==================== block 1
==> block_1/met1.png <==
Supply wires on this layer in grey.
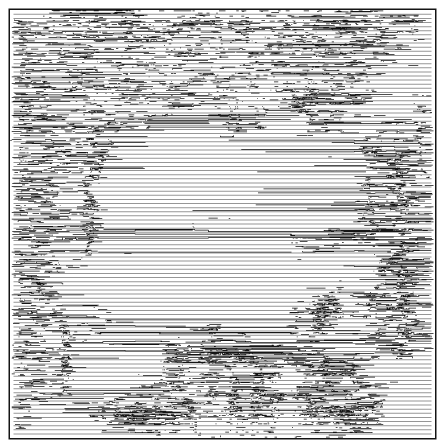
==> block_1/met2.png <==
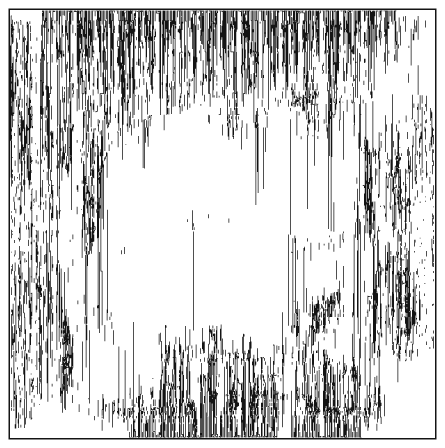
`src/rtl/qkv_sched.sv`:
```
// qkv_sched: round-robin scheduler sharing one qkv_linear engine among R requesters.
// Ports: clk, rst_n (async, active-low);
//   requests  req_valid[R], req_x[R][N], req_ready[R] (one-hot grant);
//   engine    eng_start, eng_x, eng_done, eng_q/eng_k/eng_v;
//   response  rsp_valid, rsp_ready, rsp_id, rsp_q/rsp_k/rsp_v, rsp_err;
//   status    busy.
// Option: define QKV_SCHED_TIMEOUT_EN to add a WAIT watchdog of TIMEOUT cycles.
module qkv_sched #(
    parameter int N        = 4,
    parameter int WIDTH    = 16,
    parameter int R        = 4,
    parameter int TIMEOUT  = 16,
    localparam int IW      = $clog2(R)
) (
    input  logic                                  clk,
    input  logic                                  rst_n,
    input  logic [R-1:0]                          req_valid,
    input  logic signed [R-1:0][N-1:0][WIDTH-1:0] req_x,
    output logic [R-1:0]                          req_ready,
    output logic                                  eng_start,
    output logic signed [N-1:0][WIDTH-1:0]        eng_x,
    input  logic                                  eng_done,
    input  logic signed [N-1:0][WIDTH-1:0]        eng_q,
    input  logic signed [N-1:0][WIDTH-1:0]        eng_k,
    input  logic signed [N-1:0][WIDTH-1:0]        eng_v,
    output logic                                  rsp_valid,
    input  logic                                  rsp_ready,
    output logic [IW-1:0]                         rsp_id,
    output logic signed [N-1:0][WIDTH-1:0]        rsp_q,
    output logic signed [N-1:0][WIDTH-1:0]        rsp_k,
    output logic signed [N-1:0][WIDTH-1:0]        rsp_v,
    output logic                                  rsp_err,
    output logic                                  busy
);

    if (R < 2 || TIMEOUT < 1) begin : g_param_chk
        $error("qkv_sched: need R >= 2 and TIMEOUT >= 1");
    end

    typedef enum logic [1:0] {
        S_IDLE,
        S_ISSUE,
        S_WAIT,
        S_RESP
    } state_t;

    state_t                         state_q, state_d;
    logic [IW-1:0]                  ptr_q, ptr_d;
    logic [IW-1:0]                  id_q, id_d;
    logic signed [N-1:0][WIDTH-1:0] x_q, x_d;
    logic signed [N-1:0][WIDTH-1:0] q_q, q_d;
    logic signed [N-1:0][WIDTH-1:0] k_q, k_d;
    logic signed [N-1:0][WIDTH-1:0] v_q, v_d;
    logic [R-1:0]                   grant;

`ifdef QKV_SCHED_TIMEOUT_EN
    localparam int CW = $clog2(TIMEOUT + 1);
    logic [CW-1:0] cnt_q, cnt_d;
    logic          err_q, err_d;
`endif

    // First valid requester at or above ptr, wrapping modulo R.
    logic          win_vld;
    logic [IW-1:0] win_id;
    logic [IW:0]   idx;

    always_comb begin
        win_vld = 1'b0;
        win_id  = '0;
        idx     = '0;
        for (int k = 0; k < R; k++) begin
            idx = {1'b0, ptr_q} + (IW+1)'(k);
            if (idx >= (IW+1)'(R)) begin
                idx = idx - (IW+1)'(R);
            end
            if (!win_vld && req_valid[idx[IW-1:0]]) begin
                win_vld = 1'b1;
                win_id  = idx[IW-1:0];
            end
        end
    end

    always_comb begin
        state_d = state_q;
        ptr_d   = ptr_q;
        id_d    = id_q;
        x_d     = x_q;
        q_d     = q_q;
        k_d     = k_q;
        v_d     = v_q;
        grant   = '0;
`ifdef QKV_SCHED_TIMEOUT_EN
        cnt_d   = cnt_q;
        err_d   = err_q;
`endif
        unique case (state_q)
            S_IDLE: begin
                if (win_vld) begin
                    grant[win_id] = 1'b1;
                    x_d     = req_x[win_id];
                    id_d    = win_id;
                    ptr_d   = (win_id == IW'(R - 1)) ? '0
                            : win_id + IW'(1);
                    state_d = S_ISSUE;
                end
            end
            S_ISSUE: begin
`ifdef QKV_SCHED_TIMEOUT_EN
                cnt_d   = '0;
`endif
                state_d = S_WAIT;
            end
            S_WAIT: begin
                // A done on the limit cycle still wins.
                if (eng_done) begin
                    q_d     = eng_q;
                    k_d     = eng_k;
                    v_d     = eng_v;
`ifdef QKV_SCHED_TIMEOUT_EN
                    err_d   = 1'b0;
`endif
                    state_d = S_RESP;
                end
`ifdef QKV_SCHED_TIMEOUT_EN
                else if (cnt_q == CW'(TIMEOUT - 1)) begin
                    q_d     = '0;
                    k_d     = '0;
                    v_d     = '0;
                    err_d   = 1'b1;
                    state_d = S_RESP;
                end else begin
                    cnt_d   = cnt_q + CW'(1);
                end
`endif
            end
            S_RESP: begin
                if (rsp_ready) begin
                    state_d = S_IDLE;
                end
            end
            default: state_d = S_IDLE;
        endcase
    end

    always_ff @(posedge clk or negedge rst_n) begin
        if (!rst_n) begin
            state_q <= S_IDLE;
            ptr_q   <= '0;
            id_q    <= '0;
            x_q     <= '0;
            q_q     <= '0;
            k_q     <= '0;
            v_q     <= '0;
`ifdef QKV_SCHED_TIMEOUT_EN
            cnt_q   <= '0;
            err_q   <= 1'b0;
`endif
        end else begin
            state_q <= state_d;
            ptr_q   <= ptr_d;
            id_q    <= id_d;
            x_q     <= x_d;
            q_q     <= q_d;
            k_q     <= k_d;
            v_q     <= v_d;
`ifdef QKV_SCHED_TIMEOUT_EN
            cnt_q   <= cnt_d;
            err_q   <= err_d;
`endif
        end
    end

    // The grant is combinational, so gate it while reset is held.
    assign req_ready = rst_n ? grant : '0;
    assign eng_start = (state_q == S_ISSUE);
    assign eng_x     = x_q;
    assign rsp_valid = (state_q == S_RESP);
    assign rsp_id    = id_q;
    assign rsp_q     = q_q;
    assign rsp_k     = k_q;
    assign rsp_v     = v_q;
    assign busy      = (state_q != S_IDLE);
`ifdef QKV_SCHED_TIMEOUT_EN
    assign rsp_err   = err_q;
`else
    assign rsp_err   = 1'b0;
`endif

endmodule

```
`config.mk`:
```
export PLATFORM = sky130hd
export DESIGN_NAME = qkv_sched
export DESIGN_NICKNAME = d
export VERILOG_FILES = /design/src/rtl/qkv_sched.sv
export SDC_FILE = /design/constraint.sdc
export NUM_CORES = 1
export LEC_CHECK = 0
export ABC_AREA = 1
export CAP_MARGIN = 20
export CORE_AREA = 2 2 279 281
export CTS_CLUSTER_DIAMETER = 60
export DETAILED_ROUTE_END_ITERATION = 6
export DIE_AREA = 0 0 281 283
export GPL_ROUTABILITY_DRIVEN = 1
export GPL_TIMING_DRIVEN = 0
export PLACE_DENSITY = 0.46
export SLEW_MARGIN = 20
export SYNTH_ARGS = -nofsm -noshare
export SYNTH_HDL_FRONTEND = slang
export SYNTH_SLANG_ARGS = --single-unit
```
`constraint.sdc`:
```
create_clock -name clk -period 2.6 [get_ports clk]
set_input_delay 0.26 -clock clk [delete_from_list [all_inputs] [get_ports clk]]
set_output_delay 0.26 -clock clk [all_outputs]
set_load 0.1 [all_outputs]
```
==> notes.md <==
Results of the run.

The flow ran to the end, but the final reports show violations. The checks that failed: setup timing. The layout report gives the multi-input gate share of total cell area as a little under a quarter. The average via count per standard cell is between 3 and 4. The final count of negative-setup-slack endpoints is 4. The met3 track demand over resource is about 4.7%. The total clock sinks is around 260. The wire length the detailed router placed on met1 is around 25000 um. The inserted tap cell count is 1040.

The placement-stage worst setup slack is -1590 ps. Across the run, the number of max-cap violations was 0. By startpoint and endpoint, the worst setup path is classified as flop to primary output. The count of antenna diodes in the layout is 3. The Yosys step of the flow raised 0 warnings. By area, the class that comes first in the final layout consists of buffers.

Per the synthesis report, the AND-OR/OR-AND share of the synthesized area is 0.340%. The final worst slack is -316 ps. The number of antenna violations at the first check in global routing is 7. The total iterations of the first detailed-routing run is 6. The top flip-flop cell by instance count after synthesis is dfrtp_1.

The report lists the cells along the critical path as buf_6 > buf_6 > nand2_2 > nand2_2 > nand2_2 > nand2_2 > nor2_4 > nand3_2 > nand2_4 > nand2_4 > buf_12 > inv_8 > ha_4 > nor3b_4 > buf_12. Of all nets on the critical path, the largest fanout is 6. The HPWL after detailed placement is approximately 51000 um. The number of pins exceeding their max-slew limit in the final report is 0. The clock-pin slew of the registers on the worst-case setup and hold paths is around 60 ps.

The global route stage reports its total congestion overflow as 0. The synthesized netlist cell count is 1484. The global-route wire length before repair is ~94000 um. For this run the top cell type by instance count after synthesis was nand2_1. The cell depth of the worst flop-to-flop path is 18.

Buffers inserted during clock tree synthesis total 44. Entering global routing, the biggest net connects 89 pins.

The setup skew after layout is roughly 35 ps. The start point of the critical path is ptr_q[0]. Pin placement for this block handled just over 700 I/O pins. The required time at the worst endpoint is listed as roughly 2300 ps. CTS built an H-tree with a depth of 2. For this run, the top clock speed supported by timing is 343 MHz. STA puts the critical path data arrival time at between 2000 and 3000 ps. The largest family of logic cells by area is simple AND/OR/NAND/NOR gates. The sequential share of cell area is 27.4%. Non-clock buffers make up 34.1% of the layout cell area. Of the total synthesized cell area, the portion taken by XOR and XNOR cells is 0%. The count of plain and timing-repair buffers in the layout is roughly 830. The total of buffers placed on input and output ports is slightly above 700. According to the floorplan report, the die width is 281 um. The routed design shows a wire length per standard cell of 19.3 um. The delay of the slowest cell on the worst path is roughly 410 ps. The startpoint of the lowest-slack register-to-register path is ptr_q[0]. The initial core utilization is between 15 and 20%. For reference, the final report shows the hold violation count at 0.
About block_1/met1.png:
nets with wire on the layer = 2471
longest straight run = 137 um
wire length on this layer = 25.4 mm
main direction = horizontal
total via count after detailed routing: 13.2k
detailed-route wire length: 64700 um
met1 track demand over resource in global routing: 18.1%

About block_1/met2.png:
main direction = vertical
wire length on this layer = 33.1 mm
share of all routed wire = 51%
nets with wire on the layer = 2324
longest straight run = 112 um
met2 Resource Use GR: 28.7%

sequential cells by signal, indices dropped and copies added (netlist names):
signal and flops:
eng_x 64, ptr_q 2, rsp_id 2, rsp_k 64, rsp_q 64, rsp_v 64
state_q 2
cell usage in the layout (no fill, tap or decap), drive strengths merged:
| cell | n |
|---|---|
| a21oi | 3 |
| buf | 86 |
| bufinv | 5 |
| clkbuf | 89 |
| clkdlybuf4s15 | 1 |
| clkdlybuf4s50 | 712 |
| clkinv | 8 |
| clkinvlp | 2 |
| conb | 1 |
| dfrtp | 262 |
| diode | 3 |
| dlygate4sd2 | 1 |
| dlygate4sd3 | 1 |
| ha | 6 |
| inv | 254 |
| mux2 | 192 |
| nand2 | 388 |
| nand3 | 250 |
| nand3b | 1 |
| nor2 | 9 |
| nor3 | 3 |
| nor3b | 1 |
| nor4 | 1 |
| o21a | 1 |
| o21ai | 2 |
| o22ai | 2 |
| or2 | 26 |
worst max-delay path: cells and delay by family, from the launching register on:
| kind | cells | cell delay [ps] |
|---|---|---|
| AND/OR/NAND/NOR | 9 | 860 |
| flip-flops | 1 | 410 |
| buffers and inverters | 5 | 690 |
| adder cells (fa/ha/maj) | 1 | 120 |

==================== block 2
===== config.mk =====
export PLATFORM = sky130hd
export DESIGN_NAME = inst_encode
export DESIGN_NICKNAME = d
export VERILOG_FILES = /design/src/rtl/inst_encode_pkg.sv /design/src/rtl/inst_pack.sv /design/src/rtl/inst_encode.sv
export SDC_FILE = /design/constraint.sdc
export NUM_CORES = 1
export LEC_CHECK = 0
export CORE_MARGIN = 1
export CORE_UTILIZATION = 49
export DETAILED_ROUTE_END_ITERATION = 16
export HOLD_SLACK_MARGIN = 0.15
export PLACE_DENSITY = 0.78
export SYNTH_ARGS = -nofsm -noshare
export SYNTH_HDL_FRONTEND = slang
export SYNTH_HIERARCHICAL = 1
export SYNTH_SLANG_ARGS = --single-unit

===== constraint.sdc =====
create_clock -name clk -period 2.8 [get_ports clk]
set_clock_uncertainty 0.15 [all_clocks]
set_input_delay 0.56 -clock clk [delete_from_list [all_inputs] [get_ports clk]]
set_output_delay 0.56 -clock clk [all_outputs]
set_load 0.005 [all_outputs]

===== src/rtl/inst_encode_pkg.sv =====
// Shared types and encoding constants for the RV64I instruction encoder.
// Counter outputs on the encoder appear only when INST_ENC_COUNT_EN is defined.
package inst_encode_pkg;

   localparam int ENC_XLEN = 64;

   typedef enum logic [3:0] {
      OP_ADD,
      OP_SUB,
      OP_AND,
      OP_OR,
      OP_XOR,
      OP_ADDI,
      OP_XORI,
      OP_ORI,
      OP_ANDI,
      OP_ADDIW,
      OP_ADDW,
      OP_SUBW,
      OP_LUI,
      OP_AUIPC
   } instruction_type;

   localparam logic [6:0] OPC_R     = 7'h33;
   localparam logic [6:0] OPC_RW    = 7'h3B;
   localparam logic [6:0] OPC_I     = 7'h13;
   localparam logic [6:0] OPC_IW    = 7'h1B;
   localparam logic [6:0] OPC_LUI   = 7'h37;
   localparam logic [6:0] OPC_AUIPC = 7'h17;

   localparam logic [2:0] F3_ADD = 3'd0;
   localparam logic [2:0] F3_XOR = 3'd4;
   localparam logic [2:0] F3_OR  = 3'd6;
   localparam logic [2:0] F3_AND = 3'd7;

   localparam logic [6:0] F7_BASE = 7'h00;
   localparam logic [6:0] F7_SUB  = 7'h20;

   typedef enum logic {
      IDLE,
      LI_SECOND
   } enc_state_t;

   typedef struct packed {
      instruction_type       op;
      logic                  li;
      logic [4:0]            rd;
      logic [4:0]            rs1;
      logic [4:0]            rs2;
      logic [ENC_XLEN-1:0]   imm;
   } enc_req_t;

   function automatic logic is_itype(
      input instruction_type op
   );
      return op inside {OP_ADDI, OP_XORI,
                        OP_ORI, OP_ANDI,
                        OP_ADDIW};
   endfunction

   function automatic logic is_utype(
      input instruction_type op
   );
      return op inside {OP_LUI, OP_AUIPC};
   endfunction

endpackage


===== src/rtl/inst_pack.sv =====
// Combinational field packer: operation plus operands to a 32-bit RV64I word.
// Shared by the encoder for both request words and the deferred LI tail.
module inst_pack
   import inst_encode_pkg::*;
(
   input  instruction_type op,
   input  logic [4:0]      rd,
   input  logic [4:0]      rs1,
   input  logic [4:0]      rs2,
   input  logic [19:0]     imm,
   output logic [31:0]     word
);

   logic [11:0] imm_i;

   assign imm_i = imm[11:0];

   always_comb begin
      word = '0;
      case (op)
         OP_ADD:
            word = {F7_BASE, rs2, rs1,
                    F3_ADD, rd, OPC_R};
         OP_SUB:
            word = {F7_SUB, rs2, rs1,
                    F3_ADD, rd, OPC_R};
         OP_AND:
            word = {F7_BASE, rs2, rs1,
                    F3_AND, rd, OPC_R};
         OP_OR:
            word = {F7_BASE, rs2, rs1,
                    F3_OR, rd, OPC_R};
         OP_XOR:
            word = {F7_BASE, rs2, rs1,
                    F3_XOR, rd, OPC_R};
         OP_ADDW:
            word = {F7_BASE, rs2, rs1,
                    F3_ADD, rd, OPC_RW};
         OP_SUBW:
            word = {F7_SUB, rs2, rs1,
                    F3_ADD, rd, OPC_RW};
         OP_ADDI:
            word = {imm_i, rs1, F3_ADD,
                    rd, OPC_I};
         OP_XORI:
            word = {imm_i, rs1, F3_XOR,
                    rd, OPC_I};
         OP_ORI:
            word = {imm_i, rs1, F3_OR,
                    rd, OPC_I};
         OP_ANDI:
            word = {imm_i, rs1, F3_AND,
                    rd, OPC_I};
         OP_ADDIW:
            word = {imm_i, rs1, F3_ADD,
                    rd, OPC_IW};
         OP_LUI:
            word = {imm, rd, OPC_LUI};
         OP_AUIPC:
            word = {imm, rd, OPC_AUIPC};
         default:
            word = '0;
      endcase
   end

endmodule


===== src/rtl/inst_encode.sv =====
// Request-to-word encoder with LI expansion and a one-word output register.
// INST_ENC_COUNT_EN adds words_emitted and err_count outputs.
module inst_encode
   import inst_encode_pkg::*;
#(
   parameter int XLEN = ENC_XLEN
) (
   input  logic            clk,
   input  logic            reset,
   input  logic            in_valid,
   output logic            in_ready,
   input  instruction_type in_op,
   input  logic            in_li,
   input  logic [4:0]      in_rd,
   input  logic [4:0]      in_rs1,
   input  logic [4:0]      in_rs2,
   input  logic [XLEN-1:0] in_imm,
   output logic            out_valid,
   input  logic            out_ready,
   output logic [31:0]     out_inst,
   output logic            out_last,
   output logic            err
`ifdef INST_ENC_COUNT_EN
   ,
   output logic [31:0]     words_emitted,
   output logic [15:0]     err_count
`endif
);

   enc_req_t        req;
   enc_state_t      state;
   enc_state_t      state_n;

   logic [31:0]     pend_inst;
   logic [31:0]     pend_n;
   logic            valid_n;
   logic [31:0]     inst_n;
   logic            last_n;
   logic            err_n;

   logic [31:0]     imm32;
   logic [11:0]     lo;
   logic [19:0]     hi;
   logic            i_ok;
   logic            u_ok;
   logic            li_ok;
   logic            bad;
   logic            two_word;
   logic            accept;
   logic            take;

   instruction_type p_op;
   logic [4:0]      p_rs1;
   logic [19:0]     p_imm;
   logic [31:0]     first_word;
   logic [31:0]     tail_word;

   always_comb begin
      req     = '0;
      req.op  = in_op;
      req.li  = in_li;
      req.rd  = in_rd;
      req.rs1 = in_rs1;
      req.rs2 = in_rs2;
      req.imm = in_imm;
   end

   // (imm + 0x800) >> 12 without a wide adder: carry in from imm[11]
   assign imm32 = req.imm[31:0];
   assign lo    = imm32[11:0];
   assign hi    = imm32[31:12]
                + {19'd0, imm32[11]};

   assign i_ok  = req.imm ==
      {{(ENC_XLEN-12){req.imm[11]}},
       req.imm[11:0]};
   assign u_ok  = req.imm[63:20] == '0;
   assign li_ok = req.imm ==
      {{(ENC_XLEN-32){req.imm[31]}},
       req.imm[31:0]};

   always_comb begin
      bad = 1'b0;
      if (req.li)
         bad = !li_ok;
      else if (is_itype(req.op))
         bad = !i_ok;
      else if (is_utype(req.op))
         bad = !u_ok;
   end

   assign two_word = req.li
                  && (hi != '0)
                  && (lo != '0);

   always_comb begin
      p_op  = req.op;
      p_rs1 = req.rs1;
      p_imm = req.imm[19:0];
      if (req.li) begin
         if (hi == '0) begin
            p_op  = OP_ADDI;
            p_rs1 = 5'd0;
            p_imm = {8'd0, lo};
         end else begin
            p_op  = OP_LUI;
            p_imm = hi;
         end
      end
   end

   inst_pack u_first (
      .op   (p_op),
      .rd   (req.rd),
      .rs1  (p_rs1),
      .rs2  (req.rs2),
      .imm  (p_imm),
      .word (first_word)
   );

   // ADDIW keeps the 0x80000 upper half sign-correct on RV64
   inst_pack u_tail (
      .op   (OP_ADDIW),
      .rd   (req.rd),
      .rs1  (req.rd),
      .rs2  (5'd0),
      .imm  ({8'd0, lo}),
      .word (tail_word)
   );

   assign in_ready = (state == IDLE)
                  && (!out_valid || out_ready);
   assign accept   = in_valid && in_ready;
   assign take     = out_valid && out_ready;

   always_comb begin
      state_n = state;
      valid_n = out_valid;
      inst_n  = out_inst;
      last_n  = out_last;
      pend_n  = pend_inst;
      err_n   = 1'b0;
      unique case (state)
         LI_SECOND: begin
            if (take) begin
               inst_n  = pend_inst;
               last_n  = 1'b1;
               pend_n  = '0;
               state_n = IDLE;
            end
         end
         default: begin
            if (take)
               valid_n = 1'b0;
            if (accept) begin
               if (bad) begin
                  err_n = 1'b1;
               end else begin
                  valid_n = 1'b1;
                  inst_n  = first_word;
                  last_n  = !two_word;
                  if (two_word) begin
                     pend_n  = tail_word;
                     state_n = LI_SECOND;
                  end
               end
            end
         end
      endcase
   end

   always_ff @(posedge clk or negedge reset) begin
      if (!reset) begin
         state     <= IDLE;
         out_valid <= 1'b0;
         out_inst  <= '0;
         out_last  <= 1'b0;
         err       <= 1'b0;
         pend_inst <= '0;
      end else begin
         state     <= state_n;
         out_valid <= valid_n;
         out_inst  <= inst_n;
         out_last  <= last_n;
         err       <= err_n;
         pend_inst <= pend_n;
      end
   end

`ifdef INST_ENC_COUNT_EN
   always_ff @(posedge clk or negedge reset) begin
      if (!reset) begin
         words_emitted <= '0;
         err_count     <= '0;
      end else begin
         if (take)
            words_emitted <= words_emitted + 32'd1;
         if (err && (err_count != 16'hFFFF))
            err_count <= err_count + 16'd1;
      end
   end
`endif

endmodule

==> notes.md <==
Results of the run.

The flow ran to the end, but the final reports show violations. The checks that failed: setup timing. Per the OpenROAD floorplan log, the area of the die is 11700 um^2. The clock network burns between 20% and 30% of the power. Note that the worst hold path type here is flop to flop. The final worst slack is -824 ps. Of all flip-flops after synthesis, the portion carrying an async set or reset was 100%. Along the critical path, the tally of buffer and inverter instances is 3. Cells fill 80.0% of the core in the end. Looking at the max-slew report, the worst-margin pin has a slew of 636 ps.

The type of the worst setup path is primary input to flop. The part of the total power dissipated in sequential elements is about a third. The delay of the slowest cell on the worst path is between 300 and 400 ps. The total iterations of the first detailed-routing run is 5. Per the placement report, the placed cell count is around 980. Per the synthesis report, the XOR/XNOR share of the synthesized area is ~3.5%. Along the worst hold path, the cell count comes to 1.

Per the detail_route report, routed wire per instance is between 20 and 25 um. On the final layout, the worst hold slack is about 360 ps. Once layout is done, the placed cells without fillers occupy roughly 8800 um^2. The report lists the number of standard-cell rows as 38. STA classifies the critical path endpoint as a flop. Endpoints with negative setup slack in the final report add up to around 66. The final critical path takes up 129% of the cycle. The count of instantiated cells in the yosys netlist is roughly 630. On the reported timing paths, the clock transition at the registers reads around 50 ps.

The cell type that accounts for the most area after synthesis is dfrtp_1. The highest metal layer carrying signal wires in the routed design is met4. The final antenna diode tally reported by the flow is 0. The largest fanout on the critical path is 5.
-- timing repair --
action	4_1_cts	5_1_grt
hold buffers	1	0
gates cloned	8	0
hold endpoints to repair	25	0
setup endpoints to repair	66	66
resized	149	36
pin swaps	34	12
buffers inserted	19	7
-- how the worst max path moves through the flow --
stage                          start      endpoint  slack, ps  cells past startpoint
after floorplan           in_imm[11]  out_inst[22]       -890                     16
after global placement    in_imm[11]  out_inst[30]      -1590                     14
after detailed placement  in_imm[11]  out_inst[23]      -1650                     16
after CTS                 in_imm[12]  out_inst[21]       -840                     15
after global routing      in_imm[12]  out_inst[20]       -940                     16
final                     in_imm[14]  out_inst[20]       -820                     15
-- layout make-up --
cell class,instances,area (um^2)
multi-input cells,506,4010
inverters,42,158
well taps,140,175
clock inverters,6,65.1
fillers,703,2180
clock buffers,10,229
repair buffers,258,2410
flip-flops and latches,68,1700
-- power by group through the flow --
stage	logic, W	registers [W]	clock network (W)
2_1_floorplan	0.00114	0.00162	0
3_3_place_gp	0.00208	0.00165	0
3_5_place_dp	0.00215	0.00168	0
4_1_cts	0.00238	0.00167	0.00114
5_1_grt	0.00264	0.00173	0.00117
6_report	0.00248	0.00169	0.00113
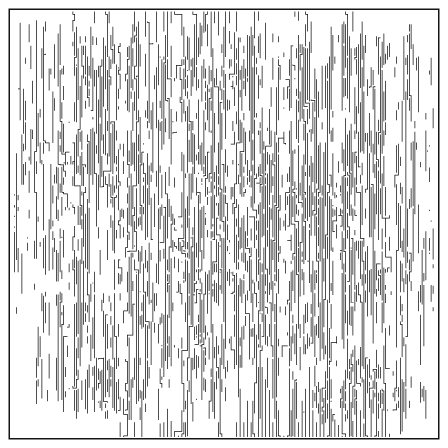
(block_2/met2.png)
longest straight run = 44.5 um
nets with wire on the layer = 875
wire length on this layer = 9860 um
main direction = vertical
share of all routed wire = 47%

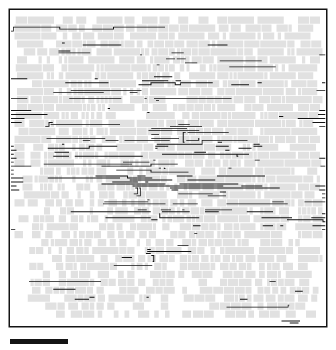
(block_2/met3.png)
Bar = 20 um.
longest straight run = 37.3 um
nets with wire on the layer = 130
wire length on this layer = 1340 um
main direction = horizontal
share of all routed wire = 6.4%
detailed-route wire length: 20800 um
routing usage on met3: 6.39%
total via count after detailed routing: 5979


==================== block 3
File: config.mk
export PLATFORM = sky130hd
export DESIGN_NAME = serial_deserializer
export DESIGN_NICKNAME = d
export VERILOG_FILES = /design/src/rtl/serial_deserializer.sv
export SDC_FILE = /design/constraint.sdc
export NUM_CORES = 1
export LEC_CHECK = 0
export ABC_AREA = 1
export CAP_MARGIN = 40
export CORE_MARGIN = 3
export CORE_UTILIZATION = 48
export DETAILED_ROUTE_END_ITERATION = 6
export PLACE_DENSITY_LB_ADDON = 0.08
export SYNTH_ARGS = -nofsm -noshare
export SYNTH_HDL_FRONTEND = slang
export SYNTH_SLANG_ARGS = --single-unit
File: constraint.sdc
create_clock -name clk -period 1.28 [get_ports clk]
set_clock_uncertainty 0.05 [all_clocks]
set_input_delay 0.384 -clock clk [delete_from_list [all_inputs] [get_ports clk]]
set_output_delay 0.384 -clock clk [all_outputs]
set_load 0.02 [all_outputs]
File: src/rtl/serial_deserializer.sv
// ---------------------------------------------------------------------------
// serial_deserializer
//
// Serial-in / parallel-out receiver. It rebuilds WIDTH-bit words from the bit
// stream that the universal shift register produces in its shift modes.
// Each word can be framed MSB-first or LSB-first. Completed words are held in
// a one-word output buffer that uses a valid/ready handshake. If a word
// completes while the buffer is still occupied, the new word is dropped and
// the sticky overrun flag is set.
//
// Optional feature (macro SERIAL_DESER_PARITY_CHECK_EN):
//   When the macro is defined, each word is followed by one even-parity bit.
//   p_perr is the XOR of the data bits and the parity bit, and it travels with
//   the word. When the macro is undefined, p_perr is tied to 0.
//
// Parameters:
//   WIDTH  data word width in bits (>= 2)
//   CNT_W  bit-counter width, 2**CNT_W > WIDTH
//
// Ports:
//   clk          rising-edge clock
//   rst          synchronous active-low reset
//   s_valid      serial bit present on s_din this cycle
//   s_din        serial data bit
//   s_sof        start of frame, marks bit 1 of a word (qualified by s_valid)
//   s_dir        0 = MSB-first, 1 = LSB-first (sampled with the sof bit)
//   p_dout       assembled word, meaningful while p_valid = 1
//   p_valid      output buffer holds an unconsumed word
//   p_ready      downstream accepts p_dout when p_valid & p_ready
//   p_perr       parity error flag for the word on p_dout
//   overrun      sticky flag, a completed word was dropped
//   clr_overrun  synchronous clear of overrun
// ---------------------------------------------------------------------------
module serial_deserializer #(
  parameter int WIDTH = 4,
  parameter int CNT_W = 3
) (
  input  logic             clk,
  input  logic             rst,
  input  logic             s_valid,
  input  logic             s_din,
  input  logic             s_sof,
  input  logic             s_dir,
  output logic [WIDTH-1:0] p_dout,
  output logic             p_valid,
  input  logic             p_ready,
  output logic             p_perr,
  output logic             overrun,
  input  logic             clr_overrun
);

  localparam logic [1:0] IDLE  = 2'd0;
  localparam logic [1:0] SHIFT = 2'd1;
`ifdef SERIAL_DESER_PARITY_CHECK_EN
  localparam logic [1:0] PAR   = 2'd2;
`endif

  localparam logic [CNT_W-1:0] LAST_CNT = CNT_W'(WIDTH - 1);

  logic [1:0]       state, state_nx;
  logic [CNT_W-1:0] cnt, cnt_nx;
  logic [WIDTH-1:0] shreg, shreg_nx;
  logic             dir, dir_nx;
  logic [WIDTH-1:0] shifted;
  logic [WIDTH-1:0] sof_load;
  logic             done;
  logic [WIDTH-1:0] done_word;
`ifdef SERIAL_DESER_PARITY_CHECK_EN
  logic             done_perr;
  logic             perr_q;
`endif

  // The sof bit starts from a cleared register. Any stale partial word is
  // dropped immediately, so a resync never mixes bits from two frames.
  assign shifted  = dir   ? {s_din, shreg[WIDTH-1:1]} : {shreg[WIDTH-2:0], s_din};
  assign sof_load = s_dir ? {s_din, {(WIDTH-1){1'b0}}} : {{(WIDTH-1){1'b0}}, s_din};

  // Next-state logic. A sof bit restarts framing from any state. Bits that
  // arrive without sof in IDLE are ignored.
  always_comb begin
    state_nx  = state;
    cnt_nx    = cnt;
    shreg_nx  = shreg;
    dir_nx    = dir;
    done      = 1'b0;
    done_word = shifted;
`ifdef SERIAL_DESER_PARITY_CHECK_EN
    done_perr = 1'b0;
`endif
    if (s_valid) begin
      if (s_sof) begin
        state_nx = SHIFT;
        cnt_nx   = CNT_W'(1);
        shreg_nx = sof_load;
        dir_nx   = s_dir;
      end else begin
        case (state)
          SHIFT: begin
            shreg_nx = shifted;
            cnt_nx   = cnt + CNT_W'(1);
            if (cnt == LAST_CNT) begin
              cnt_nx = '0;
`ifdef SERIAL_DESER_PARITY_CHECK_EN
              state_nx = PAR;
`else
              state_nx = IDLE;
              done     = 1'b1;
`endif
            end
          end
`ifdef SERIAL_DESER_PARITY_CHECK_EN
          // The data word is already complete in shreg. The current bit is the
          // parity bit, and it is not shifted in.
          PAR: begin
            state_nx  = IDLE;
            done      = 1'b1;
            done_word = shreg;
            done_perr = ^{shreg, s_din};
          end
`endif
          default: ;
        endcase
      end
    end
  end

  // Framing registers, output buffer and sticky overrun flag. A completing
  // word can be loaded only if the buffer is empty or is being drained in the
  // same cycle. Otherwise the old word stays in place and the new one is lost.
  always_ff @(posedge clk) begin
    if (!rst) begin
      state   <= IDLE;
      cnt     <= '0;
      shreg   <= '0;
      dir     <= 1'b0;
      p_dout  <= '0;
      p_valid <= 1'b0;
      overrun <= 1'b0;
`ifdef SERIAL_DESER_PARITY_CHECK_EN
      perr_q  <= 1'b0;
`endif
    end else begin
      state <= state_nx;
      cnt   <= cnt_nx;
      shreg <= shreg_nx;
      dir   <= dir_nx;

      if (done && (!p_valid || p_ready)) begin
        p_dout  <= done_word;
        p_valid <= 1'b1;
`ifdef SERIAL_DESER_PARITY_CHECK_EN
        perr_q  <= done_perr;
`endif
      end else if (p_valid && p_ready) begin
        p_valid <= 1'b0;
      end

      if (done && p_valid && !p_ready) begin
        overrun <= 1'b1;
      end else if (clr_overrun) begin
        overrun <= 1'b0;
      end
    end
  end

`ifdef SERIAL_DESER_PARITY_CHECK_EN
  assign p_perr = perr_q;
`else
  assign p_perr = 1'b0;
`endif

endmodule

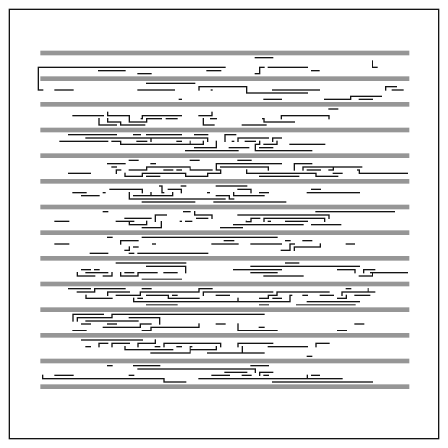
(block_3/met1.png)
Supply wires on this layer in grey.
nets with wire on the layer = 134
longest straight run = 19.8 um
share of all routed wire = 49%

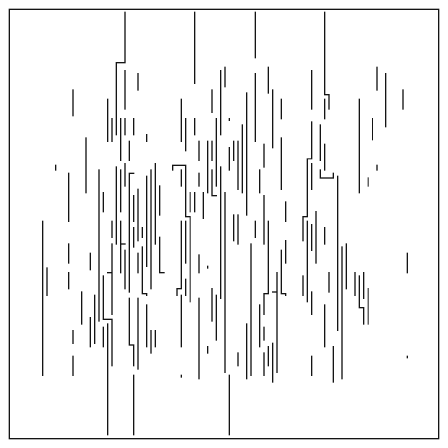
(block_3/met2.png)
nets with wire on the layer = 123
main direction = vertical
total via count after detailed routing: 745
detailed-route wire length: 1590 um
met2 Resource Use GR: 29.4%

==> notes.md <==
Results of the run.

In this run switching power makes up 25.8% of total power. The flow measured a signed area growth from synthesis to layout of 33.8%. The worst register-to-register path has a setup slack of 140 ps.

The fmax is 814 MHz. In the Yosys stats the netlist draws on 18 distinct library cells. According to the floorplan report, the die width is 45.4 um. The synthesis stats list as the most numerous cell nand2_1. The area recorded from the Yosys report for this design is about 740 um^2. The routed length per instance is ~10 um. After synthesis the cells add up to ~740 um^2.

In the power breakdown, the internal column shows ~0.00066 W. The largest fanout on the critical path is 2. The endpoint of the worst hold path is overrun.

On met3, the global router reports a usage of 3.59%. Total global-route track usage over all layers is roughly a fifth. The top flip-flop cell by instance count after synthesis is dfxtp_1. The post-synth count of flops with an enable pin is 0. The worst VDD IR drop from the latest analysis is 0.677 mV. The chip occupies between 2000 and 2500 um^2. Setup repair after global routing left no endpoint under its margin. The via count of the first global-routing pass is approximately 670. The final layout report lists a filler cell count of 127.

The footprint of the flip-flops and latches is just over 300 um^2. The flow reports that sequential cells draw between 50% and 60% of the design power. Excluding fillers, the count of instances in the completed layout stands at ~160. The final hold violation count is 0.

Setup total negative slack on the finished layout was measured at 0 ps. The global-route track usage on met1 is about a quarter. In this design, the stage delay of the slowest critical-path cell is around 340 ps. Counting every instance in the synthesized netlist gives 114. In the final layout, the registers with the most flip-flops are p_dout x4, shreg x4, cnt x3. The count of warnings emitted by yosys is 0. Setup slack closes at roughly 51 ps.

The worst min-delay path startpoint is overrun. The top cell family by delay on the critical path is flip-flops. Counting instances in the post-synthesis netlist gives the leading cell types as nand2_1 (25), inv_1 (21), nor2_1 (19). The net load switching power is between 0.0002 and 0.00025 W. The cell count of the worst hold path is 2. The weighted congestion at the end of routability-driven global placement is around 0.85. In this run the mean area of a mapped cell was around 6.5 um^2.

Of all cell types, the one taking the most synthesized area is dfxtp_1. The top routing layer in use is met4. The count of antenna diodes in the layout is 0. The flow ran to the end, and the final reports show no timing, DRC or antenna violations. The total iterations of the first detailed-routing run is 4. The leading power group is registers. The floorplan step defined a core boundary enclosing roughly 1400 um^2. Summed over its instances, the top area cell type makes up between 40% and 50% of the synthesized netlist area.

The number of hold buffers added after CTS was 0.
-- cell families after synthesis --
logic type                 Yosys count  share of synthesized area, %
DFF                                 15                          40.4
adders and majority gates            1                          1.68
other                                1                         0.505
and+or+nand+nor                     58                          34.0
AOI/OAI and AO/OA                   15                          10.4
buffers and inverters               24                          13.0
-- placed cells by master (no fill, tap or decap) --
cell type	netlist	layout
buf_2	2	6
buf_4	1	15
clkdlybuf4s50_1	0	5
o21a_1	1	1
clkbuf_1	0	1
nand2_2	2	2
nor2_2	1	1
nand3_2	1	2
o21ai_0	8	8
nor4_1	1	1
nand3_1	7	6
clkbuf_4	0	3
nor2_4	1	2
a21oi_1	6	6
inv_1	21	21
ha_1	1	1
dlygate4sd2_1	0	2
nor2_1	19	18
nand4_1	1	1
nand2_1	25	25
dfxtp_1	15	14
conb_1	1	1
dfxtp_2	0	1
-- area by class of cell --
| class | instances | share of cell area [%] |
|---|---|---|
| Clock buffer | 4 | 2.64 |
| Inverter | 21 | 7.92 |
| Multi-Input combinational cell | 75 | 36.1 |
| Sequential cell | 15 | 30.3 |
| Tap cell | 15 | 1.89 |
| Timing Repair Buffer | 28 | 21.1 |

==================== block 4
==> block_4/met1.png <==
Supply wires on this layer in grey.
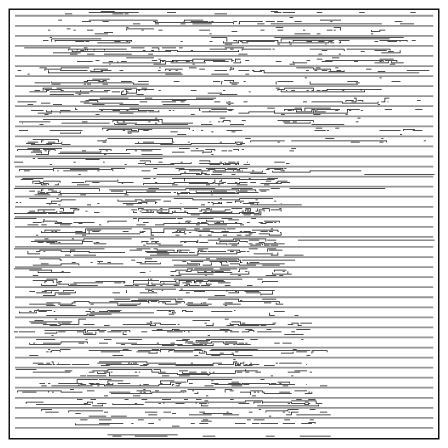
==> block_4/met2.png <==
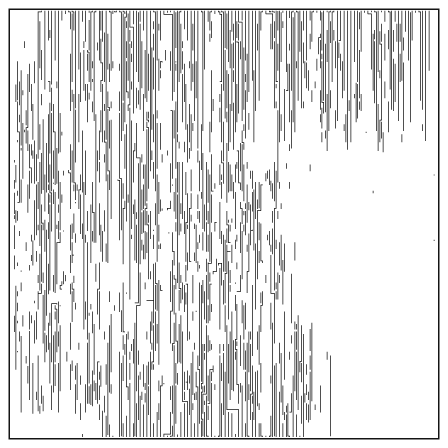
==> block_4/met3.png <==
Bar = 20 um.
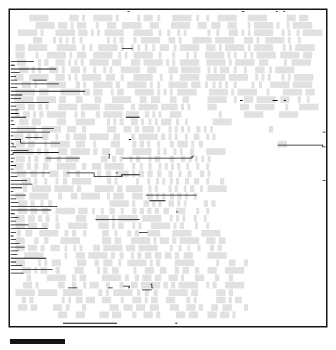
File: src/rtl/snd_rdarb_if.sv
// snd_rdarb_if: requester-side and VRAM-side AXI read signals of snd_rdarb.
// master = arbiter view (drives the VRAM AR/RREADY side); slave = requesters + VRAM model view.
interface snd_rdarb_if #(
    parameter int DATA_W = 32
);
    logic [31:0]       M0_ARADDR;
    logic [7:0]        M0_ARLEN;
    logic              M0_ARVALID;
    logic              M0_ARREADY;
    logic [DATA_W-1:0] M0_RDATA;
    logic              M0_RLAST;
    logic              M0_RVALID;
    logic              M0_RREADY;

    logic [31:0]       M1_ARADDR;
    logic [7:0]        M1_ARLEN;
    logic              M1_ARVALID;
    logic              M1_ARREADY;
    logic [DATA_W-1:0] M1_RDATA;
    logic              M1_RLAST;
    logic              M1_RVALID;
    logic              M1_RREADY;

    logic [31:0]       S_ARADDR;
    logic [7:0]        S_ARLEN;
    logic              S_ARVALID;
    logic              S_ARREADY;
    logic [DATA_W-1:0] S_RDATA;
    logic              S_RLAST;
    logic              S_RVALID;
    logic              S_RREADY;

    modport master (
        input  M0_ARADDR, M0_ARLEN, M0_ARVALID, M0_RREADY,
               M1_ARADDR, M1_ARLEN, M1_ARVALID, M1_RREADY,
               S_ARREADY, S_RDATA, S_RLAST, S_RVALID,
        output M0_ARREADY, M0_RDATA, M0_RLAST, M0_RVALID,
               M1_ARREADY, M1_RDATA, M1_RLAST, M1_RVALID,
               S_ARADDR, S_ARLEN, S_ARVALID, S_RREADY
    );

    modport slave (
        output M0_ARADDR, M0_ARLEN, M0_ARVALID, M0_RREADY,
               M1_ARADDR, M1_ARLEN, M1_ARVALID, M1_RREADY,
               S_ARREADY, S_RDATA, S_RLAST, S_RVALID,
        input  M0_ARREADY, M0_RDATA, M0_RLAST, M0_RVALID,
               M1_ARREADY, M1_RDATA, M1_RLAST, M1_RVALID,
               S_ARADDR, S_ARLEN, S_ARVALID, S_RREADY
    );
endinterface

File: src/rtl/snd_rdarb.sv
// snd_rdarb: two-requester AXI read arbiter, whole bursts granted round-robin, one outstanding read.
// Define SND_RDARB_PRIO_EN for fixed M0 priority with an M1 starvation override.
module snd_rdarb #(
    parameter int DATA_W = 32,
    parameter int BEAT_W = 9
) (
    input  logic        ACLK,
    input  logic        ARST,
    snd_rdarb_if.master bus,
    output logic        BUSY,
    output logic        OWNER,
    output logic        PROTERR
);
    typedef enum logic [1:0] {IDLE, ADDR, DATA} state_t;

    localparam logic [DATA_W-1:0] RDATA_ZERO = '0;

    state_t            state;
    logic [31:0]       araddr_q;
    logic [7:0]        arlen_q;
    logic              arvalid_q;
    logic [BEAT_W-1:0] beat_cnt;

    logic any_req;
    logic win1;
    logic grant;
    logic r_open;
    logic s_rready;
    logic beat;

    assign any_req = bus.M0_ARVALID | bus.M1_ARVALID;

`ifdef SND_RDARB_PRIO_EN
    logic [3:0] starve_cnt;

    // M0 wins ties unless M1 has already lost eight arbitrations in a row.
    assign win1 = bus.M1_ARVALID & (~bus.M0_ARVALID | (starve_cnt == 4'd8));

    always_ff @(posedge ACLK) begin
        if (ARST) begin
            starve_cnt <= 4'd0;
        end else if (grant) begin
            if (win1)
                starve_cnt <= 4'd0;
            else if (bus.M1_ARVALID)
                starve_cnt <= starve_cnt + 4'd1;
        end
    end
`else
    // On a tie the requester that did not own the last burst wins.
    assign win1 = bus.M1_ARVALID & (~bus.M0_ARVALID | ~OWNER);
`endif

    assign grant    = (state == IDLE) & any_req & ~ARST;
    assign r_open   = (state == DATA) & ~ARST;
    assign s_rready = r_open & (OWNER ? bus.M1_RREADY : bus.M0_RREADY);
    assign beat     = s_rready & bus.S_RVALID;

    assign bus.S_ARADDR  = araddr_q;
    assign bus.S_ARLEN   = arlen_q;
    assign bus.S_ARVALID = arvalid_q;

    always_comb begin
        bus.M0_ARREADY = grant & ~win1;
        bus.M1_ARREADY = grant & win1;
        bus.S_RREADY   = s_rready;
        bus.M0_RVALID  = r_open & ~OWNER & bus.S_RVALID;
        bus.M0_RLAST   = r_open & ~OWNER & bus.S_RLAST;
        bus.M0_RDATA   = (r_open & ~OWNER) ? bus.S_RDATA : RDATA_ZERO;
        bus.M1_RVALID  = r_open & OWNER & bus.S_RVALID;
        bus.M1_RLAST   = r_open & OWNER & bus.S_RLAST;
        bus.M1_RDATA   = (r_open & OWNER) ? bus.S_RDATA : RDATA_ZERO;
    end

    always_ff @(posedge ACLK) begin
        if (ARST) begin
            state     <= IDLE;
            araddr_q  <= 32'd0;
            arlen_q   <= 8'd0;
            arvalid_q <= 1'b0;
            beat_cnt  <= '0;
            BUSY      <= 1'b0;
            OWNER     <= 1'b1;
            PROTERR   <= 1'b0;
        end else begin
            case (state)
                IDLE: begin
                    if (grant) begin
                        araddr_q  <= win1 ? bus.M1_ARADDR : bus.M0_ARADDR;
                        arlen_q   <= win1 ? bus.M1_ARLEN : bus.M0_ARLEN;
                        OWNER     <= win1;
                        beat_cnt  <= '0;
                        arvalid_q <= 1'b1;
                        BUSY      <= 1'b1;
                        state     <= ADDR;
                    end
                end
                ADDR: begin
                    if (bus.S_ARREADY) begin
                        arvalid_q <= 1'b0;
                        state     <= DATA;
                    end
                end
                DATA: begin
                    if (beat) begin
                        beat_cnt <= beat_cnt + BEAT_W'(1);
                        // RLAST must coincide exactly with the beat numbered ARLEN.
                        if (bus.S_RLAST != (beat_cnt == BEAT_W'(arlen_q)))
                            PROTERR <= 1'b1;
                        if (bus.S_RLAST) begin
                            BUSY  <= 1'b0;
                            state <= IDLE;
                        end
                    end
                end
                default: state <= IDLE;
            endcase
        end
    end
endmodule

File: src/flat_wrapper.sv
// flat-port wrapper written by rule: the top's interface ports become plain ports
module snd_rdarb_flat 
#(
    parameter int DATA_W = 32,
    parameter int BEAT_W = 9
)
  (ACLK, ARST, BUSY, OWNER, PROTERR, bus_M0_ARADDR, bus_M0_ARLEN, bus_M0_ARVALID, bus_M0_RREADY, bus_M1_ARADDR, bus_M1_ARLEN, bus_M1_ARVALID, bus_M1_RREADY, bus_S_ARREADY, bus_S_RDATA, bus_S_RLAST, bus_S_RVALID, bus_M0_ARREADY, bus_M0_RDATA, bus_M0_RLAST, bus_M0_RVALID, bus_M1_ARREADY, bus_M1_RDATA, bus_M1_RLAST, bus_M1_RVALID, bus_S_ARADDR, bus_S_ARLEN, bus_S_ARVALID, bus_S_RREADY);
  snd_rdarb_if #(.DATA_W(DATA_W)) bus_i ();
  input  logic ACLK;
  input  logic ARST;
  output logic BUSY;
  output logic OWNER;
  output logic PROTERR;
  input wire logic [$bits(bus_i.M0_ARADDR)-1:0] bus_M0_ARADDR;
  input wire logic [$bits(bus_i.M0_ARLEN)-1:0] bus_M0_ARLEN;
  input wire logic [$bits(bus_i.M0_ARVALID)-1:0] bus_M0_ARVALID;
  input wire logic [$bits(bus_i.M0_RREADY)-1:0] bus_M0_RREADY;
  input wire logic [$bits(bus_i.M1_ARADDR)-1:0] bus_M1_ARADDR;
  input wire logic [$bits(bus_i.M1_ARLEN)-1:0] bus_M1_ARLEN;
  input wire logic [$bits(bus_i.M1_ARVALID)-1:0] bus_M1_ARVALID;
  input wire logic [$bits(bus_i.M1_RREADY)-1:0] bus_M1_RREADY;
  input wire logic [$bits(bus_i.S_ARREADY)-1:0] bus_S_ARREADY;
  input wire logic [$bits(bus_i.S_RDATA)-1:0] bus_S_RDATA;
  input wire logic [$bits(bus_i.S_RLAST)-1:0] bus_S_RLAST;
  input wire logic [$bits(bus_i.S_RVALID)-1:0] bus_S_RVALID;
  output wire logic [$bits(bus_i.M0_ARREADY)-1:0] bus_M0_ARREADY;
  output wire logic [$bits(bus_i.M0_RDATA)-1:0] bus_M0_RDATA;
  output wire logic [$bits(bus_i.M0_RLAST)-1:0] bus_M0_RLAST;
  output wire logic [$bits(bus_i.M0_RVALID)-1:0] bus_M0_RVALID;
  output wire logic [$bits(bus_i.M1_ARREADY)-1:0] bus_M1_ARREADY;
  output wire logic [$bits(bus_i.M1_RDATA)-1:0] bus_M1_RDATA;
  output wire logic [$bits(bus_i.M1_RLAST)-1:0] bus_M1_RLAST;
  output wire logic [$bits(bus_i.M1_RVALID)-1:0] bus_M1_RVALID;
  output wire logic [$bits(bus_i.S_ARADDR)-1:0] bus_S_ARADDR;
  output wire logic [$bits(bus_i.S_ARLEN)-1:0] bus_S_ARLEN;
  output wire logic [$bits(bus_i.S_ARVALID)-1:0] bus_S_ARVALID;
  output wire logic [$bits(bus_i.S_RREADY)-1:0] bus_S_RREADY;
  assign bus_i.M0_ARADDR = bus_M0_ARADDR;
  assign bus_i.M0_ARLEN = bus_M0_ARLEN;
  assign bus_i.M0_ARVALID = bus_M0_ARVALID;
  assign bus_i.M0_RREADY = bus_M0_RREADY;
  assign bus_i.M1_ARADDR = bus_M1_ARADDR;
  assign bus_i.M1_ARLEN = bus_M1_ARLEN;
  assign bus_i.M1_ARVALID = bus_M1_ARVALID;
  assign bus_i.M1_RREADY = bus_M1_RREADY;
  assign bus_i.S_ARREADY = bus_S_ARREADY;
  assign bus_i.S_RDATA = bus_S_RDATA;
  assign bus_i.S_RLAST = bus_S_RLAST;
  assign bus_i.S_RVALID = bus_S_RVALID;
  assign bus_M0_ARREADY = bus_i.M0_ARREADY;
  assign bus_M0_RDATA = bus_i.M0_RDATA;
  assign bus_M0_RLAST = bus_i.M0_RLAST;
  assign bus_M0_RVALID = bus_i.M0_RVALID;
  assign bus_M1_ARREADY = bus_i.M1_ARREADY;
  assign bus_M1_RDATA = bus_i.M1_RDATA;
  assign bus_M1_RLAST = bus_i.M1_RLAST;
  assign bus_M1_RVALID = bus_i.M1_RVALID;
  assign bus_S_ARADDR = bus_i.S_ARADDR;
  assign bus_S_ARLEN = bus_i.S_ARLEN;
  assign bus_S_ARVALID = bus_i.S_ARVALID;
  assign bus_S_RREADY = bus_i.S_RREADY;
  snd_rdarb #(.DATA_W(DATA_W), .BEAT_W(BEAT_W)) u_core (.ACLK(ACLK), .ARST(ARST), .bus(bus_i), .BUSY(BUSY), .OWNER(OWNER), .PROTERR(PROTERR));
endmodule
File: config.mk
export PLATFORM = sky130hd
export DESIGN_NAME = snd_rdarb_flat
export DESIGN_NICKNAME = d
export VERILOG_FILES = /design/src/rtl/snd_rdarb_if.sv /design/src/rtl/snd_rdarb.sv /design/src/flat_wrapper.sv
export SDC_FILE = /design/constraint.sdc
export NUM_CORES = 1
export LEC_CHECK = 0
export ABC_AREA = 1
export CELL_PAD_IN_SITES_DETAIL_PLACEMENT = 1
export CELL_PAD_IN_SITES_GLOBAL_PLACEMENT = 1
export CORE_UTILIZATION = 24
export CTS_BUF_LIST = sky130_fd_sc_hd__clkbuf_2 sky130_fd_sc_hd__clkbuf_4 sky130_fd_sc_hd__clkbuf_8
export DETAILED_ROUTE_END_ITERATION = 12
export GPL_ROUTABILITY_DRIVEN = 0
export PLACE_DENSITY = 0.9
export SLEW_MARGIN = 40
export SYNTH_ARGS = -nofsm -noshare
export SYNTH_HDL_FRONTEND = slang
export SYNTH_SLANG_ARGS = --single-unit
File: constraint.sdc
create_clock -name ACLK -period 4.27 [get_ports ACLK]
set_clock_uncertainty 0.1 [all_clocks]
set_input_delay 0.854 -clock ACLK [delete_from_list [all_inputs] [get_ports ACLK]]
set_output_delay 0.854 -clock ACLK [all_outputs]
set_load 0.1 [all_outputs]
==> notes.md <==
Results of the run.

The pin slew with the least headroom to its limit is ~640 ps. The flow ran to the end, and the final reports show no timing, DRC or antenna violations. The total clock sinks is 55.

At the end of the flow, the number of nets in the layout was around 810. Looking at the power breakdown, the clock network takes between 10% and 20% of the total. The CTS buffer count is 5. After clock tree synthesis, the repair step resized 0 gates. Traced cell by cell, the critical path runs through inv_1 > nand2_4 > nor2_4 > nand2_1 > buf_4 > nor2_1 > buf_12. The reported leakage power is around 2.7 nW. In this run the worst setup path terminates at bus_M1_RDATA[11]. The total power draw is around 0.0018 W.

The type of the most critical hold path is flop to flop. The cell depth of the worst flop-to-flop path is 8. The max-capacitance violation count is 0. The final layout report lists a clock buffer count of 7. The library cell occupying the most area in the post-synthesis netlist is dfxtp_1.

The clock latency reported for the late side of the worst-skew pair is between 300 and 400 ps. After clock tree synthesis, the clock-pin slew on the worst setup and hold paths is approximately 100 ps. The area of the die is ~13000 um^2. Yosys mapped a number of flops with a built-in enable equal to 0. In the layout the commonest cells are clkdlybuf4s50_1 (119), nand2_1 (95), nor2_1 (91). In this run the count of I/O pins placed on the die edge is 236. After detailed routing, the number of vias per cell comes to 4.64. The count of plain and timing-repair buffers in the layout is 240. Per STA, the highest per-stage delay on the worst path measures around 360 ps. Among logic cells in the layout, the one with the most instances is clkdlybuf4s50_1.

Each instance of the synthesized netlist takes up on average 6.64 um^2. In the final report, the number of hold violations comes to 0. The report gives the cell count of the worst hold path as 2.
About block_4/met1.png:
nets with wire on the layer = 698
wire length on this layer = 5380 um
main direction = horizontal
share of all routed wire = 36%
longest straight run = 41.9 um

About block_4/met2.png:
longest straight run = 51.7 um
share of all routed wire = 58%
detailed-route wire length: 15000 um
met2 Resource Use GR: 43.7%
total via count after detailed routing: 3997

About block_4/met3.png:
longest straight run = 26.9 um
nets with wire on the layer = 80

==> metal layers <==
layer	track usage, %	share of wire [%]	vias to the layer above
li1	-	-	1940
met1	22.5	36	1937
met2	43.7	58	102
met3	3.56	3.6	18
met4	7.26	2.1	0
met5	0	0	-
==> logic make-up after synthesis <==
logic type	share of synthesized area, %
flops	35.4
compound gates	18.7
fa+ha+maj	0.403
xor+xnor	0.564
simple gates	32.0
buf+inv	12.9
==> critical path: cells and delay by family, from the launching register on <==
kind | cells | cell delay (ps)
buf+inv | 3 | 830
simple gates | 4 | 690
flops | 1 | 310
==> per-stage QoR <==
stage | std cells | hold WS (ps) | utilization, % | instance area (um^2) | setup slack (ps)
floorplan | 468 | 403 | - | 3110 | 345
global placement | 853 | 360 | 49.5 | 6250 | 1230
detailed placement | 853 | 362 | 47.8 | 6030 | 1200
CTS | 861 | 376 | 48.6 | 6130 | 1140
global route | 861 | 383 | 48.6 | 6130 | 1030
finish | 862 | 365 | 48.6 | 6130 | 1150

==================== block 5
==> block_5/met1.png <==
Supply wires on this layer in grey.
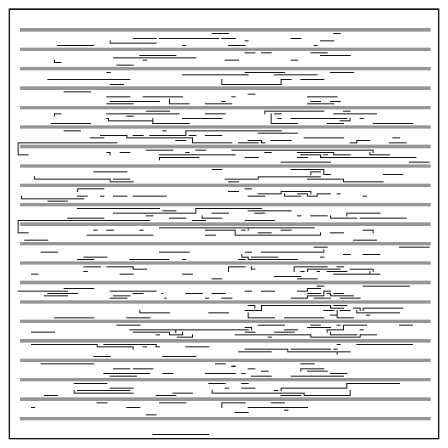
==> block_5/met2.png <==
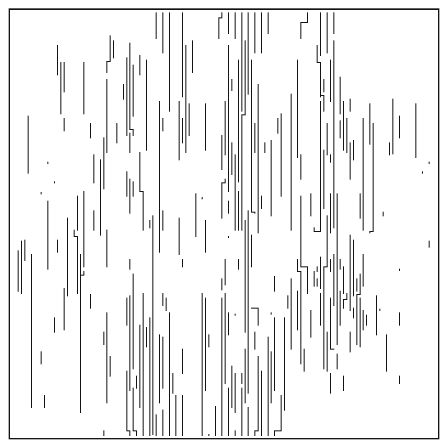
[src/rtl/alu_uart_ctrl_if.sv]
`default_nettype none
// ============================================================================
// Module      : alu_uart_ctrl_if
// Description : Byte-level bundle between the UART, the ALU and the
//               alu_uart_ctrl sequencer.
//               master : sequencer side (drives ALU operands and TX request)
//               slave  : UART/ALU side (drives RX/TX strobes and ALU result)
//   i_rx_done    UART byte-received strobe (rising edge is the event)
//   i_rx_data    received byte
//   i_tx_done    UART transmit-complete strobe (rising edge is the event)
//   i_alu_result combinational ALU output
//   o_op_a/o_op_b/o_opcode  registered ALU operands
//   o_tx_signal  one-cycle transmit-start pulse
//   o_tx_result  byte to transmit
//   o_busy       high while a result is being computed or transmitted
//   o_overrun    sticky: a byte arrived while busy
// Revision    : 1.0 - initial release
// ============================================================================
interface alu_uart_ctrl_if #(
  parameter int SIZEDATA = 8,
  parameter int SIZEOP   = 6
);
  logic                i_rx_done;
  logic [SIZEDATA-1:0] i_rx_data;
  logic                i_tx_done;
  logic [SIZEDATA-1:0] i_alu_result;
  logic [SIZEDATA-1:0] o_op_a;
  logic [SIZEDATA-1:0] o_op_b;
  logic [SIZEOP-1:0]   o_opcode;
  logic                o_tx_signal;
  logic [SIZEDATA-1:0] o_tx_result;
  logic                o_busy;
  logic                o_overrun;

  modport master (
    input  i_rx_done, i_rx_data, i_tx_done, i_alu_result,
    output o_op_a, o_op_b, o_opcode, o_tx_signal, o_tx_result, o_busy, o_overrun
  );

  modport slave (
    output i_rx_done, i_rx_data, i_tx_done, i_alu_result,
    input  o_op_a, o_op_b, o_opcode, o_tx_signal, o_tx_result, o_busy, o_overrun
  );
endinterface
`default_nettype wire

[src/rtl/alu_uart_ctrl.sv]
`default_nettype none
// ============================================================================
// Module      : alu_uart_ctrl
// Description : Sequencer between UART and ALU. Collects operand A, operand B
//               and opcode bytes, presents them to the ALU, captures the
//               result one cycle later and requests its transmission.
//   i_clock     system clock
//   i_reset     asynchronous active-high reset
//   bus         alu_uart_ctrl_if.master (UART strobes/data, ALU operands,
//               TX request, busy and overrun flags)
//   o_timeout   (only with ALU_UART_CTRL_TIMEOUT_EN) one-cycle pulse when a
//               partial transaction is abandoned after TIMEOUT_CYCLES idle
//               clocks in WAIT_B/WAIT_OP
// Optional    : define ALU_UART_CTRL_TIMEOUT_EN to enable the inter-byte
//               timeout.
// Revision    : 1.0 - initial release
// ============================================================================
module alu_uart_ctrl #(
  parameter int SIZEDATA       = 8,
  parameter int SIZEOP         = 6,
  parameter int TIMEOUT_CYCLES = 2000000
) (
  input  logic i_clock,
  input  logic i_reset,
  alu_uart_ctrl_if.master bus
`ifdef ALU_UART_CTRL_TIMEOUT_EN
  ,
  output logic o_timeout
`endif
);

  typedef enum logic [2:0] {
    S_IDLE    = 3'd0,
    S_WAIT_B  = 3'd1,
    S_WAIT_OP = 3'd2,
    S_CALC    = 3'd3,
    S_SEND    = 3'd4,
    S_WAIT_TX = 3'd5
  } state_t;

  state_t              state_q;
  logic                rx_done_q;
  logic                tx_done_q;
  logic [SIZEDATA-1:0] op_a_q;
  logic [SIZEDATA-1:0] op_b_q;
  logic [SIZEOP-1:0]   opcode_q;
  logic [SIZEDATA-1:0] tx_result_q;
  logic                tx_signal_q;
  logic                busy_q;
  logic                overrun_q;
  logic                rx_evt;
  logic                tx_evt;

  assign rx_evt = bus.i_rx_done & ~rx_done_q;
  assign tx_evt = bus.i_tx_done & ~tx_done_q;

`ifdef ALU_UART_CTRL_TIMEOUT_EN
  localparam int CNT_W = $clog2(TIMEOUT_CYCLES + 1);
  logic [CNT_W-1:0] cnt_q;
  logic             timeout_q;
  logic             expire;
  // Fires on the last idle clock so the return to IDLE lands exactly
  // TIMEOUT_CYCLES clocks after the previous byte was accepted.
  assign expire    = (cnt_q == CNT_W'(TIMEOUT_CYCLES - 1));
  assign o_timeout = timeout_q;
`endif

  always_ff @(posedge i_clock or posedge i_reset) begin
    if (i_reset) begin
      state_q     <= S_IDLE;
      rx_done_q   <= 1'b0;
      tx_done_q   <= 1'b0;
      op_a_q      <= '0;
      op_b_q      <= '0;
      opcode_q    <= '0;
      tx_result_q <= '0;
      tx_signal_q <= 1'b0;
      busy_q      <= 1'b0;
      overrun_q   <= 1'b0;
`ifdef ALU_UART_CTRL_TIMEOUT_EN
      cnt_q       <= '0;
      timeout_q   <= 1'b0;
`endif
    end else begin
      rx_done_q   <= bus.i_rx_done;
      tx_done_q   <= bus.i_tx_done;
      tx_signal_q <= 1'b0;
`ifdef ALU_UART_CTRL_TIMEOUT_EN
      timeout_q   <= 1'b0;
      // Counts only while a partial transaction is pending; any accepted
      // byte or any exit from the collecting states restarts it.
      if ((state_q == S_WAIT_B || state_q == S_WAIT_OP) && !rx_evt && !expire)
        cnt_q <= cnt_q + 1'b1;
      else
        cnt_q <= '0;
`endif

      // busy_q is high exactly in CALC/SEND/WAIT_TX, so it doubles as the
      // "byte arrived while busy" qualifier.
      if (rx_evt && busy_q)
        overrun_q <= 1'b1;

      case (state_q)
        S_IDLE: begin
          if (rx_evt) begin
            op_a_q  <= bus.i_rx_data;
            state_q <= S_WAIT_B;
          end
        end
        S_WAIT_B: begin
          if (rx_evt) begin
            op_b_q  <= bus.i_rx_data;
            state_q <= S_WAIT_OP;
          end
`ifdef ALU_UART_CTRL_TIMEOUT_EN
          else if (expire) begin
            state_q   <= S_IDLE;
            timeout_q <= 1'b1;
          end
`endif
        end
        S_WAIT_OP: begin
          if (rx_evt) begin
            opcode_q <= bus.i_rx_data[SIZEOP-1:0];
            busy_q   <= 1'b1;
            state_q  <= S_CALC;
          end
`ifdef ALU_UART_CTRL_TIMEOUT_EN
          else if (expire) begin
            state_q   <= S_IDLE;
            timeout_q <= 1'b1;
          end
`endif
        end
        S_CALC: begin
          // Operands have been stable at the ALU for a full cycle here.
          tx_result_q <= bus.i_alu_result;
          tx_signal_q <= 1'b1;
          state_q     <= S_SEND;
        end
        S_SEND: begin
          state_q <= S_WAIT_TX;
        end
        S_WAIT_TX: begin
          if (tx_evt) begin
            busy_q  <= 1'b0;
            state_q <= S_IDLE;
          end
        end
        default: begin
          busy_q  <= 1'b0;
          state_q <= S_IDLE;
        end
      endcase
    end
  end

  assign bus.o_op_a      = op_a_q;
  assign bus.o_op_b      = op_b_q;
  assign bus.o_opcode    = opcode_q;
  assign bus.o_tx_signal = tx_signal_q;
  assign bus.o_tx_result = tx_result_q;
  assign bus.o_busy      = busy_q;
  assign bus.o_overrun   = overrun_q;

endmodule
`default_nettype wire

[src/flat_wrapper.sv]
// flat-port wrapper written by rule: the top's interface ports become plain ports
module alu_uart_ctrl_flat 
#(
  parameter int SIZEDATA       = 8,
  parameter int SIZEOP         = 6,
  parameter int TIMEOUT_CYCLES = 2000000
)
  (i_clock, i_reset, bus_i_rx_done, bus_i_rx_data, bus_i_tx_done, bus_i_alu_result, bus_o_op_a, bus_o_op_b, bus_o_opcode, bus_o_tx_signal, bus_o_tx_result, bus_o_busy, bus_o_overrun);
  alu_uart_ctrl_if #(.SIZEDATA(SIZEDATA), .SIZEOP(SIZEOP)) bus_i ();
  input  logic i_clock;
  input  logic i_reset;
  input wire logic [$bits(bus_i.i_rx_done)-1:0] bus_i_rx_done;
  input wire logic [$bits(bus_i.i_rx_data)-1:0] bus_i_rx_data;
  input wire logic [$bits(bus_i.i_tx_done)-1:0] bus_i_tx_done;
  input wire logic [$bits(bus_i.i_alu_result)-1:0] bus_i_alu_result;
  output wire logic [$bits(bus_i.o_op_a)-1:0] bus_o_op_a;
  output wire logic [$bits(bus_i.o_op_b)-1:0] bus_o_op_b;
  output wire logic [$bits(bus_i.o_opcode)-1:0] bus_o_opcode;
  output wire logic [$bits(bus_i.o_tx_signal)-1:0] bus_o_tx_signal;
  output wire logic [$bits(bus_i.o_tx_result)-1:0] bus_o_tx_result;
  output wire logic [$bits(bus_i.o_busy)-1:0] bus_o_busy;
  output wire logic [$bits(bus_i.o_overrun)-1:0] bus_o_overrun;
  assign bus_i.i_rx_done = bus_i_rx_done;
  assign bus_i.i_rx_data = bus_i_rx_data;
  assign bus_i.i_tx_done = bus_i_tx_done;
  assign bus_i.i_alu_result = bus_i_alu_result;
  assign bus_o_op_a = bus_i.o_op_a;
  assign bus_o_op_b = bus_i.o_op_b;
  assign bus_o_opcode = bus_i.o_opcode;
  assign bus_o_tx_signal = bus_i.o_tx_signal;
  assign bus_o_tx_result = bus_i.o_tx_result;
  assign bus_o_busy = bus_i.o_busy;
  assign bus_o_overrun = bus_i.o_overrun;
  alu_uart_ctrl #(.SIZEDATA(SIZEDATA), .SIZEOP(SIZEOP), .TIMEOUT_CYCLES(TIMEOUT_CYCLES)) u_core (.i_clock(i_clock), .i_reset(i_reset), .bus(bus_i));
endmodule
[config.mk]
export PLATFORM = sky130hd
export DESIGN_NAME = alu_uart_ctrl_flat
export DESIGN_NICKNAME = d
export VERILOG_FILES = /design/src/rtl/alu_uart_ctrl_if.sv /design/src/rtl/alu_uart_ctrl.sv /design/src/flat_wrapper.sv
export SDC_FILE = /design/constraint.sdc
export NUM_CORES = 1
export LEC_CHECK = 0
export ABC_AREA = 0
export CAP_MARGIN = 20
export CORE_UTILIZATION = 44
export DETAILED_ROUTE_END_ITERATION = 10
export MAX_ROUTING_LAYER = met4
export PLACE_DENSITY = 0.79
export SKIP_LAST_GASP = 1
export SYNTH_ARGS = -nofsm -noshare
export SYNTH_HDL_FRONTEND = slang
export SYNTH_SLANG_ARGS = --single-unit
[constraint.sdc]
create_clock -name i_clock -period 1.4 [get_ports i_clock]
set_input_delay 0.21 -clock i_clock [delete_from_list [all_inputs] [get_ports i_clock]]
set_output_delay 0.21 -clock i_clock [all_outputs]
set_load 0.01 [all_outputs]
==> notes.md <==
Results of the run.

The flow ran to the end, and the final reports show no timing, DRC or antenna violations. The placed wire-length estimate is between 2000 and 2500 um. The synthesis stat section lists a flop and latch total of 38. The script computed a power per unit cell area of roughly 2000 nW/um^2. The initial core utilization is between 40% and 50%. Setup repair after global routing could not meet its margin everywhere.

Combinational cells account for 40.4% of the total power. The detailed router placed between 900 and 1k vias in this run. The deepest level of the CTS H-tree is 2. The later pin in the worst-skew pair is clocked with a latency of 330 ps.

After detailed routing, the number of vias per cell comes to 4.87. The clock network accounts for between 15 and 20% of the total power. The net count reported at finish is 175. Of the total synthesized cell area, the portion taken by AND, OR, NAND and NOR gates is 8.91%. Per the run report, area growth between synthesis and finish was 44.7%. The type of the most critical hold path is primary input to asynchronous set/reset pin. The post-synth net total is approximately 110.

The wire length reported by the detailed router is just under 3000 um. The reported leakage power is between 1 and 1.5 nW. After synthesis, the cell types taking the most area are dfrtp_1 (64%), mux2_2 (22%), nand3b_4 (2.7%), nand3b_1 (2.0%), nand2b_1 (0.85%).

The internal power is 0.00294 W. Detailed routing placed a total of between 100 and 150 um of wire on met3. For this run, global-route usage on met3 was measured as ~4.5%. Of the post-synthesis cell area, the part taken by muxes is between 20% and 30%. The clock tree from TritonCTS is done. Global routing consumed, on the met1 layer, between 20 and 25% of the routing resources.

STA classifies the critical path startpoint as a flop. In this run the standard cell core region covers around 3100 um^2. The CTS buffer count is 5. The final count of negative-setup-slack endpoints is 0.

For the worst reg-to-reg path, the startpoint reported by OpenROAD is u_core.state_q[2]. The number of antenna violations at the first check in global routing came to 0. The final design utilization is between 60% and 70%. The total power draw is roughly 0.0043 W. The mean instance size in the synthesized netlist is between 15 and 20 um^2.

The most frequently used library cell after synthesis is dfrtp_1. The worst-path cell with the longest stage delay is dfrtp_1. Counting flops with an async set or reset pin after synthesis yields a share of 100%. The pin closest to its max-slew limit shows a slew of roughly 310 ps. In this run the VDD rail shows a maximum IR drop of 0.988 mV. Together, buffers and inverters on the worst path number 0. The portion of the clock cycle consumed by the worst path in the final layout is 96.8%. According to the floorplan report, the die height is 59.9 um. The synthesized netlist devotes under 10% of its cell area to compound gates. The number of enable flip-flop cells is 0.

By startpoint and endpoint, the worst setup path is classified as flop to flop. The part of the total power dissipated in sequential elements is between 40% and 50%. The largest family of logic cells by area is multiplexers.

The total of buffers placed on input and output ports is ~52. The worst slew margin relative to its limit is about four fifths. For reference, full adder, half adder and majority cells occupy 0% of the area reported after synthesis. The clock net in this run drives a total of 38 sinks. The most crowded layer after global routing is met2. The first global-routing pass estimated roughly 4700 um of wire.

The die covers around 3600 um^2. The top flip-flop cell by instance count after synthesis is dfrtp_1. The detailed placer reported the number of placed instances as about 190. The endpoint identified for the worst register-to-register timing path is u_core.bus.o_opcode[2]. For reference, the critical path is launched at u_core.state_q[2]. Across the run, the number of max-cap violations was 0. The synthesized netlist cell count is 93.

OpenSTA lists the critical path endpoint as u_core.bus.o_opcode[2]. The clock-pin slew of the registers on the worst-case setup and hold paths is 110 ps. The net load switching power is roughly 0.0014 W.
About block_5/met1.png:
main direction = horizontal
longest straight run = 21.6 um
wire length on this layer = 1240 um

About block_5/met2.png:
wire length on this layer = 1520 um
nets with wire on the layer = 164
main direction = vertical

==> final cells by class <==
class	instances	area [um^2]
clock buffers	8	78.8
fillers	242	993
inverters	2	7.51
multi-input cells	51	513
flip-flops and latches	38	951
well taps	44	55.1
repair buffers	57	529
==> power by group through the flow <==
stage	logic [W]	clock network, W	registers (W)
CTS	0.00174	0.000696	0.00189
global placement	0.00200	0	0.00188
global route	0.00186	0.000744	0.00195
detailed placement	0.00205	0	0.00192
floorplan	0.000735	0	0.00207
finish	0.00174	0.000678	0.00188
==> layout by cell type (no fill, tap or decap), drive strengths merged, types with 2 or more instances in the layout <==
master	instances
mux2	30
dlygate4sd2	33
nand2b	2
dfrtp	38
clkdlybuf4s50	19
clkbuf	8
buf	5
inv	2
nand3b	6
nand2	4
==> state kept, by name, summed over array words and instances (netlist names) <==
name and count:
u_core.bus.o_busy 1, u_core.bus.o_op_a 8, u_core.bus.o_op_b 8, u_core.bus.o_opcode 6
u_core.bus.o_overrun 1, u_core.bus.o_tx_result 8, u_core.bus.o_tx_signal 1, u_core.rx_done_q 1
u_core.state_q 3, u_core.tx_done_q 1

==================== block 6
<file path="config.mk">
export PLATFORM = sky130hd
export DESIGN_NAME = move_tracer
export DESIGN_NICKNAME = d
export VERILOG_FILES = /design/src/rtl/move_tracer.sv
export SDC_FILE = /design/constraint.sdc
export NUM_CORES = 1
export LEC_CHECK = 0
export CAP_MARGIN = 10
export CORE_MARGIN = 3
export CORE_UTILIZATION = 50
export DETAILED_ROUTE_END_ITERATION = 10
export PLACE_DENSITY = 0.84
export SYNTH_ARGS = -nofsm -noshare
export SYNTH_HDL_FRONTEND = slang
export SYNTH_SLANG_ARGS = --single-unit
</file>
<file path="constraint.sdc">
create_clock -name CLK -period 2.9 [get_ports CLK]
set_input_delay 0.58 -clock CLK [delete_from_list [all_inputs] [get_ports CLK]]
set_output_delay 0.58 -clock CLK [all_outputs]
set_load 0.01 [all_outputs]
</file>
<file path="src/rtl/move_tracer.sv">
// rtl/move_tracer.sv - traces a move stream across a 2^N x 2^N maze, checking bounds and walls
module move_tracer #(
    parameter int N              = 4,
    parameter int DIRECTION_SIZE = 2
) (
    input  logic                      CLK,
    input  logic                      RST,
    input  logic                      start,
    input  logic                      move_valid,
    input  logic [DIRECTION_SIZE-1:0] move,
    input  logic                      move_last,
    output logic                      move_ready,
    output logic [2*N-1:0]            map_addr,
    input  logic                      map_data,
    output logic [N-1:0]              X,
    output logic [N-1:0]              Y,
    output logic [7:0]                step_count,
    output logic                      busy,
    output logic                      done,
    output logic                      success,
    output logic                      error
);

    typedef enum logic [1:0] {
        S_IDLE      = 2'd0,
        S_WAIT_MOVE = 2'd1,
        S_CHECK     = 2'd2,
        S_DONE      = 2'd3
    } state_t;

    localparam logic [N-1:0] ONE = {{(N-1){1'b0}}, 1'b1};

    state_t         r_state;
    state_t         w_next_state;
    logic [N-1:0]   r_x;
    logic [N-1:0]   r_y;
    logic [N-1:0]   r_cand_x;
    logic [N-1:0]   r_cand_y;
    logic [7:0]     r_step;
    logic           r_last;
    logic           r_success;
    logic           r_error;
    logic [N-1:0]   w_cand_x;
    logic [N-1:0]   w_cand_y;
    logic           w_off_grid;
    logic           w_step_max;
    logic           w_cand_corner;

    assign w_step_max    = (r_step == 8'hFF);
    assign w_cand_corner = (&r_cand_x) && (&r_cand_y);

    // Candidate position and the off-grid test are evaluated before any wrap can happen.
    always_comb begin
        w_cand_x   = r_x;
        w_cand_y   = r_y;
        w_off_grid = 1'b0;
        case (move[1:0])
            2'b00: begin w_cand_x = r_x + ONE; w_off_grid = &r_x;          end
            2'b01: begin w_cand_y = r_y + ONE; w_off_grid = &r_y;          end
            2'b10: begin w_cand_x = r_x - ONE; w_off_grid = (r_x == '0);   end
            default: begin w_cand_y = r_y - ONE; w_off_grid = (r_y == '0); end
        endcase
    end

    always_ff @(posedge CLK) begin
        if (RST) r_state <= S_IDLE;
        else     r_state <= w_next_state;
    end

    always_comb begin
        w_next_state = r_state;
        case (r_state)
            S_IDLE, S_DONE: if (start) w_next_state = S_WAIT_MOVE;
            S_WAIT_MOVE:    if (move_valid) w_next_state = w_off_grid ? S_DONE : S_CHECK;
            default: begin
                if (map_data || w_step_max || r_last) w_next_state = S_DONE;
                else                                  w_next_state = S_WAIT_MOVE;
            end
        endcase
    end

    always_comb begin
        move_ready = (r_state == S_WAIT_MOVE);
        busy       = (r_state == S_WAIT_MOVE) || (r_state == S_CHECK);
        done       = (r_state == S_DONE);
        map_addr   = (r_state == S_CHECK) ? {r_cand_y, r_cand_x} : {r_y, r_x};
        X          = r_x;
        Y          = r_y;
        step_count = r_step;
        success    = r_success;
        error      = r_error;
    end

    always_ff @(posedge CLK) begin
        if (RST) begin
            r_x       <= '0;
            r_y       <= '0;
            r_cand_x  <= '0;
            r_cand_y  <= '0;
            r_step    <= '0;
            r_last    <= 1'b0;
            r_success <= 1'b0;
            r_error   <= 1'b0;
        end else begin
            case (r_state)
                S_IDLE, S_DONE: begin
                    if (start) begin
                        r_x       <= '0;
                        r_y       <= '0;
                        r_step    <= '0;
                        r_success <= 1'b0;
                        r_error   <= 1'b0;
                    end
                end
                S_WAIT_MOVE: begin
                    if (move_valid) begin
                        r_last   <= move_last;
                        r_cand_x <= w_cand_x;
                        r_cand_y <= w_cand_y;
                        if (w_off_grid) r_error <= 1'b1;
                    end
                end
                default: begin
                    if (map_data) begin
                        r_error <= 1'b1;
                    end else begin
                        r_x <= r_cand_x;
                        r_y <= r_cand_y;
                        // A commit at a full counter ends the trace with the counter saturated.
                        if (w_step_max) begin
                            r_error <= 1'b1;
                        end else begin
                            r_step <= r_step + 8'd1;
                            if (r_last) begin
                                if (w_cand_corner) r_success <= 1'b1;
                                else               r_error   <= 1'b1;
                            end
                        end
                    end
                end
            endcase
        end
    end

endmodule

</file>
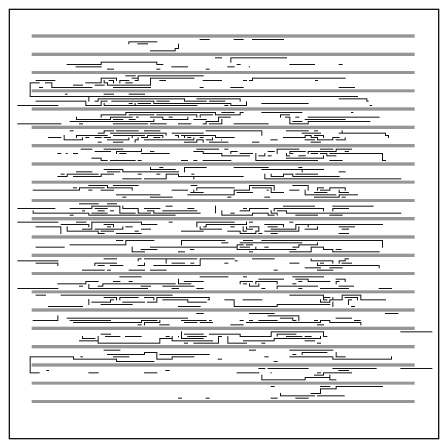
(block_6/met1.png)
Supply wires on this layer in grey.
main direction = horizontal
share of all routed wire = 46%
nets with wire on the layer = 219
wire length on this layer = 1830 um
longest straight run = 48.8 um
detailed-route wire length: 3980 um
met1 track demand over resource in global routing: 26.8%
total via count after detailed routing: 1559

==> notes.md <==
Results of the run.

The run finished with clean final reports. Among all cell classes, the greatest summed area belongs to multi-input combinational cells. The placed wire-length estimate is roughly 2900 um. The total power draw is 0.00143 W.

According to the timing report, the critical path is captured at map_addr[6]. The part of the Yosys area used for sequential elements is about a third. The all-layer global routing usage is a little over a fifth. The cell area after synthesis is 1670 um^2. The clock-pin slew of the registers on the worst-case setup and hold paths is roughly 100 ps. Counting instances, the worst hold path has a depth of 2. The footprint of the flip-flops and latches is 581 um^2. For this design, the CTS-stage hold fixing added 0 buffers. Clock tree synthesis selected as its root buffer the cell clkbuf_4. The worst reg-to-reg setup slack is 670 ps. The fraction of final layout cells sized beyond drive strength 1 is a little under a tenth.

The net count reported at finish is between 200 and 250. The layout has approximately 41 buffers outside the clock class. The top routing layer in use is met4. The synthesis stat section lists a flop and latch total of 29. The power report puts the net switching power at 0.000530 W. The cell depth of the worst flop-to-flop path is 7. STA classifies the critical path startpoint as a flop. OpenROAD emitted warnings numbering 28. The final global-route overflow total is 0.

The initial detailed-routing violation count is 132. Synthesis produced a netlist whose cell count is ~190. The total iterations of the first detailed-routing run is 4. The post-route minimum period is approximately 2800 ps.
[layout by cell type, fill, tap and decap left out, types with 3 or more instances in the layout]
cell / n
clkdlybuf4s50_1: 36
nor2_1: 32
dfxtp_1: 29
nand2_1: 13
a21oi_1: 9
xnor2_1: 9
a22oi_1: 8
ha_1: 8
inv_1: 6
nand4_1: 5
a211oi_1: 5
clkbuf_4: 5
buf_4: 5
mux2_1: 4
o21ai_0: 4
nand3_1: 4
o21ai_1: 4
nor3_1: 4
nand2b_1: 3
a21o_1: 3
a31oi_1: 3
xor2_1: 3
nor4_1: 3
[cell families after synthesis]
group	after synthesis	share of synthesized area, %
buffers and inverters	17	5.33
xor gates and xnor gates	12	6.31
DFF	29	34.9
adders and majority gates	10	8.42
AOI/OAI and AO/OA	42	17.7
and+or+nand+nor	73	20.8
muxes	9	6.61
[cells in the mapped netlist (3+ instances only)]
cell      number
a211oi_1       5
a21o_1         3
a21oi_1        9
a22oi_1        8
a31oi_1        3
clkbuf_1       6
dfxtp_1       29
ha_1           8
inv_1          6
mux2_1         4
nand2_1       13
nand2b_1       3
nand3_1        4
nand4_1        5
nor2_1        32
nor3_1         4
nor4_1         3
o21ai_0        4
o21ai_1        4
xnor2_1        9
xor2_1         3

==================== block 7
## config.mk

```make
export PLATFORM = sky130hd
export DESIGN_NAME = ov7670_capture_ctrl
export DESIGN_NICKNAME = d
export VERILOG_FILES = /design/src/rtl/ov7670_capture_ctrl.sv
export SDC_FILE = /design/constraint.sdc
export NUM_CORES = 1
export LEC_CHECK = 0
export CORE_AREA = 2 2 93 117
export DETAILED_ROUTE_END_ITERATION = 8
export DIE_AREA = 0 0 95 119
export PLACE_DENSITY = 0.84
export SYNTH_ARGS = -nofsm -noshare
export SYNTH_HDL_FRONTEND = slang
export SYNTH_SLANG_ARGS = --single-unit
```

## constraint.sdc

```tcl
create_clock -name i_clk -period 3.1 [get_ports i_clk]
set_input_delay 0.62 -clock i_clk [delete_from_list [all_inputs] [get_ports i_clk]]
set_output_delay 0.62 -clock i_clk [all_outputs]
set_load 0.05 [all_outputs]
```

## src/rtl/ov7670_capture_ctrl.sv

```systemverilog
// OV7670 capture sequencer: arms on SCCB completion, frames pixels between VSYNC edges,
// validates pixel counts and ping-pongs two frame-buffer banks against the VGA reader.
module ov7670_capture_ctrl #(
  parameter int H_WIDTH        = 320,
  parameter int V_WIDTH        = 240,
  parameter int TIMEOUT_CYCLES = 2_000_000,
  parameter int CNT_WIDTH      = 16,
  localparam int FRAME_PIX     = H_WIDTH * V_WIDTH,
  localparam int AW            = $clog2(FRAME_PIX)
) (
  input  logic                 i_clk,
  input  logic                 i_n_reset,
  input  logic                 i_start,
  input  logic                 i_stop,
  input  logic                 i_continuous,
  input  logic                 i_cfg_done,
  input  logic                 i_vs,
  input  logic                 i_valid,
  input  logic                 i_rd_frame_start,
  output logic [5:0]           o_state,
  output logic                 o_en_xclk,
  output logic                 o_wr_en,
  output logic [AW-1:0]        o_wr_addr,
  output logic                 o_wr_bank,
  output logic                 o_rd_bank,
  output logic                 o_frame_done,
  output logic                 o_frame_err,
  output logic                 o_timeout,
  output logic [CNT_WIDTH-1:0] o_frame_count,
  output logic [CNT_WIDTH-1:0] o_drop_count,
  output logic [CNT_WIDTH-1:0] o_err_count
);

  localparam int PW = $clog2(FRAME_PIX + 2);
  localparam logic [PW-1:0] PIX_FULL = PW'(FRAME_PIX);
  localparam logic [PW-1:0] PIX_SAT  = PW'(FRAME_PIX + 1);
  localparam int WW = (TIMEOUT_CYCLES > 1) ? $clog2(TIMEOUT_CYCLES) : 1;

  typedef enum logic [5:0] {
    IDLE       = 6'b000001,
    WAIT_CFG   = 6'b000010,
    WAIT_VSYNC = 6'b000100,
    CAPTURE    = 6'b001000,
    CHECK      = 6'b010000,
    HOLD       = 6'b100000
  } state_t;

  state_t        state, state_next;
  logic          vs_d;
  logic          vs_fall, vs_rise;
  logic [PW-1:0] pix_cnt;
  logic          ready;
  logic          swap;
  logic          done_set, err_set;
  logic          wd_hit, wd_enter, wd_active;

  assign vs_fall   = vs_d & ~i_vs;
  assign vs_rise   = ~vs_d & i_vs;
  assign swap      = i_rd_frame_start & ready;
  assign wd_active = (state == WAIT_VSYNC) || (state == CAPTURE);
  assign wd_enter  = (state_next != state) &&
                     ((state_next == WAIT_VSYNC) || (state_next == CAPTURE));

  assign o_state   = state;
  assign o_en_xclk = 1'b1;
  assign o_wr_en   = i_valid && (state == CAPTURE) && (pix_cnt < PIX_FULL);
  assign o_wr_addr = pix_cnt[AW-1:0];

  always_comb begin
    state_next = state;
    done_set   = 1'b0;
    err_set    = 1'b0;
    case (state)
      IDLE:       if (i_start) state_next = WAIT_CFG;
      WAIT_CFG:   if (i_cfg_done) state_next = WAIT_VSYNC;
      WAIT_VSYNC: if (vs_fall) state_next = CAPTURE;
      CAPTURE: begin
        // A stalled frame is discarded; the next VSYNC gets a fresh attempt.
        if (wd_hit)       state_next = WAIT_VSYNC;
        else if (vs_rise) state_next = CHECK;
      end
      CHECK: begin
        if (pix_cnt == PIX_FULL) begin
          done_set   = 1'b1;
          state_next = i_continuous ? HOLD : IDLE;
        end else begin
          err_set    = 1'b1;
          state_next = WAIT_VSYNC;
        end
      end
      HOLD:       if (!ready) state_next = WAIT_VSYNC;
      default:    state_next = IDLE;
    endcase
    if (i_stop) begin
      state_next = IDLE;
      done_set   = 1'b0;
      err_set    = 1'b0;
    end
  end

  generate
    if (TIMEOUT_CYCLES > 0) begin : g_wd
      logic [WW-1:0] wd_cnt;
      assign wd_hit = wd_active && (wd_cnt == WW'(TIMEOUT_CYCLES - 1));
      always_ff @(posedge i_clk or negedge i_n_reset) begin
        if (!i_n_reset)              wd_cnt <= '0;
        else if (wd_enter || wd_hit) wd_cnt <= '0;
        else if (wd_active)          wd_cnt <= wd_cnt + WW'(1);
      end
    end else begin : g_no_wd
      assign wd_hit = 1'b0;
    end
  endgenerate

  always_ff @(posedge i_clk or negedge i_n_reset) begin
    if (!i_n_reset) begin
      state         <= IDLE;
      vs_d          <= 1'b0;
      pix_cnt       <= '0;
      ready         <= 1'b0;
      o_wr_bank     <= 1'b1;
      o_rd_bank     <= 1'b0;
      o_frame_done  <= 1'b0;
      o_frame_err   <= 1'b0;
      o_timeout     <= 1'b0;
      o_frame_count <= '0;
      o_drop_count  <= '0;
      o_err_count   <= '0;
    end else begin
      state        <= state_next;
      vs_d         <= i_vs;
      o_frame_done <= done_set;
      o_frame_err  <= err_set;
      o_timeout    <= wd_hit;
      // Saturating one past full lets overrun frames fail the count check.
      if (state == WAIT_VSYNC && vs_fall)
        pix_cnt <= '0;
      else if (state == CAPTURE && i_valid && pix_cnt != PIX_SAT)
        pix_cnt <= pix_cnt + PW'(1);
      if (done_set) o_frame_count <= o_frame_count + CNT_WIDTH'(1);
      if (err_set)  o_err_count   <= o_err_count + CNT_WIDTH'(1);
      if (state == HOLD && vs_fall) o_drop_count <= o_drop_count + CNT_WIDTH'(1);
      if (swap) begin
        o_rd_bank <= o_wr_bank;
        o_wr_bank <= ~o_wr_bank;
      end
      // A frame completing alongside a reader frame start waits for the next one.
      if (done_set)  ready <= 1'b1;
      else if (swap) ready <= 1'b0;
    end
  end

endmodule
```

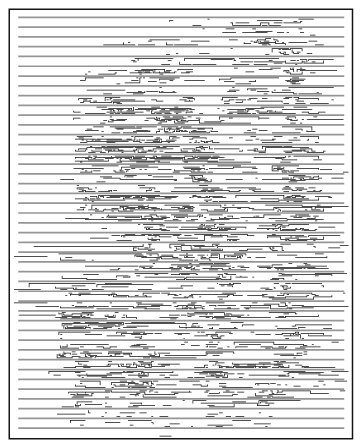
(block_7/met1.png)
Supply wires on this layer in grey.
longest straight run = 30.4 um
main direction = horizontal
wire length on this layer = 5080 um
nets with wire on the layer = 551
share of all routed wire = 42%

==> notes.md <==
Results of the run.

The all-layer global routing usage is between 20 and 25%. Looking at the setup timing report, the critical path kind is flop to flop. For the worst-skew pair, the clock arrives at the later sink with an insertion delay of ~350 ps. Ranked by instance count, the synthesized netlist is headed by dfrtp_1 (97), xnor2_1 (48), nor2_1 (45). The number of unique standard cell types used by synthesis is around 55. The largest family of logic cells by area is simple AND/OR/NAND/NOR gates. The mean instance size in the synthesized netlist is between 10 and 15 um^2. The weighted congestion at the end of routability-driven global placement is roughly 0.84.

Summed over all layers, the routed wires come to approximately 12000 um. Per the synthesis report, the XOR/XNOR share of the synthesized area is a little over an eighth. The synthesized netlist cell count is just over 500. The delay of the slowest cell on the worst path is around 530 ps. Per the synth stats, the proportion of register bits with asynchronous set or reset is 100%. The worst path needs approximately 2600 ps of the cycle, external delays included. The max-capacitance violation count is 0. The type of the most critical hold path is primary input to asynchronous set/reset pin. The flow ran to the end, and the final reports show no timing, DRC or antenna violations. The report lists the cells along the critical path as or4_4 > or3_1 > a32o_1 > a2111oi_4 > a21boi_2 > buf_12 > a211oi_1. The inserted tap cell count is between 100 and 150.

The final-layout clock buffer total is 10. For this design, the slowest cell found on the critical path is dfrtp_1. The net count reported at finish is between 600 and 700. The layout multi-input combinational cell count is 386. The clock tree from TritonCTS is done. The via count of the first global-routing pass came to 4079. The number of sequential cells is roughly 99. Entering global routing, the biggest net connects a little over 60 pins. The portion of the clock cycle consumed by the worst path in the final layout is a little over four fifths. For reference, the placement row count at floorplan is about 42.

The count of plain and timing-repair buffers in the layout is between 100 and 150. STA classifies the critical path startpoint as a flop. The area of placed instances is 6260 um^2. Multi-input logic gates represent a cell area share of roughly two fifths. Counting endpoints that fail hold in the final report gives 0. The placeable core region is 10400 um^2.

The post-cts hold buffer count is 0. The fraction of the mapped netlist area in simple logic gates is 27.6%. After synthesis the cells add up to roughly 5200 um^2. The critical path data arrival time is ~2900 ps. The finished layout holds 741 standard cells, fillers aside.
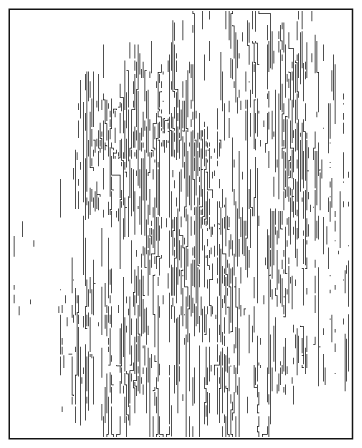
(block_7/met2.png)
longest straight run = 38.4 um
nets with wire on the layer = 562
wire length on this layer = 6290 um

per-stage QoR:
stage | power (W) | util, % | worst slack, ps
5_1_grt | 0.00298 | 63.6 | 282
3_3_place_gp | 0.00166 | 60.5 | 252
4_1_cts | 0.00289 | 63.6 | 451
6_report | 0.00287 | 63.6 | 467
2_1_floorplan | 0.00157 | - | 203
3_5_place_dp | 0.00168 | 60.5 | 205
report_power, final:
group	total [W]	internal (W)	leakage (nW)	switching, W
clock network	0.00122	0.000731	0.163	0.000487
logic	0.000268	0.000106	1.31	0.000162
registers	0.00138	0.00133	1.35	0.0000526
flip-flops by register name (all words and copies together) (netlist names):
| signal | cells |
|---|---|
| o_frame_done | 1 |
| o_drop_count | 16 |
| o_frame_err | 1 |
| g_wd.wd_cnt | 21 |
| o_timeout | 1 |
| o_err_count | 16 |
| vs_d | 1 |
| ready | 1 |
| o_state | 6 |
| o_rd_bank | 1 |
| o_wr_addr | 17 |
| o_wr_bank | 1 |
| o_frame_count | 16 |
routing by layer:
layer	wire [um]	part of all wire (%)	track usage, %
met1	5080	42	28.2
met2	6290	52	37.3
met3	529	4.4	3.92
met4	220	1.8	8.24
met5	0	0	0

==================== block 8
==> block_8/met1.png <==
Supply wires on this layer in grey.
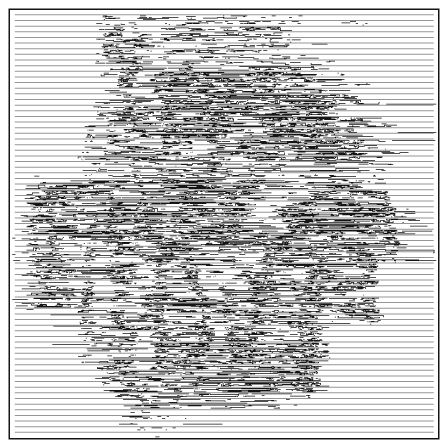
==> block_8/met2.png <==
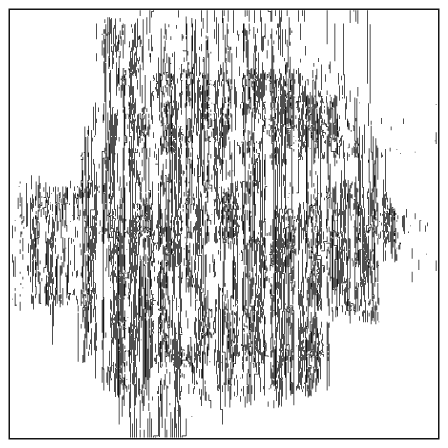
[src/rtl/muldiv_pkg.sv]
// muldiv_pkg: shared types and helpers for the iterative multiply/divide unit.
//   md_op_t    : operation select, RV32M funct3 encoding
//   md_state_t : control FSM states
//   is_signed_a / is_signed_b / is_div / is_rem : operation decode helpers
package muldiv_pkg;

    typedef enum logic [2:0] {
        OP_MUL    = 3'b000,
        OP_MULH   = 3'b001,
        OP_MULHSU = 3'b010,
        OP_MULHU  = 3'b011,
        OP_DIV    = 3'b100,
        OP_DIVU   = 3'b101,
        OP_REM    = 3'b110,
        OP_REMU   = 3'b111
    } md_op_t;

    typedef enum logic [1:0] {
        S_IDLE = 2'b00,
        S_CALC = 2'b01,
        S_FIX  = 2'b10,
        S_DONE = 2'b11
    } md_state_t;

    function automatic logic is_signed_a(input md_op_t op);
        return (op == OP_MUL) || (op == OP_MULH) || (op == OP_MULHSU) ||
               (op == OP_DIV) || (op == OP_REM);
    endfunction

    function automatic logic is_signed_b(input md_op_t op);
        return (op == OP_MUL) || (op == OP_MULH) || (op == OP_DIV) || (op == OP_REM);
    endfunction

    function automatic logic is_div(input md_op_t op);
        return op[2];
    endfunction

    function automatic logic is_rem(input md_op_t op);
        return (op == OP_REM) || (op == OP_REMU);
    endfunction

endpackage

[src/rtl/muldiv_operand_prep.sv]
// muldiv_operand_prep: combinational operand conditioning for muldiv_unit.
// Extracts operand signs, forms unsigned magnitudes and detects the cases
// that bypass the iterative datapath, supplying their final quotient and
// remainder directly.
// Optional feature macro: MULDIV_EARLY_OUT_EN (division with
// |dividend| < |divisor| resolves immediately).
// Ports:
//   op          in   operation
//   src_a/src_b in   raw operands
//   sign_a/b    out  operand is negative (always 0 for unsigned sides)
//   mag_a/b     out  two's-complement magnitude
//   special     out  result known without iterating
//   spec_quot   out  quotient to use when special
//   spec_rem    out  remainder to use when special
module muldiv_operand_prep
    import muldiv_pkg::*;
#(
    parameter int DATA_WIDTH = 32
) (
    input  md_op_t                  op,
    input  logic [DATA_WIDTH-1:0]   src_a,
    input  logic [DATA_WIDTH-1:0]   src_b,
    output logic                    sign_a,
    output logic                    sign_b,
    output logic [DATA_WIDTH-1:0]   mag_a,
    output logic [DATA_WIDTH-1:0]   mag_b,
    output logic                    special,
    output logic [DATA_WIDTH-1:0]   spec_quot,
    output logic [DATA_WIDTH-1:0]   spec_rem
);

    localparam logic [DATA_WIDTH-1:0] MOST_NEG = {1'b1, {(DATA_WIDTH-1){1'b0}}};

    logic div_zero;
    logic overflow;
    logic early;

    always_comb begin
        sign_a   = is_signed_a(op) & src_a[DATA_WIDTH-1];
        sign_b   = is_signed_b(op) & src_b[DATA_WIDTH-1];
        // Magnitude of the most-negative value wraps to itself, which is
        // still the correct unsigned magnitude.
        mag_a    = sign_a ? (~src_a + 1'b1) : src_a;
        mag_b    = sign_b ? (~src_b + 1'b1) : src_b;
        div_zero = is_div(op) && (src_b == '0);
        overflow = ((op == OP_DIV) || (op == OP_REM)) &&
                   (src_a == MOST_NEG) && (&src_b);
`ifdef MULDIV_EARLY_OUT_EN
        early    = is_div(op) && !div_zero && (mag_a < mag_b);
`else
        early    = 1'b0;
`endif
        special  = div_zero | overflow | early;

        spec_quot = '0;
        spec_rem  = src_a;
        if (div_zero) begin
            spec_quot = '1;
            spec_rem  = src_a;
        end else if (overflow) begin
            spec_quot = src_a;
            spec_rem  = '0;
        end
    end

endmodule

[src/rtl/muldiv_unit.sv]
// muldiv_unit: iterative RV32M multiply/divide unit (MUL/MULH/MULHSU/MULHU/
// DIV/DIVU/REM/REMU) with a start/busy/done handshake. Shift-add multiply
// and restoring divide on magnitudes, one bit per cycle, sign fixed up at
// the end. Optional feature macro: MULDIV_EARLY_OUT_EN (see
// muldiv_operand_prep).
// Ports:
//   clk, rst   clock, asynchronous active-high reset
//   Start      request, accepted when Start && !Busy && !Flush
//   Flush      abort the operation in flight, no Done
//   MDControl  operation (funct3 encoding)
//   SrcA/SrcB  operands, sampled on accept
//   Result     registered result, held until the next Done
//   Busy       high in CALC and FIX
//   Done       one-cycle pulse with Result valid
module muldiv_unit
    import muldiv_pkg::*;
#(
    parameter int DATA_WIDTH    = 32,
    parameter int MD_CTRL_WIDTH = 3,
    parameter int CNT_WIDTH     = $clog2(DATA_WIDTH) + 1
) (
    input  logic                     clk,
    input  logic                     rst,
    input  logic                     Start,
    input  logic                     Flush,
    input  logic [MD_CTRL_WIDTH-1:0] MDControl,
    input  logic [DATA_WIDTH-1:0]    SrcA,
    input  logic [DATA_WIDTH-1:0]    SrcB,
    output logic [DATA_WIDTH-1:0]    Result,
    output logic                     Busy,
    output logic                     Done
);

    localparam int W = DATA_WIDTH;

    md_state_t            state;
    logic [CNT_WIDTH-1:0] cnt;

    // Datapath: hi/lo hold product (multiply) or remainder/quotient (divide).
    md_op_t               op_r;
    logic [W-1:0]         hi;
    logic [W-1:0]         lo;
    logic [W-1:0]         addend;
    logic                 neg;

    md_op_t               op_in;
    logic                 sign_a, sign_b, special;
    logic [W-1:0]         mag_a, mag_b, spec_quot, spec_rem;
    logic                 accept;

    assign op_in  = md_op_t'(MDControl);
    assign accept = Start && !Busy && !Flush;

    muldiv_operand_prep #(.DATA_WIDTH(W)) u_prep (
        .op        (op_in),
        .src_a     (SrcA),
        .src_b     (SrcB),
        .sign_a    (sign_a),
        .sign_b    (sign_b),
        .mag_a     (mag_a),
        .mag_b     (mag_b),
        .special   (special),
        .spec_quot (spec_quot),
        .spec_rem  (spec_rem)
    );

    function automatic logic [2*W-1:0] cond_neg_2w(input logic [2*W-1:0] v, input logic n);
        return n ? (~v + 1'b1) : v;
    endfunction

    function automatic logic [W-1:0] cond_neg_w(input logic [W-1:0] v, input logic n);
        return n ? (~v + 1'b1) : v;
    endfunction

    // Iteration step
    logic [W:0]     mul_sum;
    logic [W:0]     div_shift;
    logic [W-1:0]   div_diff;
    logic           div_ge;
    logic [2*W-1:0] prod_s;
    logic [W-1:0]   fix_res;

    always_comb begin
        mul_sum   = {1'b0, hi} + (lo[0] ? {1'b0, addend} : '0);
        div_shift = {hi, lo[W-1]};
        div_ge    = div_shift >= {1'b0, addend};
        // When div_ge holds the true difference is below 2^W, so W bits suffice.
        div_diff  = div_shift[W-1:0] - addend;

        prod_s = cond_neg_2w({hi, lo}, neg);
        case (op_r)
            OP_MUL:                        fix_res = prod_s[W-1:0];
            OP_MULH, OP_MULHSU, OP_MULHU:  fix_res = prod_s[2*W-1:W];
            OP_DIV, OP_DIVU:               fix_res = cond_neg_w(lo, neg);
            default:                       fix_res = cond_neg_w(hi, neg);
        endcase
    end

    // Datapath registers: loaded on accept, stepped in CALC
    always_ff @(posedge clk) begin
        if (accept) begin
            op_r <= op_in;
            if (special) begin
                hi     <= spec_rem;
                lo     <= spec_quot;
                addend <= mag_b;
                neg    <= 1'b0;
            end else if (is_div(op_in)) begin
                hi     <= '0;
                lo     <= mag_a;
                addend <= mag_b;
                neg    <= is_rem(op_in) ? sign_a : (sign_a ^ sign_b);
            end else begin
                hi     <= '0;
                lo     <= mag_b;
                addend <= mag_a;
                neg    <= sign_a ^ sign_b;
            end
        end else if (state == S_CALC) begin
            if (is_div(op_r)) begin
                hi <= div_ge ? div_diff : div_shift[W-1:0];
                lo <= {lo[W-2:0], div_ge};
            end else begin
                hi <= mul_sum[W:1];
                lo <= {mul_sum[0], lo[W-1:1]};
            end
        end
    end

    // Control FSM and registered outputs
    always_ff @(posedge clk or posedge rst) begin
        if (rst) begin
            state  <= S_IDLE;
            cnt    <= '0;
            Result <= '0;
            Busy   <= 1'b0;
            Done   <= 1'b0;
        end else if (Flush) begin
            state <= S_IDLE;
            cnt   <= '0;
            Busy  <= 1'b0;
            Done  <= 1'b0;
        end else begin
            case (state)
                S_CALC: begin
                    cnt <= cnt - 1'b1;
                    if (cnt == CNT_WIDTH'(1)) state <= S_FIX;
                end
                S_FIX: begin
                    state  <= S_DONE;
                    Result <= fix_res;
                    Busy   <= 1'b0;
                    Done   <= 1'b1;
                end
                default: begin
                    Done <= 1'b0;
                    if (Start) begin
                        Busy <= 1'b1;
                        if (special) begin
                            state <= S_FIX;
                        end else begin
                            state <= S_CALC;
                            cnt   <= CNT_WIDTH'(W);
                        end
                    end else begin
                        state <= S_IDLE;
                    end
                end
            endcase
        end
    end

endmodule

[config.mk]
export PLATFORM = sky130hd
export DESIGN_NAME = muldiv_unit
export DESIGN_NICKNAME = d
export VERILOG_FILES = /design/src/rtl/muldiv_pkg.sv /design/src/rtl/muldiv_operand_prep.sv /design/src/rtl/muldiv_unit.sv
export SDC_FILE = /design/constraint.sdc
export NUM_CORES = 1
export LEC_CHECK = 0
export CAP_MARGIN = 20
export CORE_MARGIN = 2
export CORE_UTILIZATION = 35
export DETAILED_ROUTE_END_ITERATION = 6
export PLACE_DENSITY = 0.65
export SYNTH_ARGS = -nofsm -noshare
export SYNTH_HDL_FRONTEND = slang
export SYNTH_SLANG_ARGS = --single-unit
[constraint.sdc]
create_clock -name clk -period 3.75 [get_ports clk]
set_clock_uncertainty 0.05 [all_clocks]
set_input_delay 0.375 -clock clk [delete_from_list [all_inputs] [get_ports clk]]
set_output_delay 0.375 -clock clk [all_outputs]
set_load 0.05 [all_outputs]
==> notes.md <==
Results of the run.

Yosys reports that the leading cell type by area covers a little over a fifth of the netlist area. Yosys attributes the largest share of cell area to edfxtp_1 (21%), dfrtp_1 (7.3%), xnor2_1 (7.2%), ha_1 (6.4%), mux2i_1 (5.8%). The later pin in the worst-skew pair is clocked with a latency of between 400 and 500 ps. In the final report, the number of endpoints failing setup comes to 0. The fraction of the mapped netlist area in simple logic gates is 18.4%. The routed length per instance is 21.6 um. around 110 I/O pins were placed. Of the cells placed in the final design, the portion with a size suffix greater than 1 is about 10%. The via count of the first global-routing pass came to 13.7k. Ranking logic cells in the layout by count gives the top entries nor2_1 (171), a21oi_1 (164), nand2_1 (141). TritonRoute reported its final design rule violation total as 2.

Per the synthesis report, the adder-cell share of the synthesized area is under 10%. nor2_1 is the most common cell in the netlist. The final global-route overflow total is 0. The top cell family by delay on the critical path is AND-OR/OR-AND gates. The worst setup path is of the flop to flop kind.

The met2 routed wirelength is around 24000 um. The endpoint kind of the worst setup timing path is a flop. The max-capacitance violation count is 0. The delay of the slowest cell on the worst path is about 420 ps. After layout, the design draws a total of approximately 0.013 W. Sorting the synthesized cells by how often they occur yields nor2_1 (172), a21oi_1 (165), nand2_1 (143). The number of cells after detailed placement is between 2k and 2.5k. The warning total across the stage logs is 29. STA reports the tightest min-delay check as being of type primary input to asynchronous set/reset pin. Post-synth the commonest register cell is edfxtp_1. The count of warnings emitted by yosys is 0.

The startpoint of the lowest-slack register-to-register path is addend[0]. Routability-driven placement finished with a final weighted congestion of 1.02. The remaining antenna violation count after routing is 0. The run finished, with violations left. Logic depth along the worst register-to-register path is recorded as 13. Summing all non-filler instances in the final layout gives an area of about 17000 um^2. Per the post-synthesis report, the number of cells in the design is between 1.5k and 2k. The cell that appears most often on the critical path is a21oi_2. Together, buffers and inverters on the worst path number 0. The total negative slack is 0 ps. The highest supply drop recorded on VDD is 0.376 mV. The pin count of the biggest net entering global routing is roughly 99.

Per the log, the first TritonRoute iteration ended with a DRC count of ~1.7k. The cell resize tally after clock tree synthesis is 0. The count of instantiated cells in the yosys netlist is about 1.7k. The placement stage leaves a total instance area of between 15000 and 20000 um^2. The clock tree from TritonCTS is done. The CTS buffer count is 17. The floorplan die height is just over 200 um. The number of standard cells in the final layout excluding fillers is 2426. The final max-slew violation count recorded for this run is 0. For the worst reg-to-reg path, the endpoint reported by OpenROAD is hi[29].

The final reports fail on DRC. For reference, the final report shows the hold violation count at 0. In the synthesized netlist, the dominant kind of combinational cell is AND-OR/OR-AND gates. The critical path data arrival time is approximately 3800 ps. Buffers placed on the I/O ports in this run total between 100 and 150. The clock drives around 140 sinks. The first global-routing pass estimated slightly below 80000 um of wire.
Notes on block_8/met1.png above:
main direction = horizontal
wire length on this layer = 21.7 mm
longest straight run = 63.5 um
detailed-route wire length: 52500 um
met1 track demand over resource in global routing: 31.8%
total via count after detailed routing: 14.6k

Notes on block_8/met2.png above:
nets with wire on the layer = 1719
longest straight run = 67.7 um
wire length on this layer = 23.6 mm
main direction = vertical
share of all routed wire = 45%
met2 Resource Use GR: 38.8%

layout make-up:
| class | instances | area (um^2) | share of cell area (%) |
|---|---|---|---|
| clock inverters | 14 | 133 | 0.777 |
| inverters | 78 | 293 | 1.71 |
| flip-flops and latches | 142 | 4050 | 23.7 |
| diodes | 2 | 5.00 | 0.0293 |
| repair buffers | 203 | 1830 | 10.7 |
| multi-input cells | 1437 | 9670 | 56.6 |
| clock buffers | 18 | 429 | 2.51 |
| well taps | 532 | 666 | 3.90 |
worst max-delay path by stage:
stage,from,endpoint,cells after the start
floorplan,lo[0],hi[30],14
detailed placement,addend[0],hi[29],13
finish,addend[0],hi[29],13
global placement,addend[0],hi[29],13
global route,hi[0],hi[31],12
CTS,addend[0],hi[29],13
where the power goes:
part	total, W	switching, W	internal [W]
clock network	0.00169	0.000763	0.000924
registers	0.00288	0.000471	0.00241
logic	0.00849	0.00508	0.00341
worst min-delay path: stages:
cell and delay [ps]:
clkdlybuf4s50_1 400, clkinv_1 40, buf_4 450
sequential cells by signal, indices dropped and copies added, names as in the netlist:
register,cells
Result,32
addend,32
hi,32
lo,32
cnt,6
op_r,3
state,2
Busy,1
Done,1
neg,1

==================== block 9
`src/rtl/pid_regfile_pkg.sv`:
```
// Shared constants and address-map helpers for the PID register bank.
package pid_regfile_pkg;

    // Fixed address-map anchors
    localparam int unsigned ADDR_ZERO = 0;
    localparam int unsigned EXT_BASE  = 1;

    // Default PID general-purpose register indices (0-based GP index)
    localparam int unsigned REG_TEMP1 = 0;
    localparam int unsigned REG_IK    = 1;
    localparam int unsigned REG_YK1   = 2;
    localparam int unsigned REG_IK1   = 3;
    localparam int unsigned REG_TEMP2 = 4;
    localparam int unsigned REG_DK    = 5;
    localparam int unsigned REG_PK    = 6;
    localparam int unsigned REG_PWM   = 7;

    // First address of the GP window, directly after the external shadows
    function automatic int unsigned gp_base(input int unsigned num_ext);
        return num_ext + EXT_BASE;
    endfunction

    // True when addr falls inside the writable GP window
    function automatic logic is_gp(input int unsigned addr,
                                   input int unsigned num_ext,
                                   input int unsigned num_gp);
        return (addr >= gp_base(num_ext)) && (addr < gp_base(num_ext) + num_gp);
    endfunction

endpackage

```
`src/rtl/pid_reg.sv`:
```
// Single word register with synchronous active-low reset and load enable.
module pid_reg #(
    parameter int unsigned DATA_W = 18
) (
    input  logic              clk,
    input  logic              rst,
    input  logic              en,
    input  logic [DATA_W-1:0] d,
    output logic [DATA_W-1:0] q
);

    logic [DATA_W-1:0] q_q;

    // Clear on reset, otherwise load when enabled
    always_ff @(posedge clk) begin
        if (!rst) begin
            q_q <= '0;
        end else if (en) begin
            q_q <= d;
        end
    end

    assign q = q_q;

endmodule

```
`src/rtl/pid_regfile.sv`:
```
// PID register bank: GP registers, sampled external shadows, double-buffered PWM word.
module pid_regfile
    import pid_regfile_pkg::*;
#(
    parameter int unsigned DATA_W  = 18,
    parameter int unsigned ADDR_W  = 4,
    parameter int unsigned NUM_EXT = 2,
    parameter int unsigned NUM_GP  = 8,
    parameter int unsigned PWM_IDX = REG_PWM,
    parameter int unsigned BYPASS  = 1
) (
    input  logic                      clk,
    input  logic                      rst,
    input  logic [NUM_EXT*DATA_W-1:0] ext_in,
    input  logic                      sample,
    input  logic                      wr_en,
    input  logic [ADDR_W-1:0]         wr_addr,
    input  logic [DATA_W-1:0]         wr_data,
    input  logic [ADDR_W-1:0]         rd_addr_a,
    input  logic [ADDR_W-1:0]         rd_addr_b,
    output logic [DATA_W-1:0]         rd_data_a,
    output logic [DATA_W-1:0]         rd_data_b,
    input  logic                      commit,
    output logic [DATA_W-1:0]         pwm_out,
    output logic                      pwm_valid,
    output logic                      wr_err
);

    localparam int unsigned GP_BASE = gp_base(NUM_EXT);

    // Reject parameter sets whose map does not fit the address space
    generate
        if (NUM_EXT + NUM_GP + 1 > 2 ** ADDR_W) begin : g_bad_map
            $fatal(1, "pid_regfile: address map does not fit in ADDR_W bits");
        end
        if (PWM_IDX >= NUM_GP) begin : g_bad_pwm
            $fatal(1, "pid_regfile: PWM_IDX outside GP range");
        end
    endgenerate

    logic [DATA_W-1:0] shadow_q [NUM_EXT];
    logic [DATA_W-1:0] gp_q     [NUM_GP];
    logic [DATA_W-1:0] pwm_q;
    logic              pwm_valid_q;
    logic              wr_err_q;
    logic              wr_gp;

    assign wr_gp = is_gp(32'(wr_addr), NUM_EXT, NUM_GP);

    genvar g;
    generate
        for (g = 0; g < NUM_GP; g++) begin : g_gp
            logic gp_en;
            assign gp_en = wr_en && (wr_addr == ADDR_W'(GP_BASE + g));
            pid_reg #(.DATA_W(DATA_W)) u_gp (
                .clk (clk),
                .rst (rst),
                .en  (gp_en),
                .d   (wr_data),
                .q   (gp_q[g])
            );
        end
        for (g = 0; g < NUM_EXT; g++) begin : g_shadow
            pid_reg #(.DATA_W(DATA_W)) u_shadow (
                .clk (clk),
                .rst (rst),
                .en  (sample),
                .d   (ext_in[g*DATA_W +: DATA_W]),
                .q   (shadow_q[g])
            );
        end
    endgenerate

    // Commit copies the registered (pre-edge) PWM source, never the write data
    pid_reg #(.DATA_W(DATA_W)) u_pwm (
        .clk (clk),
        .rst (rst),
        .en  (commit),
        .d   (gp_q[PWM_IDX]),
        .q   (pwm_q)
    );

    // Decode one read address against the registered state, with optional GP bypass
    function automatic logic [DATA_W-1:0] read_mux(input logic [ADDR_W-1:0] a);
        logic [DATA_W-1:0] r;
        r = '0;
        if (a != ADDR_W'(ADDR_ZERO)) begin
            for (int k = 0; k < int'(NUM_EXT); k++) begin
                if (a == ADDR_W'(EXT_BASE + k)) r = shadow_q[k];
            end
            for (int k = 0; k < int'(NUM_GP); k++) begin
                if (a == ADDR_W'(GP_BASE + k)) r = gp_q[k];
            end
        end
        if ((BYPASS != 0) && wr_en && wr_gp && (a == wr_addr)) r = wr_data;
        return r;
    endfunction

    // Two independent combinational read ports
    always_comb begin
        rd_data_a = read_mux(rd_addr_a);
        rd_data_b = read_mux(rd_addr_b);
    end

    // Sticky valid flag and one-cycle error pulse for dropped writes
    always_ff @(posedge clk) begin
        if (!rst) begin
            pwm_valid_q <= 1'b0;
            wr_err_q    <= 1'b0;
        end else begin
            wr_err_q <= wr_en && !wr_gp;
            if (commit) pwm_valid_q <= 1'b1;
        end
    end

    assign pwm_out   = pwm_q;
    assign pwm_valid = pwm_valid_q;
    assign wr_err    = wr_err_q;

endmodule

```
`config.mk`:
```
export PLATFORM = sky130hd
export DESIGN_NAME = pid_regfile
export DESIGN_NICKNAME = d
export VERILOG_FILES = /design/src/rtl/pid_regfile_pkg.sv /design/src/rtl/pid_reg.sv /design/src/rtl/pid_regfile.sv
export SDC_FILE = /design/constraint.sdc
export NUM_CORES = 1
export LEC_CHECK = 0
export ABC_AREA = 0
export CAP_MARGIN = 20
export CORE_ASPECT_RATIO = 0.9
export CORE_MARGIN = 2
export CORE_UTILIZATION = 45
export DETAILED_ROUTE_END_ITERATION = 6
export PLACE_DENSITY = 0.66
export SYNTH_ARGS = -nofsm -noshare
export SYNTH_HDL_FRONTEND = slang
export SYNTH_SLANG_ARGS = --single-unit
```
`constraint.sdc`:
```
create_clock -name clk -period 3.2 [get_ports clk]
set_clock_uncertainty 0.1 [all_clocks]
set_input_delay 0.8 -clock clk [delete_from_list [all_inputs] [get_ports clk]]
set_output_delay 0.8 -clock clk [all_outputs]
set_load 0.01 [all_outputs]
```
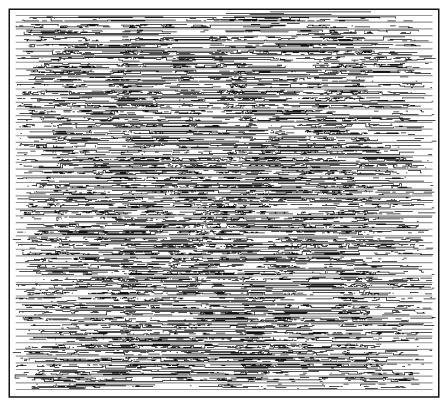
(block_9/met1.png)
Supply wires on this layer in grey.
nets with wire on the layer = 1706
wire length on this layer = 25.0 mm
longest straight run = 66.2 um

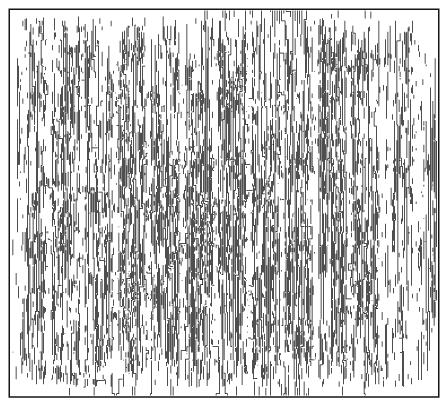
(block_9/met2.png)
longest straight run = 80.9 um
share of all routed wire = 40%
nets with wire on the layer = 1510

==> notes.md <==
Results of the run.

The run finished, with violations left. The checks that failed: setup timing. The largest family of logic cells by area is AND-OR/OR-AND gates. The via count of the first global-routing pass is between 10k and 15k.

Relative to the synthesized area, the layout overhead comes to 46.3%. The post-CTS repair timing setup buffer count is 30. The weighted congestion at the end of routability-driven global placement is ~1.0. The CTS buffer count is 17. The post-synth net total is between 1.5k and 2k. The number of antenna violations at the first check in global routing was 0. Headroom to the max-slew limit came out at 51.9%.

TritonCTS built the clock tree. The met3 track demand over resource is between 10% and 20%. STA lists the maximum fanout along the critical path as 8. The placeable core region is about 26000 um^2. Clock tree synthesis found a total of about 200 sinks. The final hold violation count is 0. The most critical hold endpoint after final layout shows a slack of approximately 360 ps. Setup slack on the critical path of the routed design comes to -172 ps. Of the total synthesized cell area, the portion taken by full adders, half adders and majority gates is 0%.

STA classifies the critical path startpoint as a primary input. The clock latency reported for the late side of the worst-skew pair is ~460 ps. The delay of the slowest cell on the worst path is just over 300 ps. The count of buffering cells on the critical path with inverters included is 5.

CTS reports a maximum clock tree buffer depth of 2. The share of total power in combinational logic is around a quarter. The largest total area in the synthesized netlist belongs to dfxtp_1. The synthesis run shows the most used standard cells to be nand2_1 (259), dfxtp_1 (200), nor2b_1 (114). The floorplan has between 50 and 60 rows. For the worst setup path, the data arrival time is between 2000 and 2500 ps. After synthesis the netlist holds a flip-flop and latch count of ~200. The top cell type in the final layout, fill and taps aside, is nand2_1. The pin count of the biggest net entering global routing is 70. The part of the Yosys area used for sequential elements is around a third. Measured on the finished design, the core utilization comes to 66.5%.

Setup repair after global routing could not meet its margin everywhere. Counting flops with a built-in enable in the synthesized netlist gives 0. The library cells used most frequently in the layout, excluding fill and tap cells, are nand2_1 (251), dfxtp_1 (200), buf_4 (191).

The end-of-flow timing check tallies setup violations at 31. Across the VDD grid, the largest voltage drop is approximately 0.35 mV. The fmax is about 300 MHz.

The area recorded from the Yosys report for this design is 11700 um^2. The number of pins exceeding their max-slew limit in the final report is 0. The largest part of the power goes to registers. The reported combinational group power is 0.00149 W.

Per STA, the worst path is made up of buf_8 > buf_6 > buf_4 > nand4b_4 > clkbuf_16 > nor2_1 > a21oi_1 > a221oi_2 > o32ai_1 > buf_2. The warning total across the stage logs is 28. The violation tally recorded at the end of detailed-routing iteration 0 is 1567.

After detailed placement, the design holds a cell count of just over 2k. The net count reported at finish is 1832. The floorplan die height is 157 um.

The wire length reported by the detailed router is between 50000 and 60000 um. The total of buffers placed on input and output ports is 126. The total iterations of the first detailed-routing run is 7. The initial core utilization is around 45%. The first global-routing pass estimated ~80000 um of wire.

Synthesis handed over a netlist of about 1.5k instances. The required time of the critical path is 2300 ps. The net load switching power is ~0.0020 W.
path summary, 6_finish.rpt:
check	cells past startpoint	end	slack [ps]
worst min register to register	1	pwm_valid	360
worst max register to register	3	u_pwm.q[13]	2180
worst min-delay path	1	pwm_valid	360
worst max-delay path	10	rd_data_b[1]	-170
final cells by class:
class	instances	area, um^2
tap	348	435
sequential	200	4000
multi-input combinational	1129	8230
inverter	20	75.1
timing repair buffer	393	3830
clock buffer	18	439
fill	2170	8660
clock inverter	14	178
flip-flops by register name (all words and copies together) (netlist names):
register / cells
g_gp.u_gp.q: 144
g_shadow.u_shadow.q: 36
u_pwm.q: 18
pwm_valid: 1
wr_err: 1
layer usage:
layer / part of all wire [%] / up-vias
li1: - / 5789
met1: 45 / 6246
met2: 40 / 788
met3: 12 / 93
met4: 2.3 / 0
met5: 0 / -
through the flow:
step	setup WS, ps	cell area (um^2)	setup TNS, ps
5_1_grt	-194	17200	-3510
4_1_cts	-157	16600	-2180
6_report	-172	17200	-2720
3_5_place_dp	-1210	14600	-36620
3_3_place_gp	-1310	14600	-36410
2_1_floorplan	139	11700	0
worst register-to-register path, stage by stage, from the launching register on:
cell	delay [ps]
dfxtp_1	490
buf_4	190
mux2i_1	60
nor2b_1	110

==================== block 10
==> block_10/met1.png <==
Supply wires on this layer in grey.
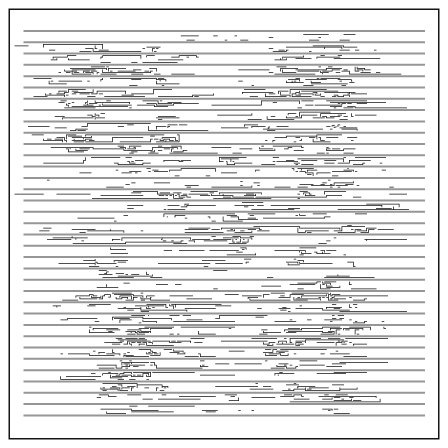
==> block_10/met2.png <==
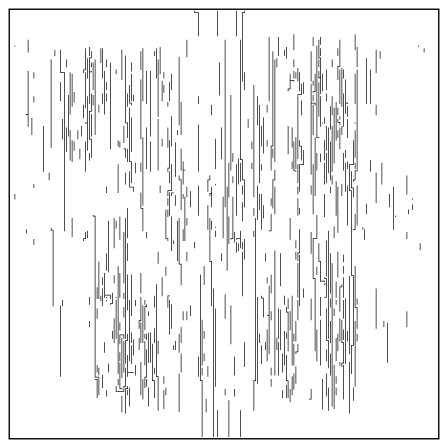
### config.mk
export PLATFORM = sky130hd
export DESIGN_NAME = bit_in_capture
export DESIGN_NICKNAME = d
export VERILOG_FILES = /design/src/rtl/bit_in_capture.sv
export SDC_FILE = /design/constraint.sdc
export NUM_CORES = 1
export LEC_CHECK = 0
export CAP_MARGIN = 20
export CORE_MARGIN = 3
export CORE_UTILIZATION = 45
export CTS_BUF_LIST = sky130_fd_sc_hd__clkbuf_8
export CTS_CLUSTER_DIAMETER = 200
export DETAILED_ROUTE_END_ITERATION = 10
export PLACE_DENSITY = 0.65
export SYNTH_ARGS = -nofsm -noshare
export SYNTH_HDL_FRONTEND = slang
export SYNTH_SLANG_ARGS = --single-unit
export TNS_END_PERCENT = 10
### constraint.sdc
create_clock -name csi_clk -period 9.53 [get_ports csi_clk]
set_input_delay 1.906 -clock csi_clk [delete_from_list [all_inputs] [get_ports csi_clk]]
set_output_delay 1.906 -clock csi_clk [all_outputs]
set_load 0.02 [all_outputs]
### src/rtl/bit_in_capture.sv
// Debounced input port with sticky rising-edge capture and maskable IRQ.
// Avalon-MM slave: DATA, MASK, CAPTURE (W1C) registers.
module bit_in_capture #(
  parameter int WIDTH           = 4,
  parameter int DEBOUNCE_CYCLES = 50000,
  parameter int CNT_W           = 16
) (
  input  logic             csi_clk,
  input  logic             csi_reset,
  input  logic [1:0]       avs_s1_address,
  input  logic             avs_s1_read,
  output logic [7:0]       avs_s1_readdata,
  input  logic             avs_s1_write,
  input  logic [7:0]       avs_s1_writedata,
  input  logic [WIDTH-1:0] coe_in,
  output logic             ins_irq
);

  localparam logic [CNT_W-1:0] CNT_MAX =
    CNT_W'(DEBOUNCE_CYCLES - 1);

  logic [WIDTH-1:0] sync1;
  logic [WIDTH-1:0] sync2;
  logic [WIDTH-1:0] stable;
  logic [WIDTH-1:0] stable_d;
  logic [WIDTH-1:0] rise;
  logic [WIDTH-1:0] mask;
  logic [WIDTH-1:0] mask_next;
  logic [WIDTH-1:0] cap;
  logic [WIDTH-1:0] cap_next;
  logic [WIDTH-1:0] clr;
  logic [WIDTH-1:0] wdata;
  logic [7:0]       rd_mux;
  logic             wr_mask;
  logic             wr_cap;

  always_ff @(posedge csi_clk or posedge csi_reset) begin
    if (csi_reset) begin
      sync1 <= '0;
      sync2 <= '0;
    end else begin
      sync1 <= coe_in;
      sync2 <= sync1;
    end
  end

  // Any return to the stable level clears the count, so short glitches vanish.
  for (genvar i = 0; i < WIDTH; i++) begin : g_db
    logic [CNT_W-1:0] cnt;

    always_ff @(posedge csi_clk or posedge csi_reset) begin
      if (csi_reset) begin
        cnt       <= '0;
        stable[i] <= 1'b0;
      end else if (sync2[i] == stable[i]) begin
        cnt <= '0;
      end else if (cnt == CNT_MAX) begin
        cnt       <= '0;
        stable[i] <= sync2[i];
      end else begin
        cnt <= cnt + 1'b1;
      end
    end
  end

  always_ff @(posedge csi_clk or posedge csi_reset) begin
    if (csi_reset) stable_d <= '0;
    else           stable_d <= stable;
  end

  assign rise    = stable & ~stable_d;
  assign wdata   = avs_s1_writedata[WIDTH-1:0];
  assign wr_mask = avs_s1_write && (avs_s1_address == 2'd1);
  assign wr_cap  = avs_s1_write && (avs_s1_address == 2'd2);
  assign clr     = wr_cap ? wdata : '0;

  // OR-ing rise last keeps a new edge even when it lands on a clear.
  assign cap_next  = (cap & ~clr) | rise;
  assign mask_next = wr_mask ? wdata : mask;

  always_ff @(posedge csi_clk or posedge csi_reset) begin
    if (csi_reset) begin
      cap     <= '0;
      mask    <= '0;
      ins_irq <= 1'b0;
    end else begin
      cap     <= cap_next;
      mask    <= mask_next;
      ins_irq <= |(cap_next & mask_next);
    end
  end

  always_comb begin
    rd_mux = '0;
    unique case (avs_s1_address)
      2'd0:    rd_mux[WIDTH-1:0] = stable;
      2'd1:    rd_mux[WIDTH-1:0] = mask;
      2'd2:    rd_mux[WIDTH-1:0] = cap;
      default: rd_mux = '0;
    endcase
  end

  always_ff @(posedge csi_clk or posedge csi_reset) begin
    if (csi_reset)        avs_s1_readdata <= '0;
    else if (avs_s1_read) avs_s1_readdata <= rd_mux;
  end

endmodule

==> notes.md <==
Results of the run.

Of the total synthesized cell area, the portion taken by AND-OR and OR-AND cells is approximately 3.3%. In the final timing run, aggregate negative setup slack is 0 ps. For this design, the sink count on the clock tree is 93. Grouping stages by cell kind, the critical path spends the most delay in buffers and inverters. The flow ran to the end, and the final reports show no timing, DRC or antenna violations.

The power per standard cell area is 154 nW/um^2. The flow inserted around 110 tap cells. Timing would allow up to slightly below 300 MHz. On the worst setup and hold paths after CTS, the clock-pin slew comes to around 90 ps. The synthesized netlist devotes 1.18% of its cell area to adder and majority cells. In the final layout, the multi-input gates occupy roughly 1800 um^2.

Hold-check failures listed in the final report amount to 0. TritonCTS built the clock tree. For reference, the top cells by area after synthesis are dfrtp_1 (55%), xnor2_1 (9.5%), nor2_1 (7.0%), xor2_1 (2.7%), nor4_1 (2.7%). The top flip-flop cell by instance count after synthesis is dfrtp_1. The longest clock path from root to sink contains 2 buffers.

Setup repair after global routing left no endpoint under its margin. The net count reported at finish is roughly 450.
About block_10/met1.png:
nets with wire on the layer = 405
longest straight run = 26.7 um
share of all routed wire = 48%
detailed-route wire length: 7290 um
met1 track demand over resource in global routing: 19.8%

About block_10/met2.png:
main direction = vertical
longest straight run = 40.1 um

[per-stage QoR]
step	std cells	utilization, %	cell area (um^2)	hold slack (ps)
after floorplan	408	-	4240	331
after global placement	525	50.4	4500	332
after detailed placement	525	50.4	4500	336
after CTS	541	52.7	4710	359
after global routing	541	52.7	4710	360
final	541	52.7	4710	354
[power breakdown]
group	total, W	internal, W	switching (W)
clock	0.000268	0.000125	0.000143
combinational	0.0000440	0.0000173	0.0000267
sequential	0.000413	0.000405	0.00000762
[cells in the mapped netlist (2+ instances only)]
library cell	count
nand2_1	17
buf_4	4
dfrtp_1	93
a21oi_1	9
nor3_1	13
nand3b_1	2
xor2_1	13
nor2b_1	3
nor4bb_1	6
nand4_1	16
xnor2_1	46
nand3_1	22
nor4_1	18
a221o_1	3
o21ai_0	6
inv_1	19
nor2_1	79
mux2i_1	4
mux2_2	6
nor4b_1	3
buf_2	3
ha_1	4
and3_1	7
[sequential cells by signal, summed over array words and instances, names as in the netlist]
signal           cells
ins_irq              1
stable_d             4
stable               4
sync2                4
g_db.cnt            64
avs_s1_readdata      4
cap                  4
sync1                4
mask                 4


## Gallery

Clock nets.
picture 1
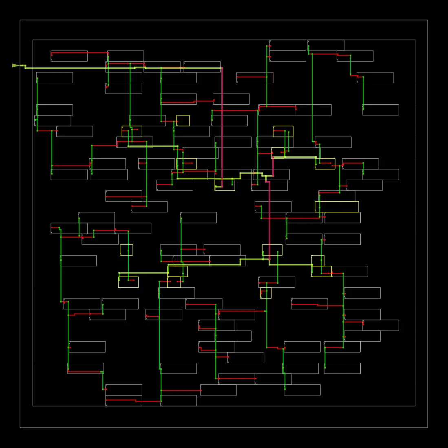
picture 2
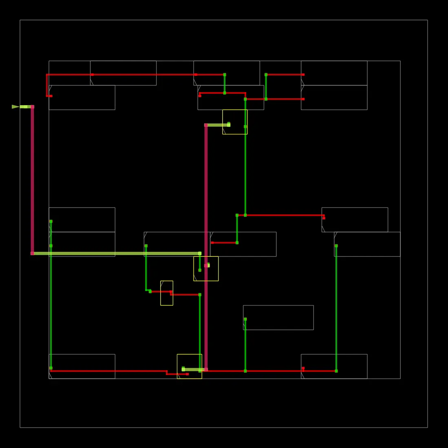
picture 3
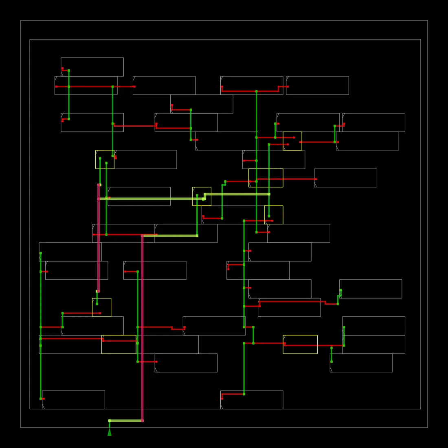
picture 4
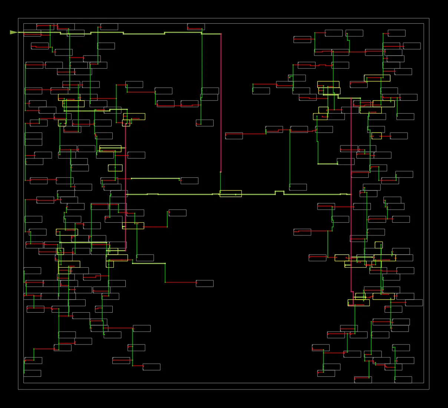
picture 5
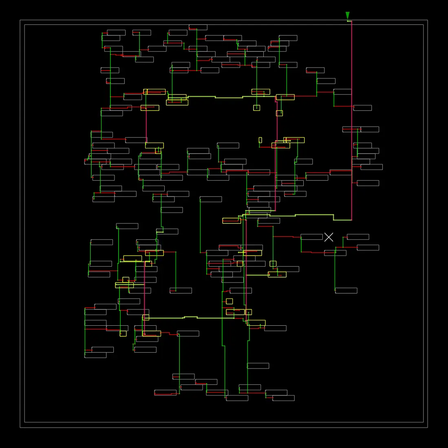
picture 6
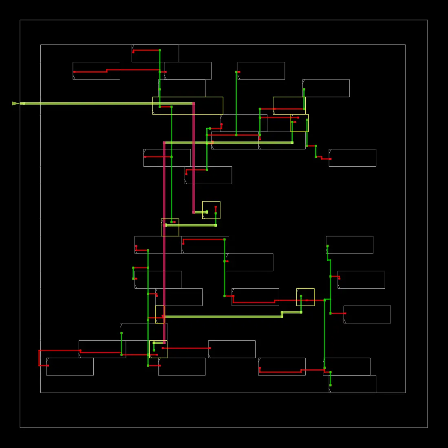
Picture 3 comes from block 5.
Picture 5 comes from block 8.
Picture 1 comes from block 10.
Picture 6 comes from block 6.
Picture 4 comes from block 9.
Picture 2 comes from block 3.
The one with the most sequential cells is picture 4.


==> notes/layouts.md <==
Pictures saved along the way, in no particular order.

Clock nets.
image #1
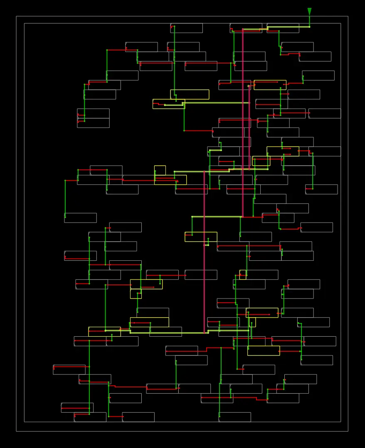
image #2
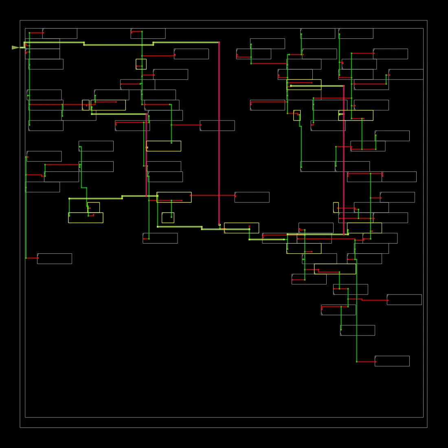
image #3
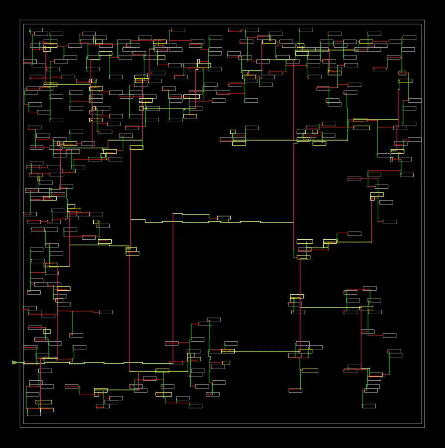
image #4
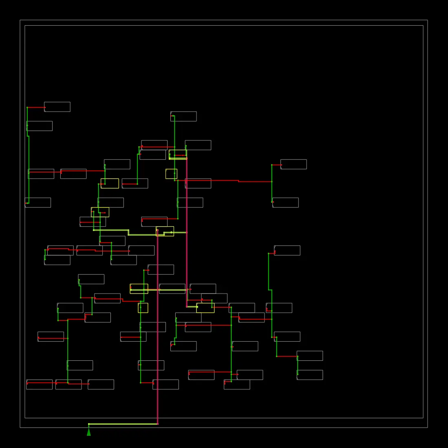
- most sequential cells: image #3
- fewest sequential cells: image #4
Image #4 comes from block 4.
Image #1 comes from block 7.
Image #2 comes from block 2.
Image #3 comes from block 1.

Power and IR drop assume default switching activity.
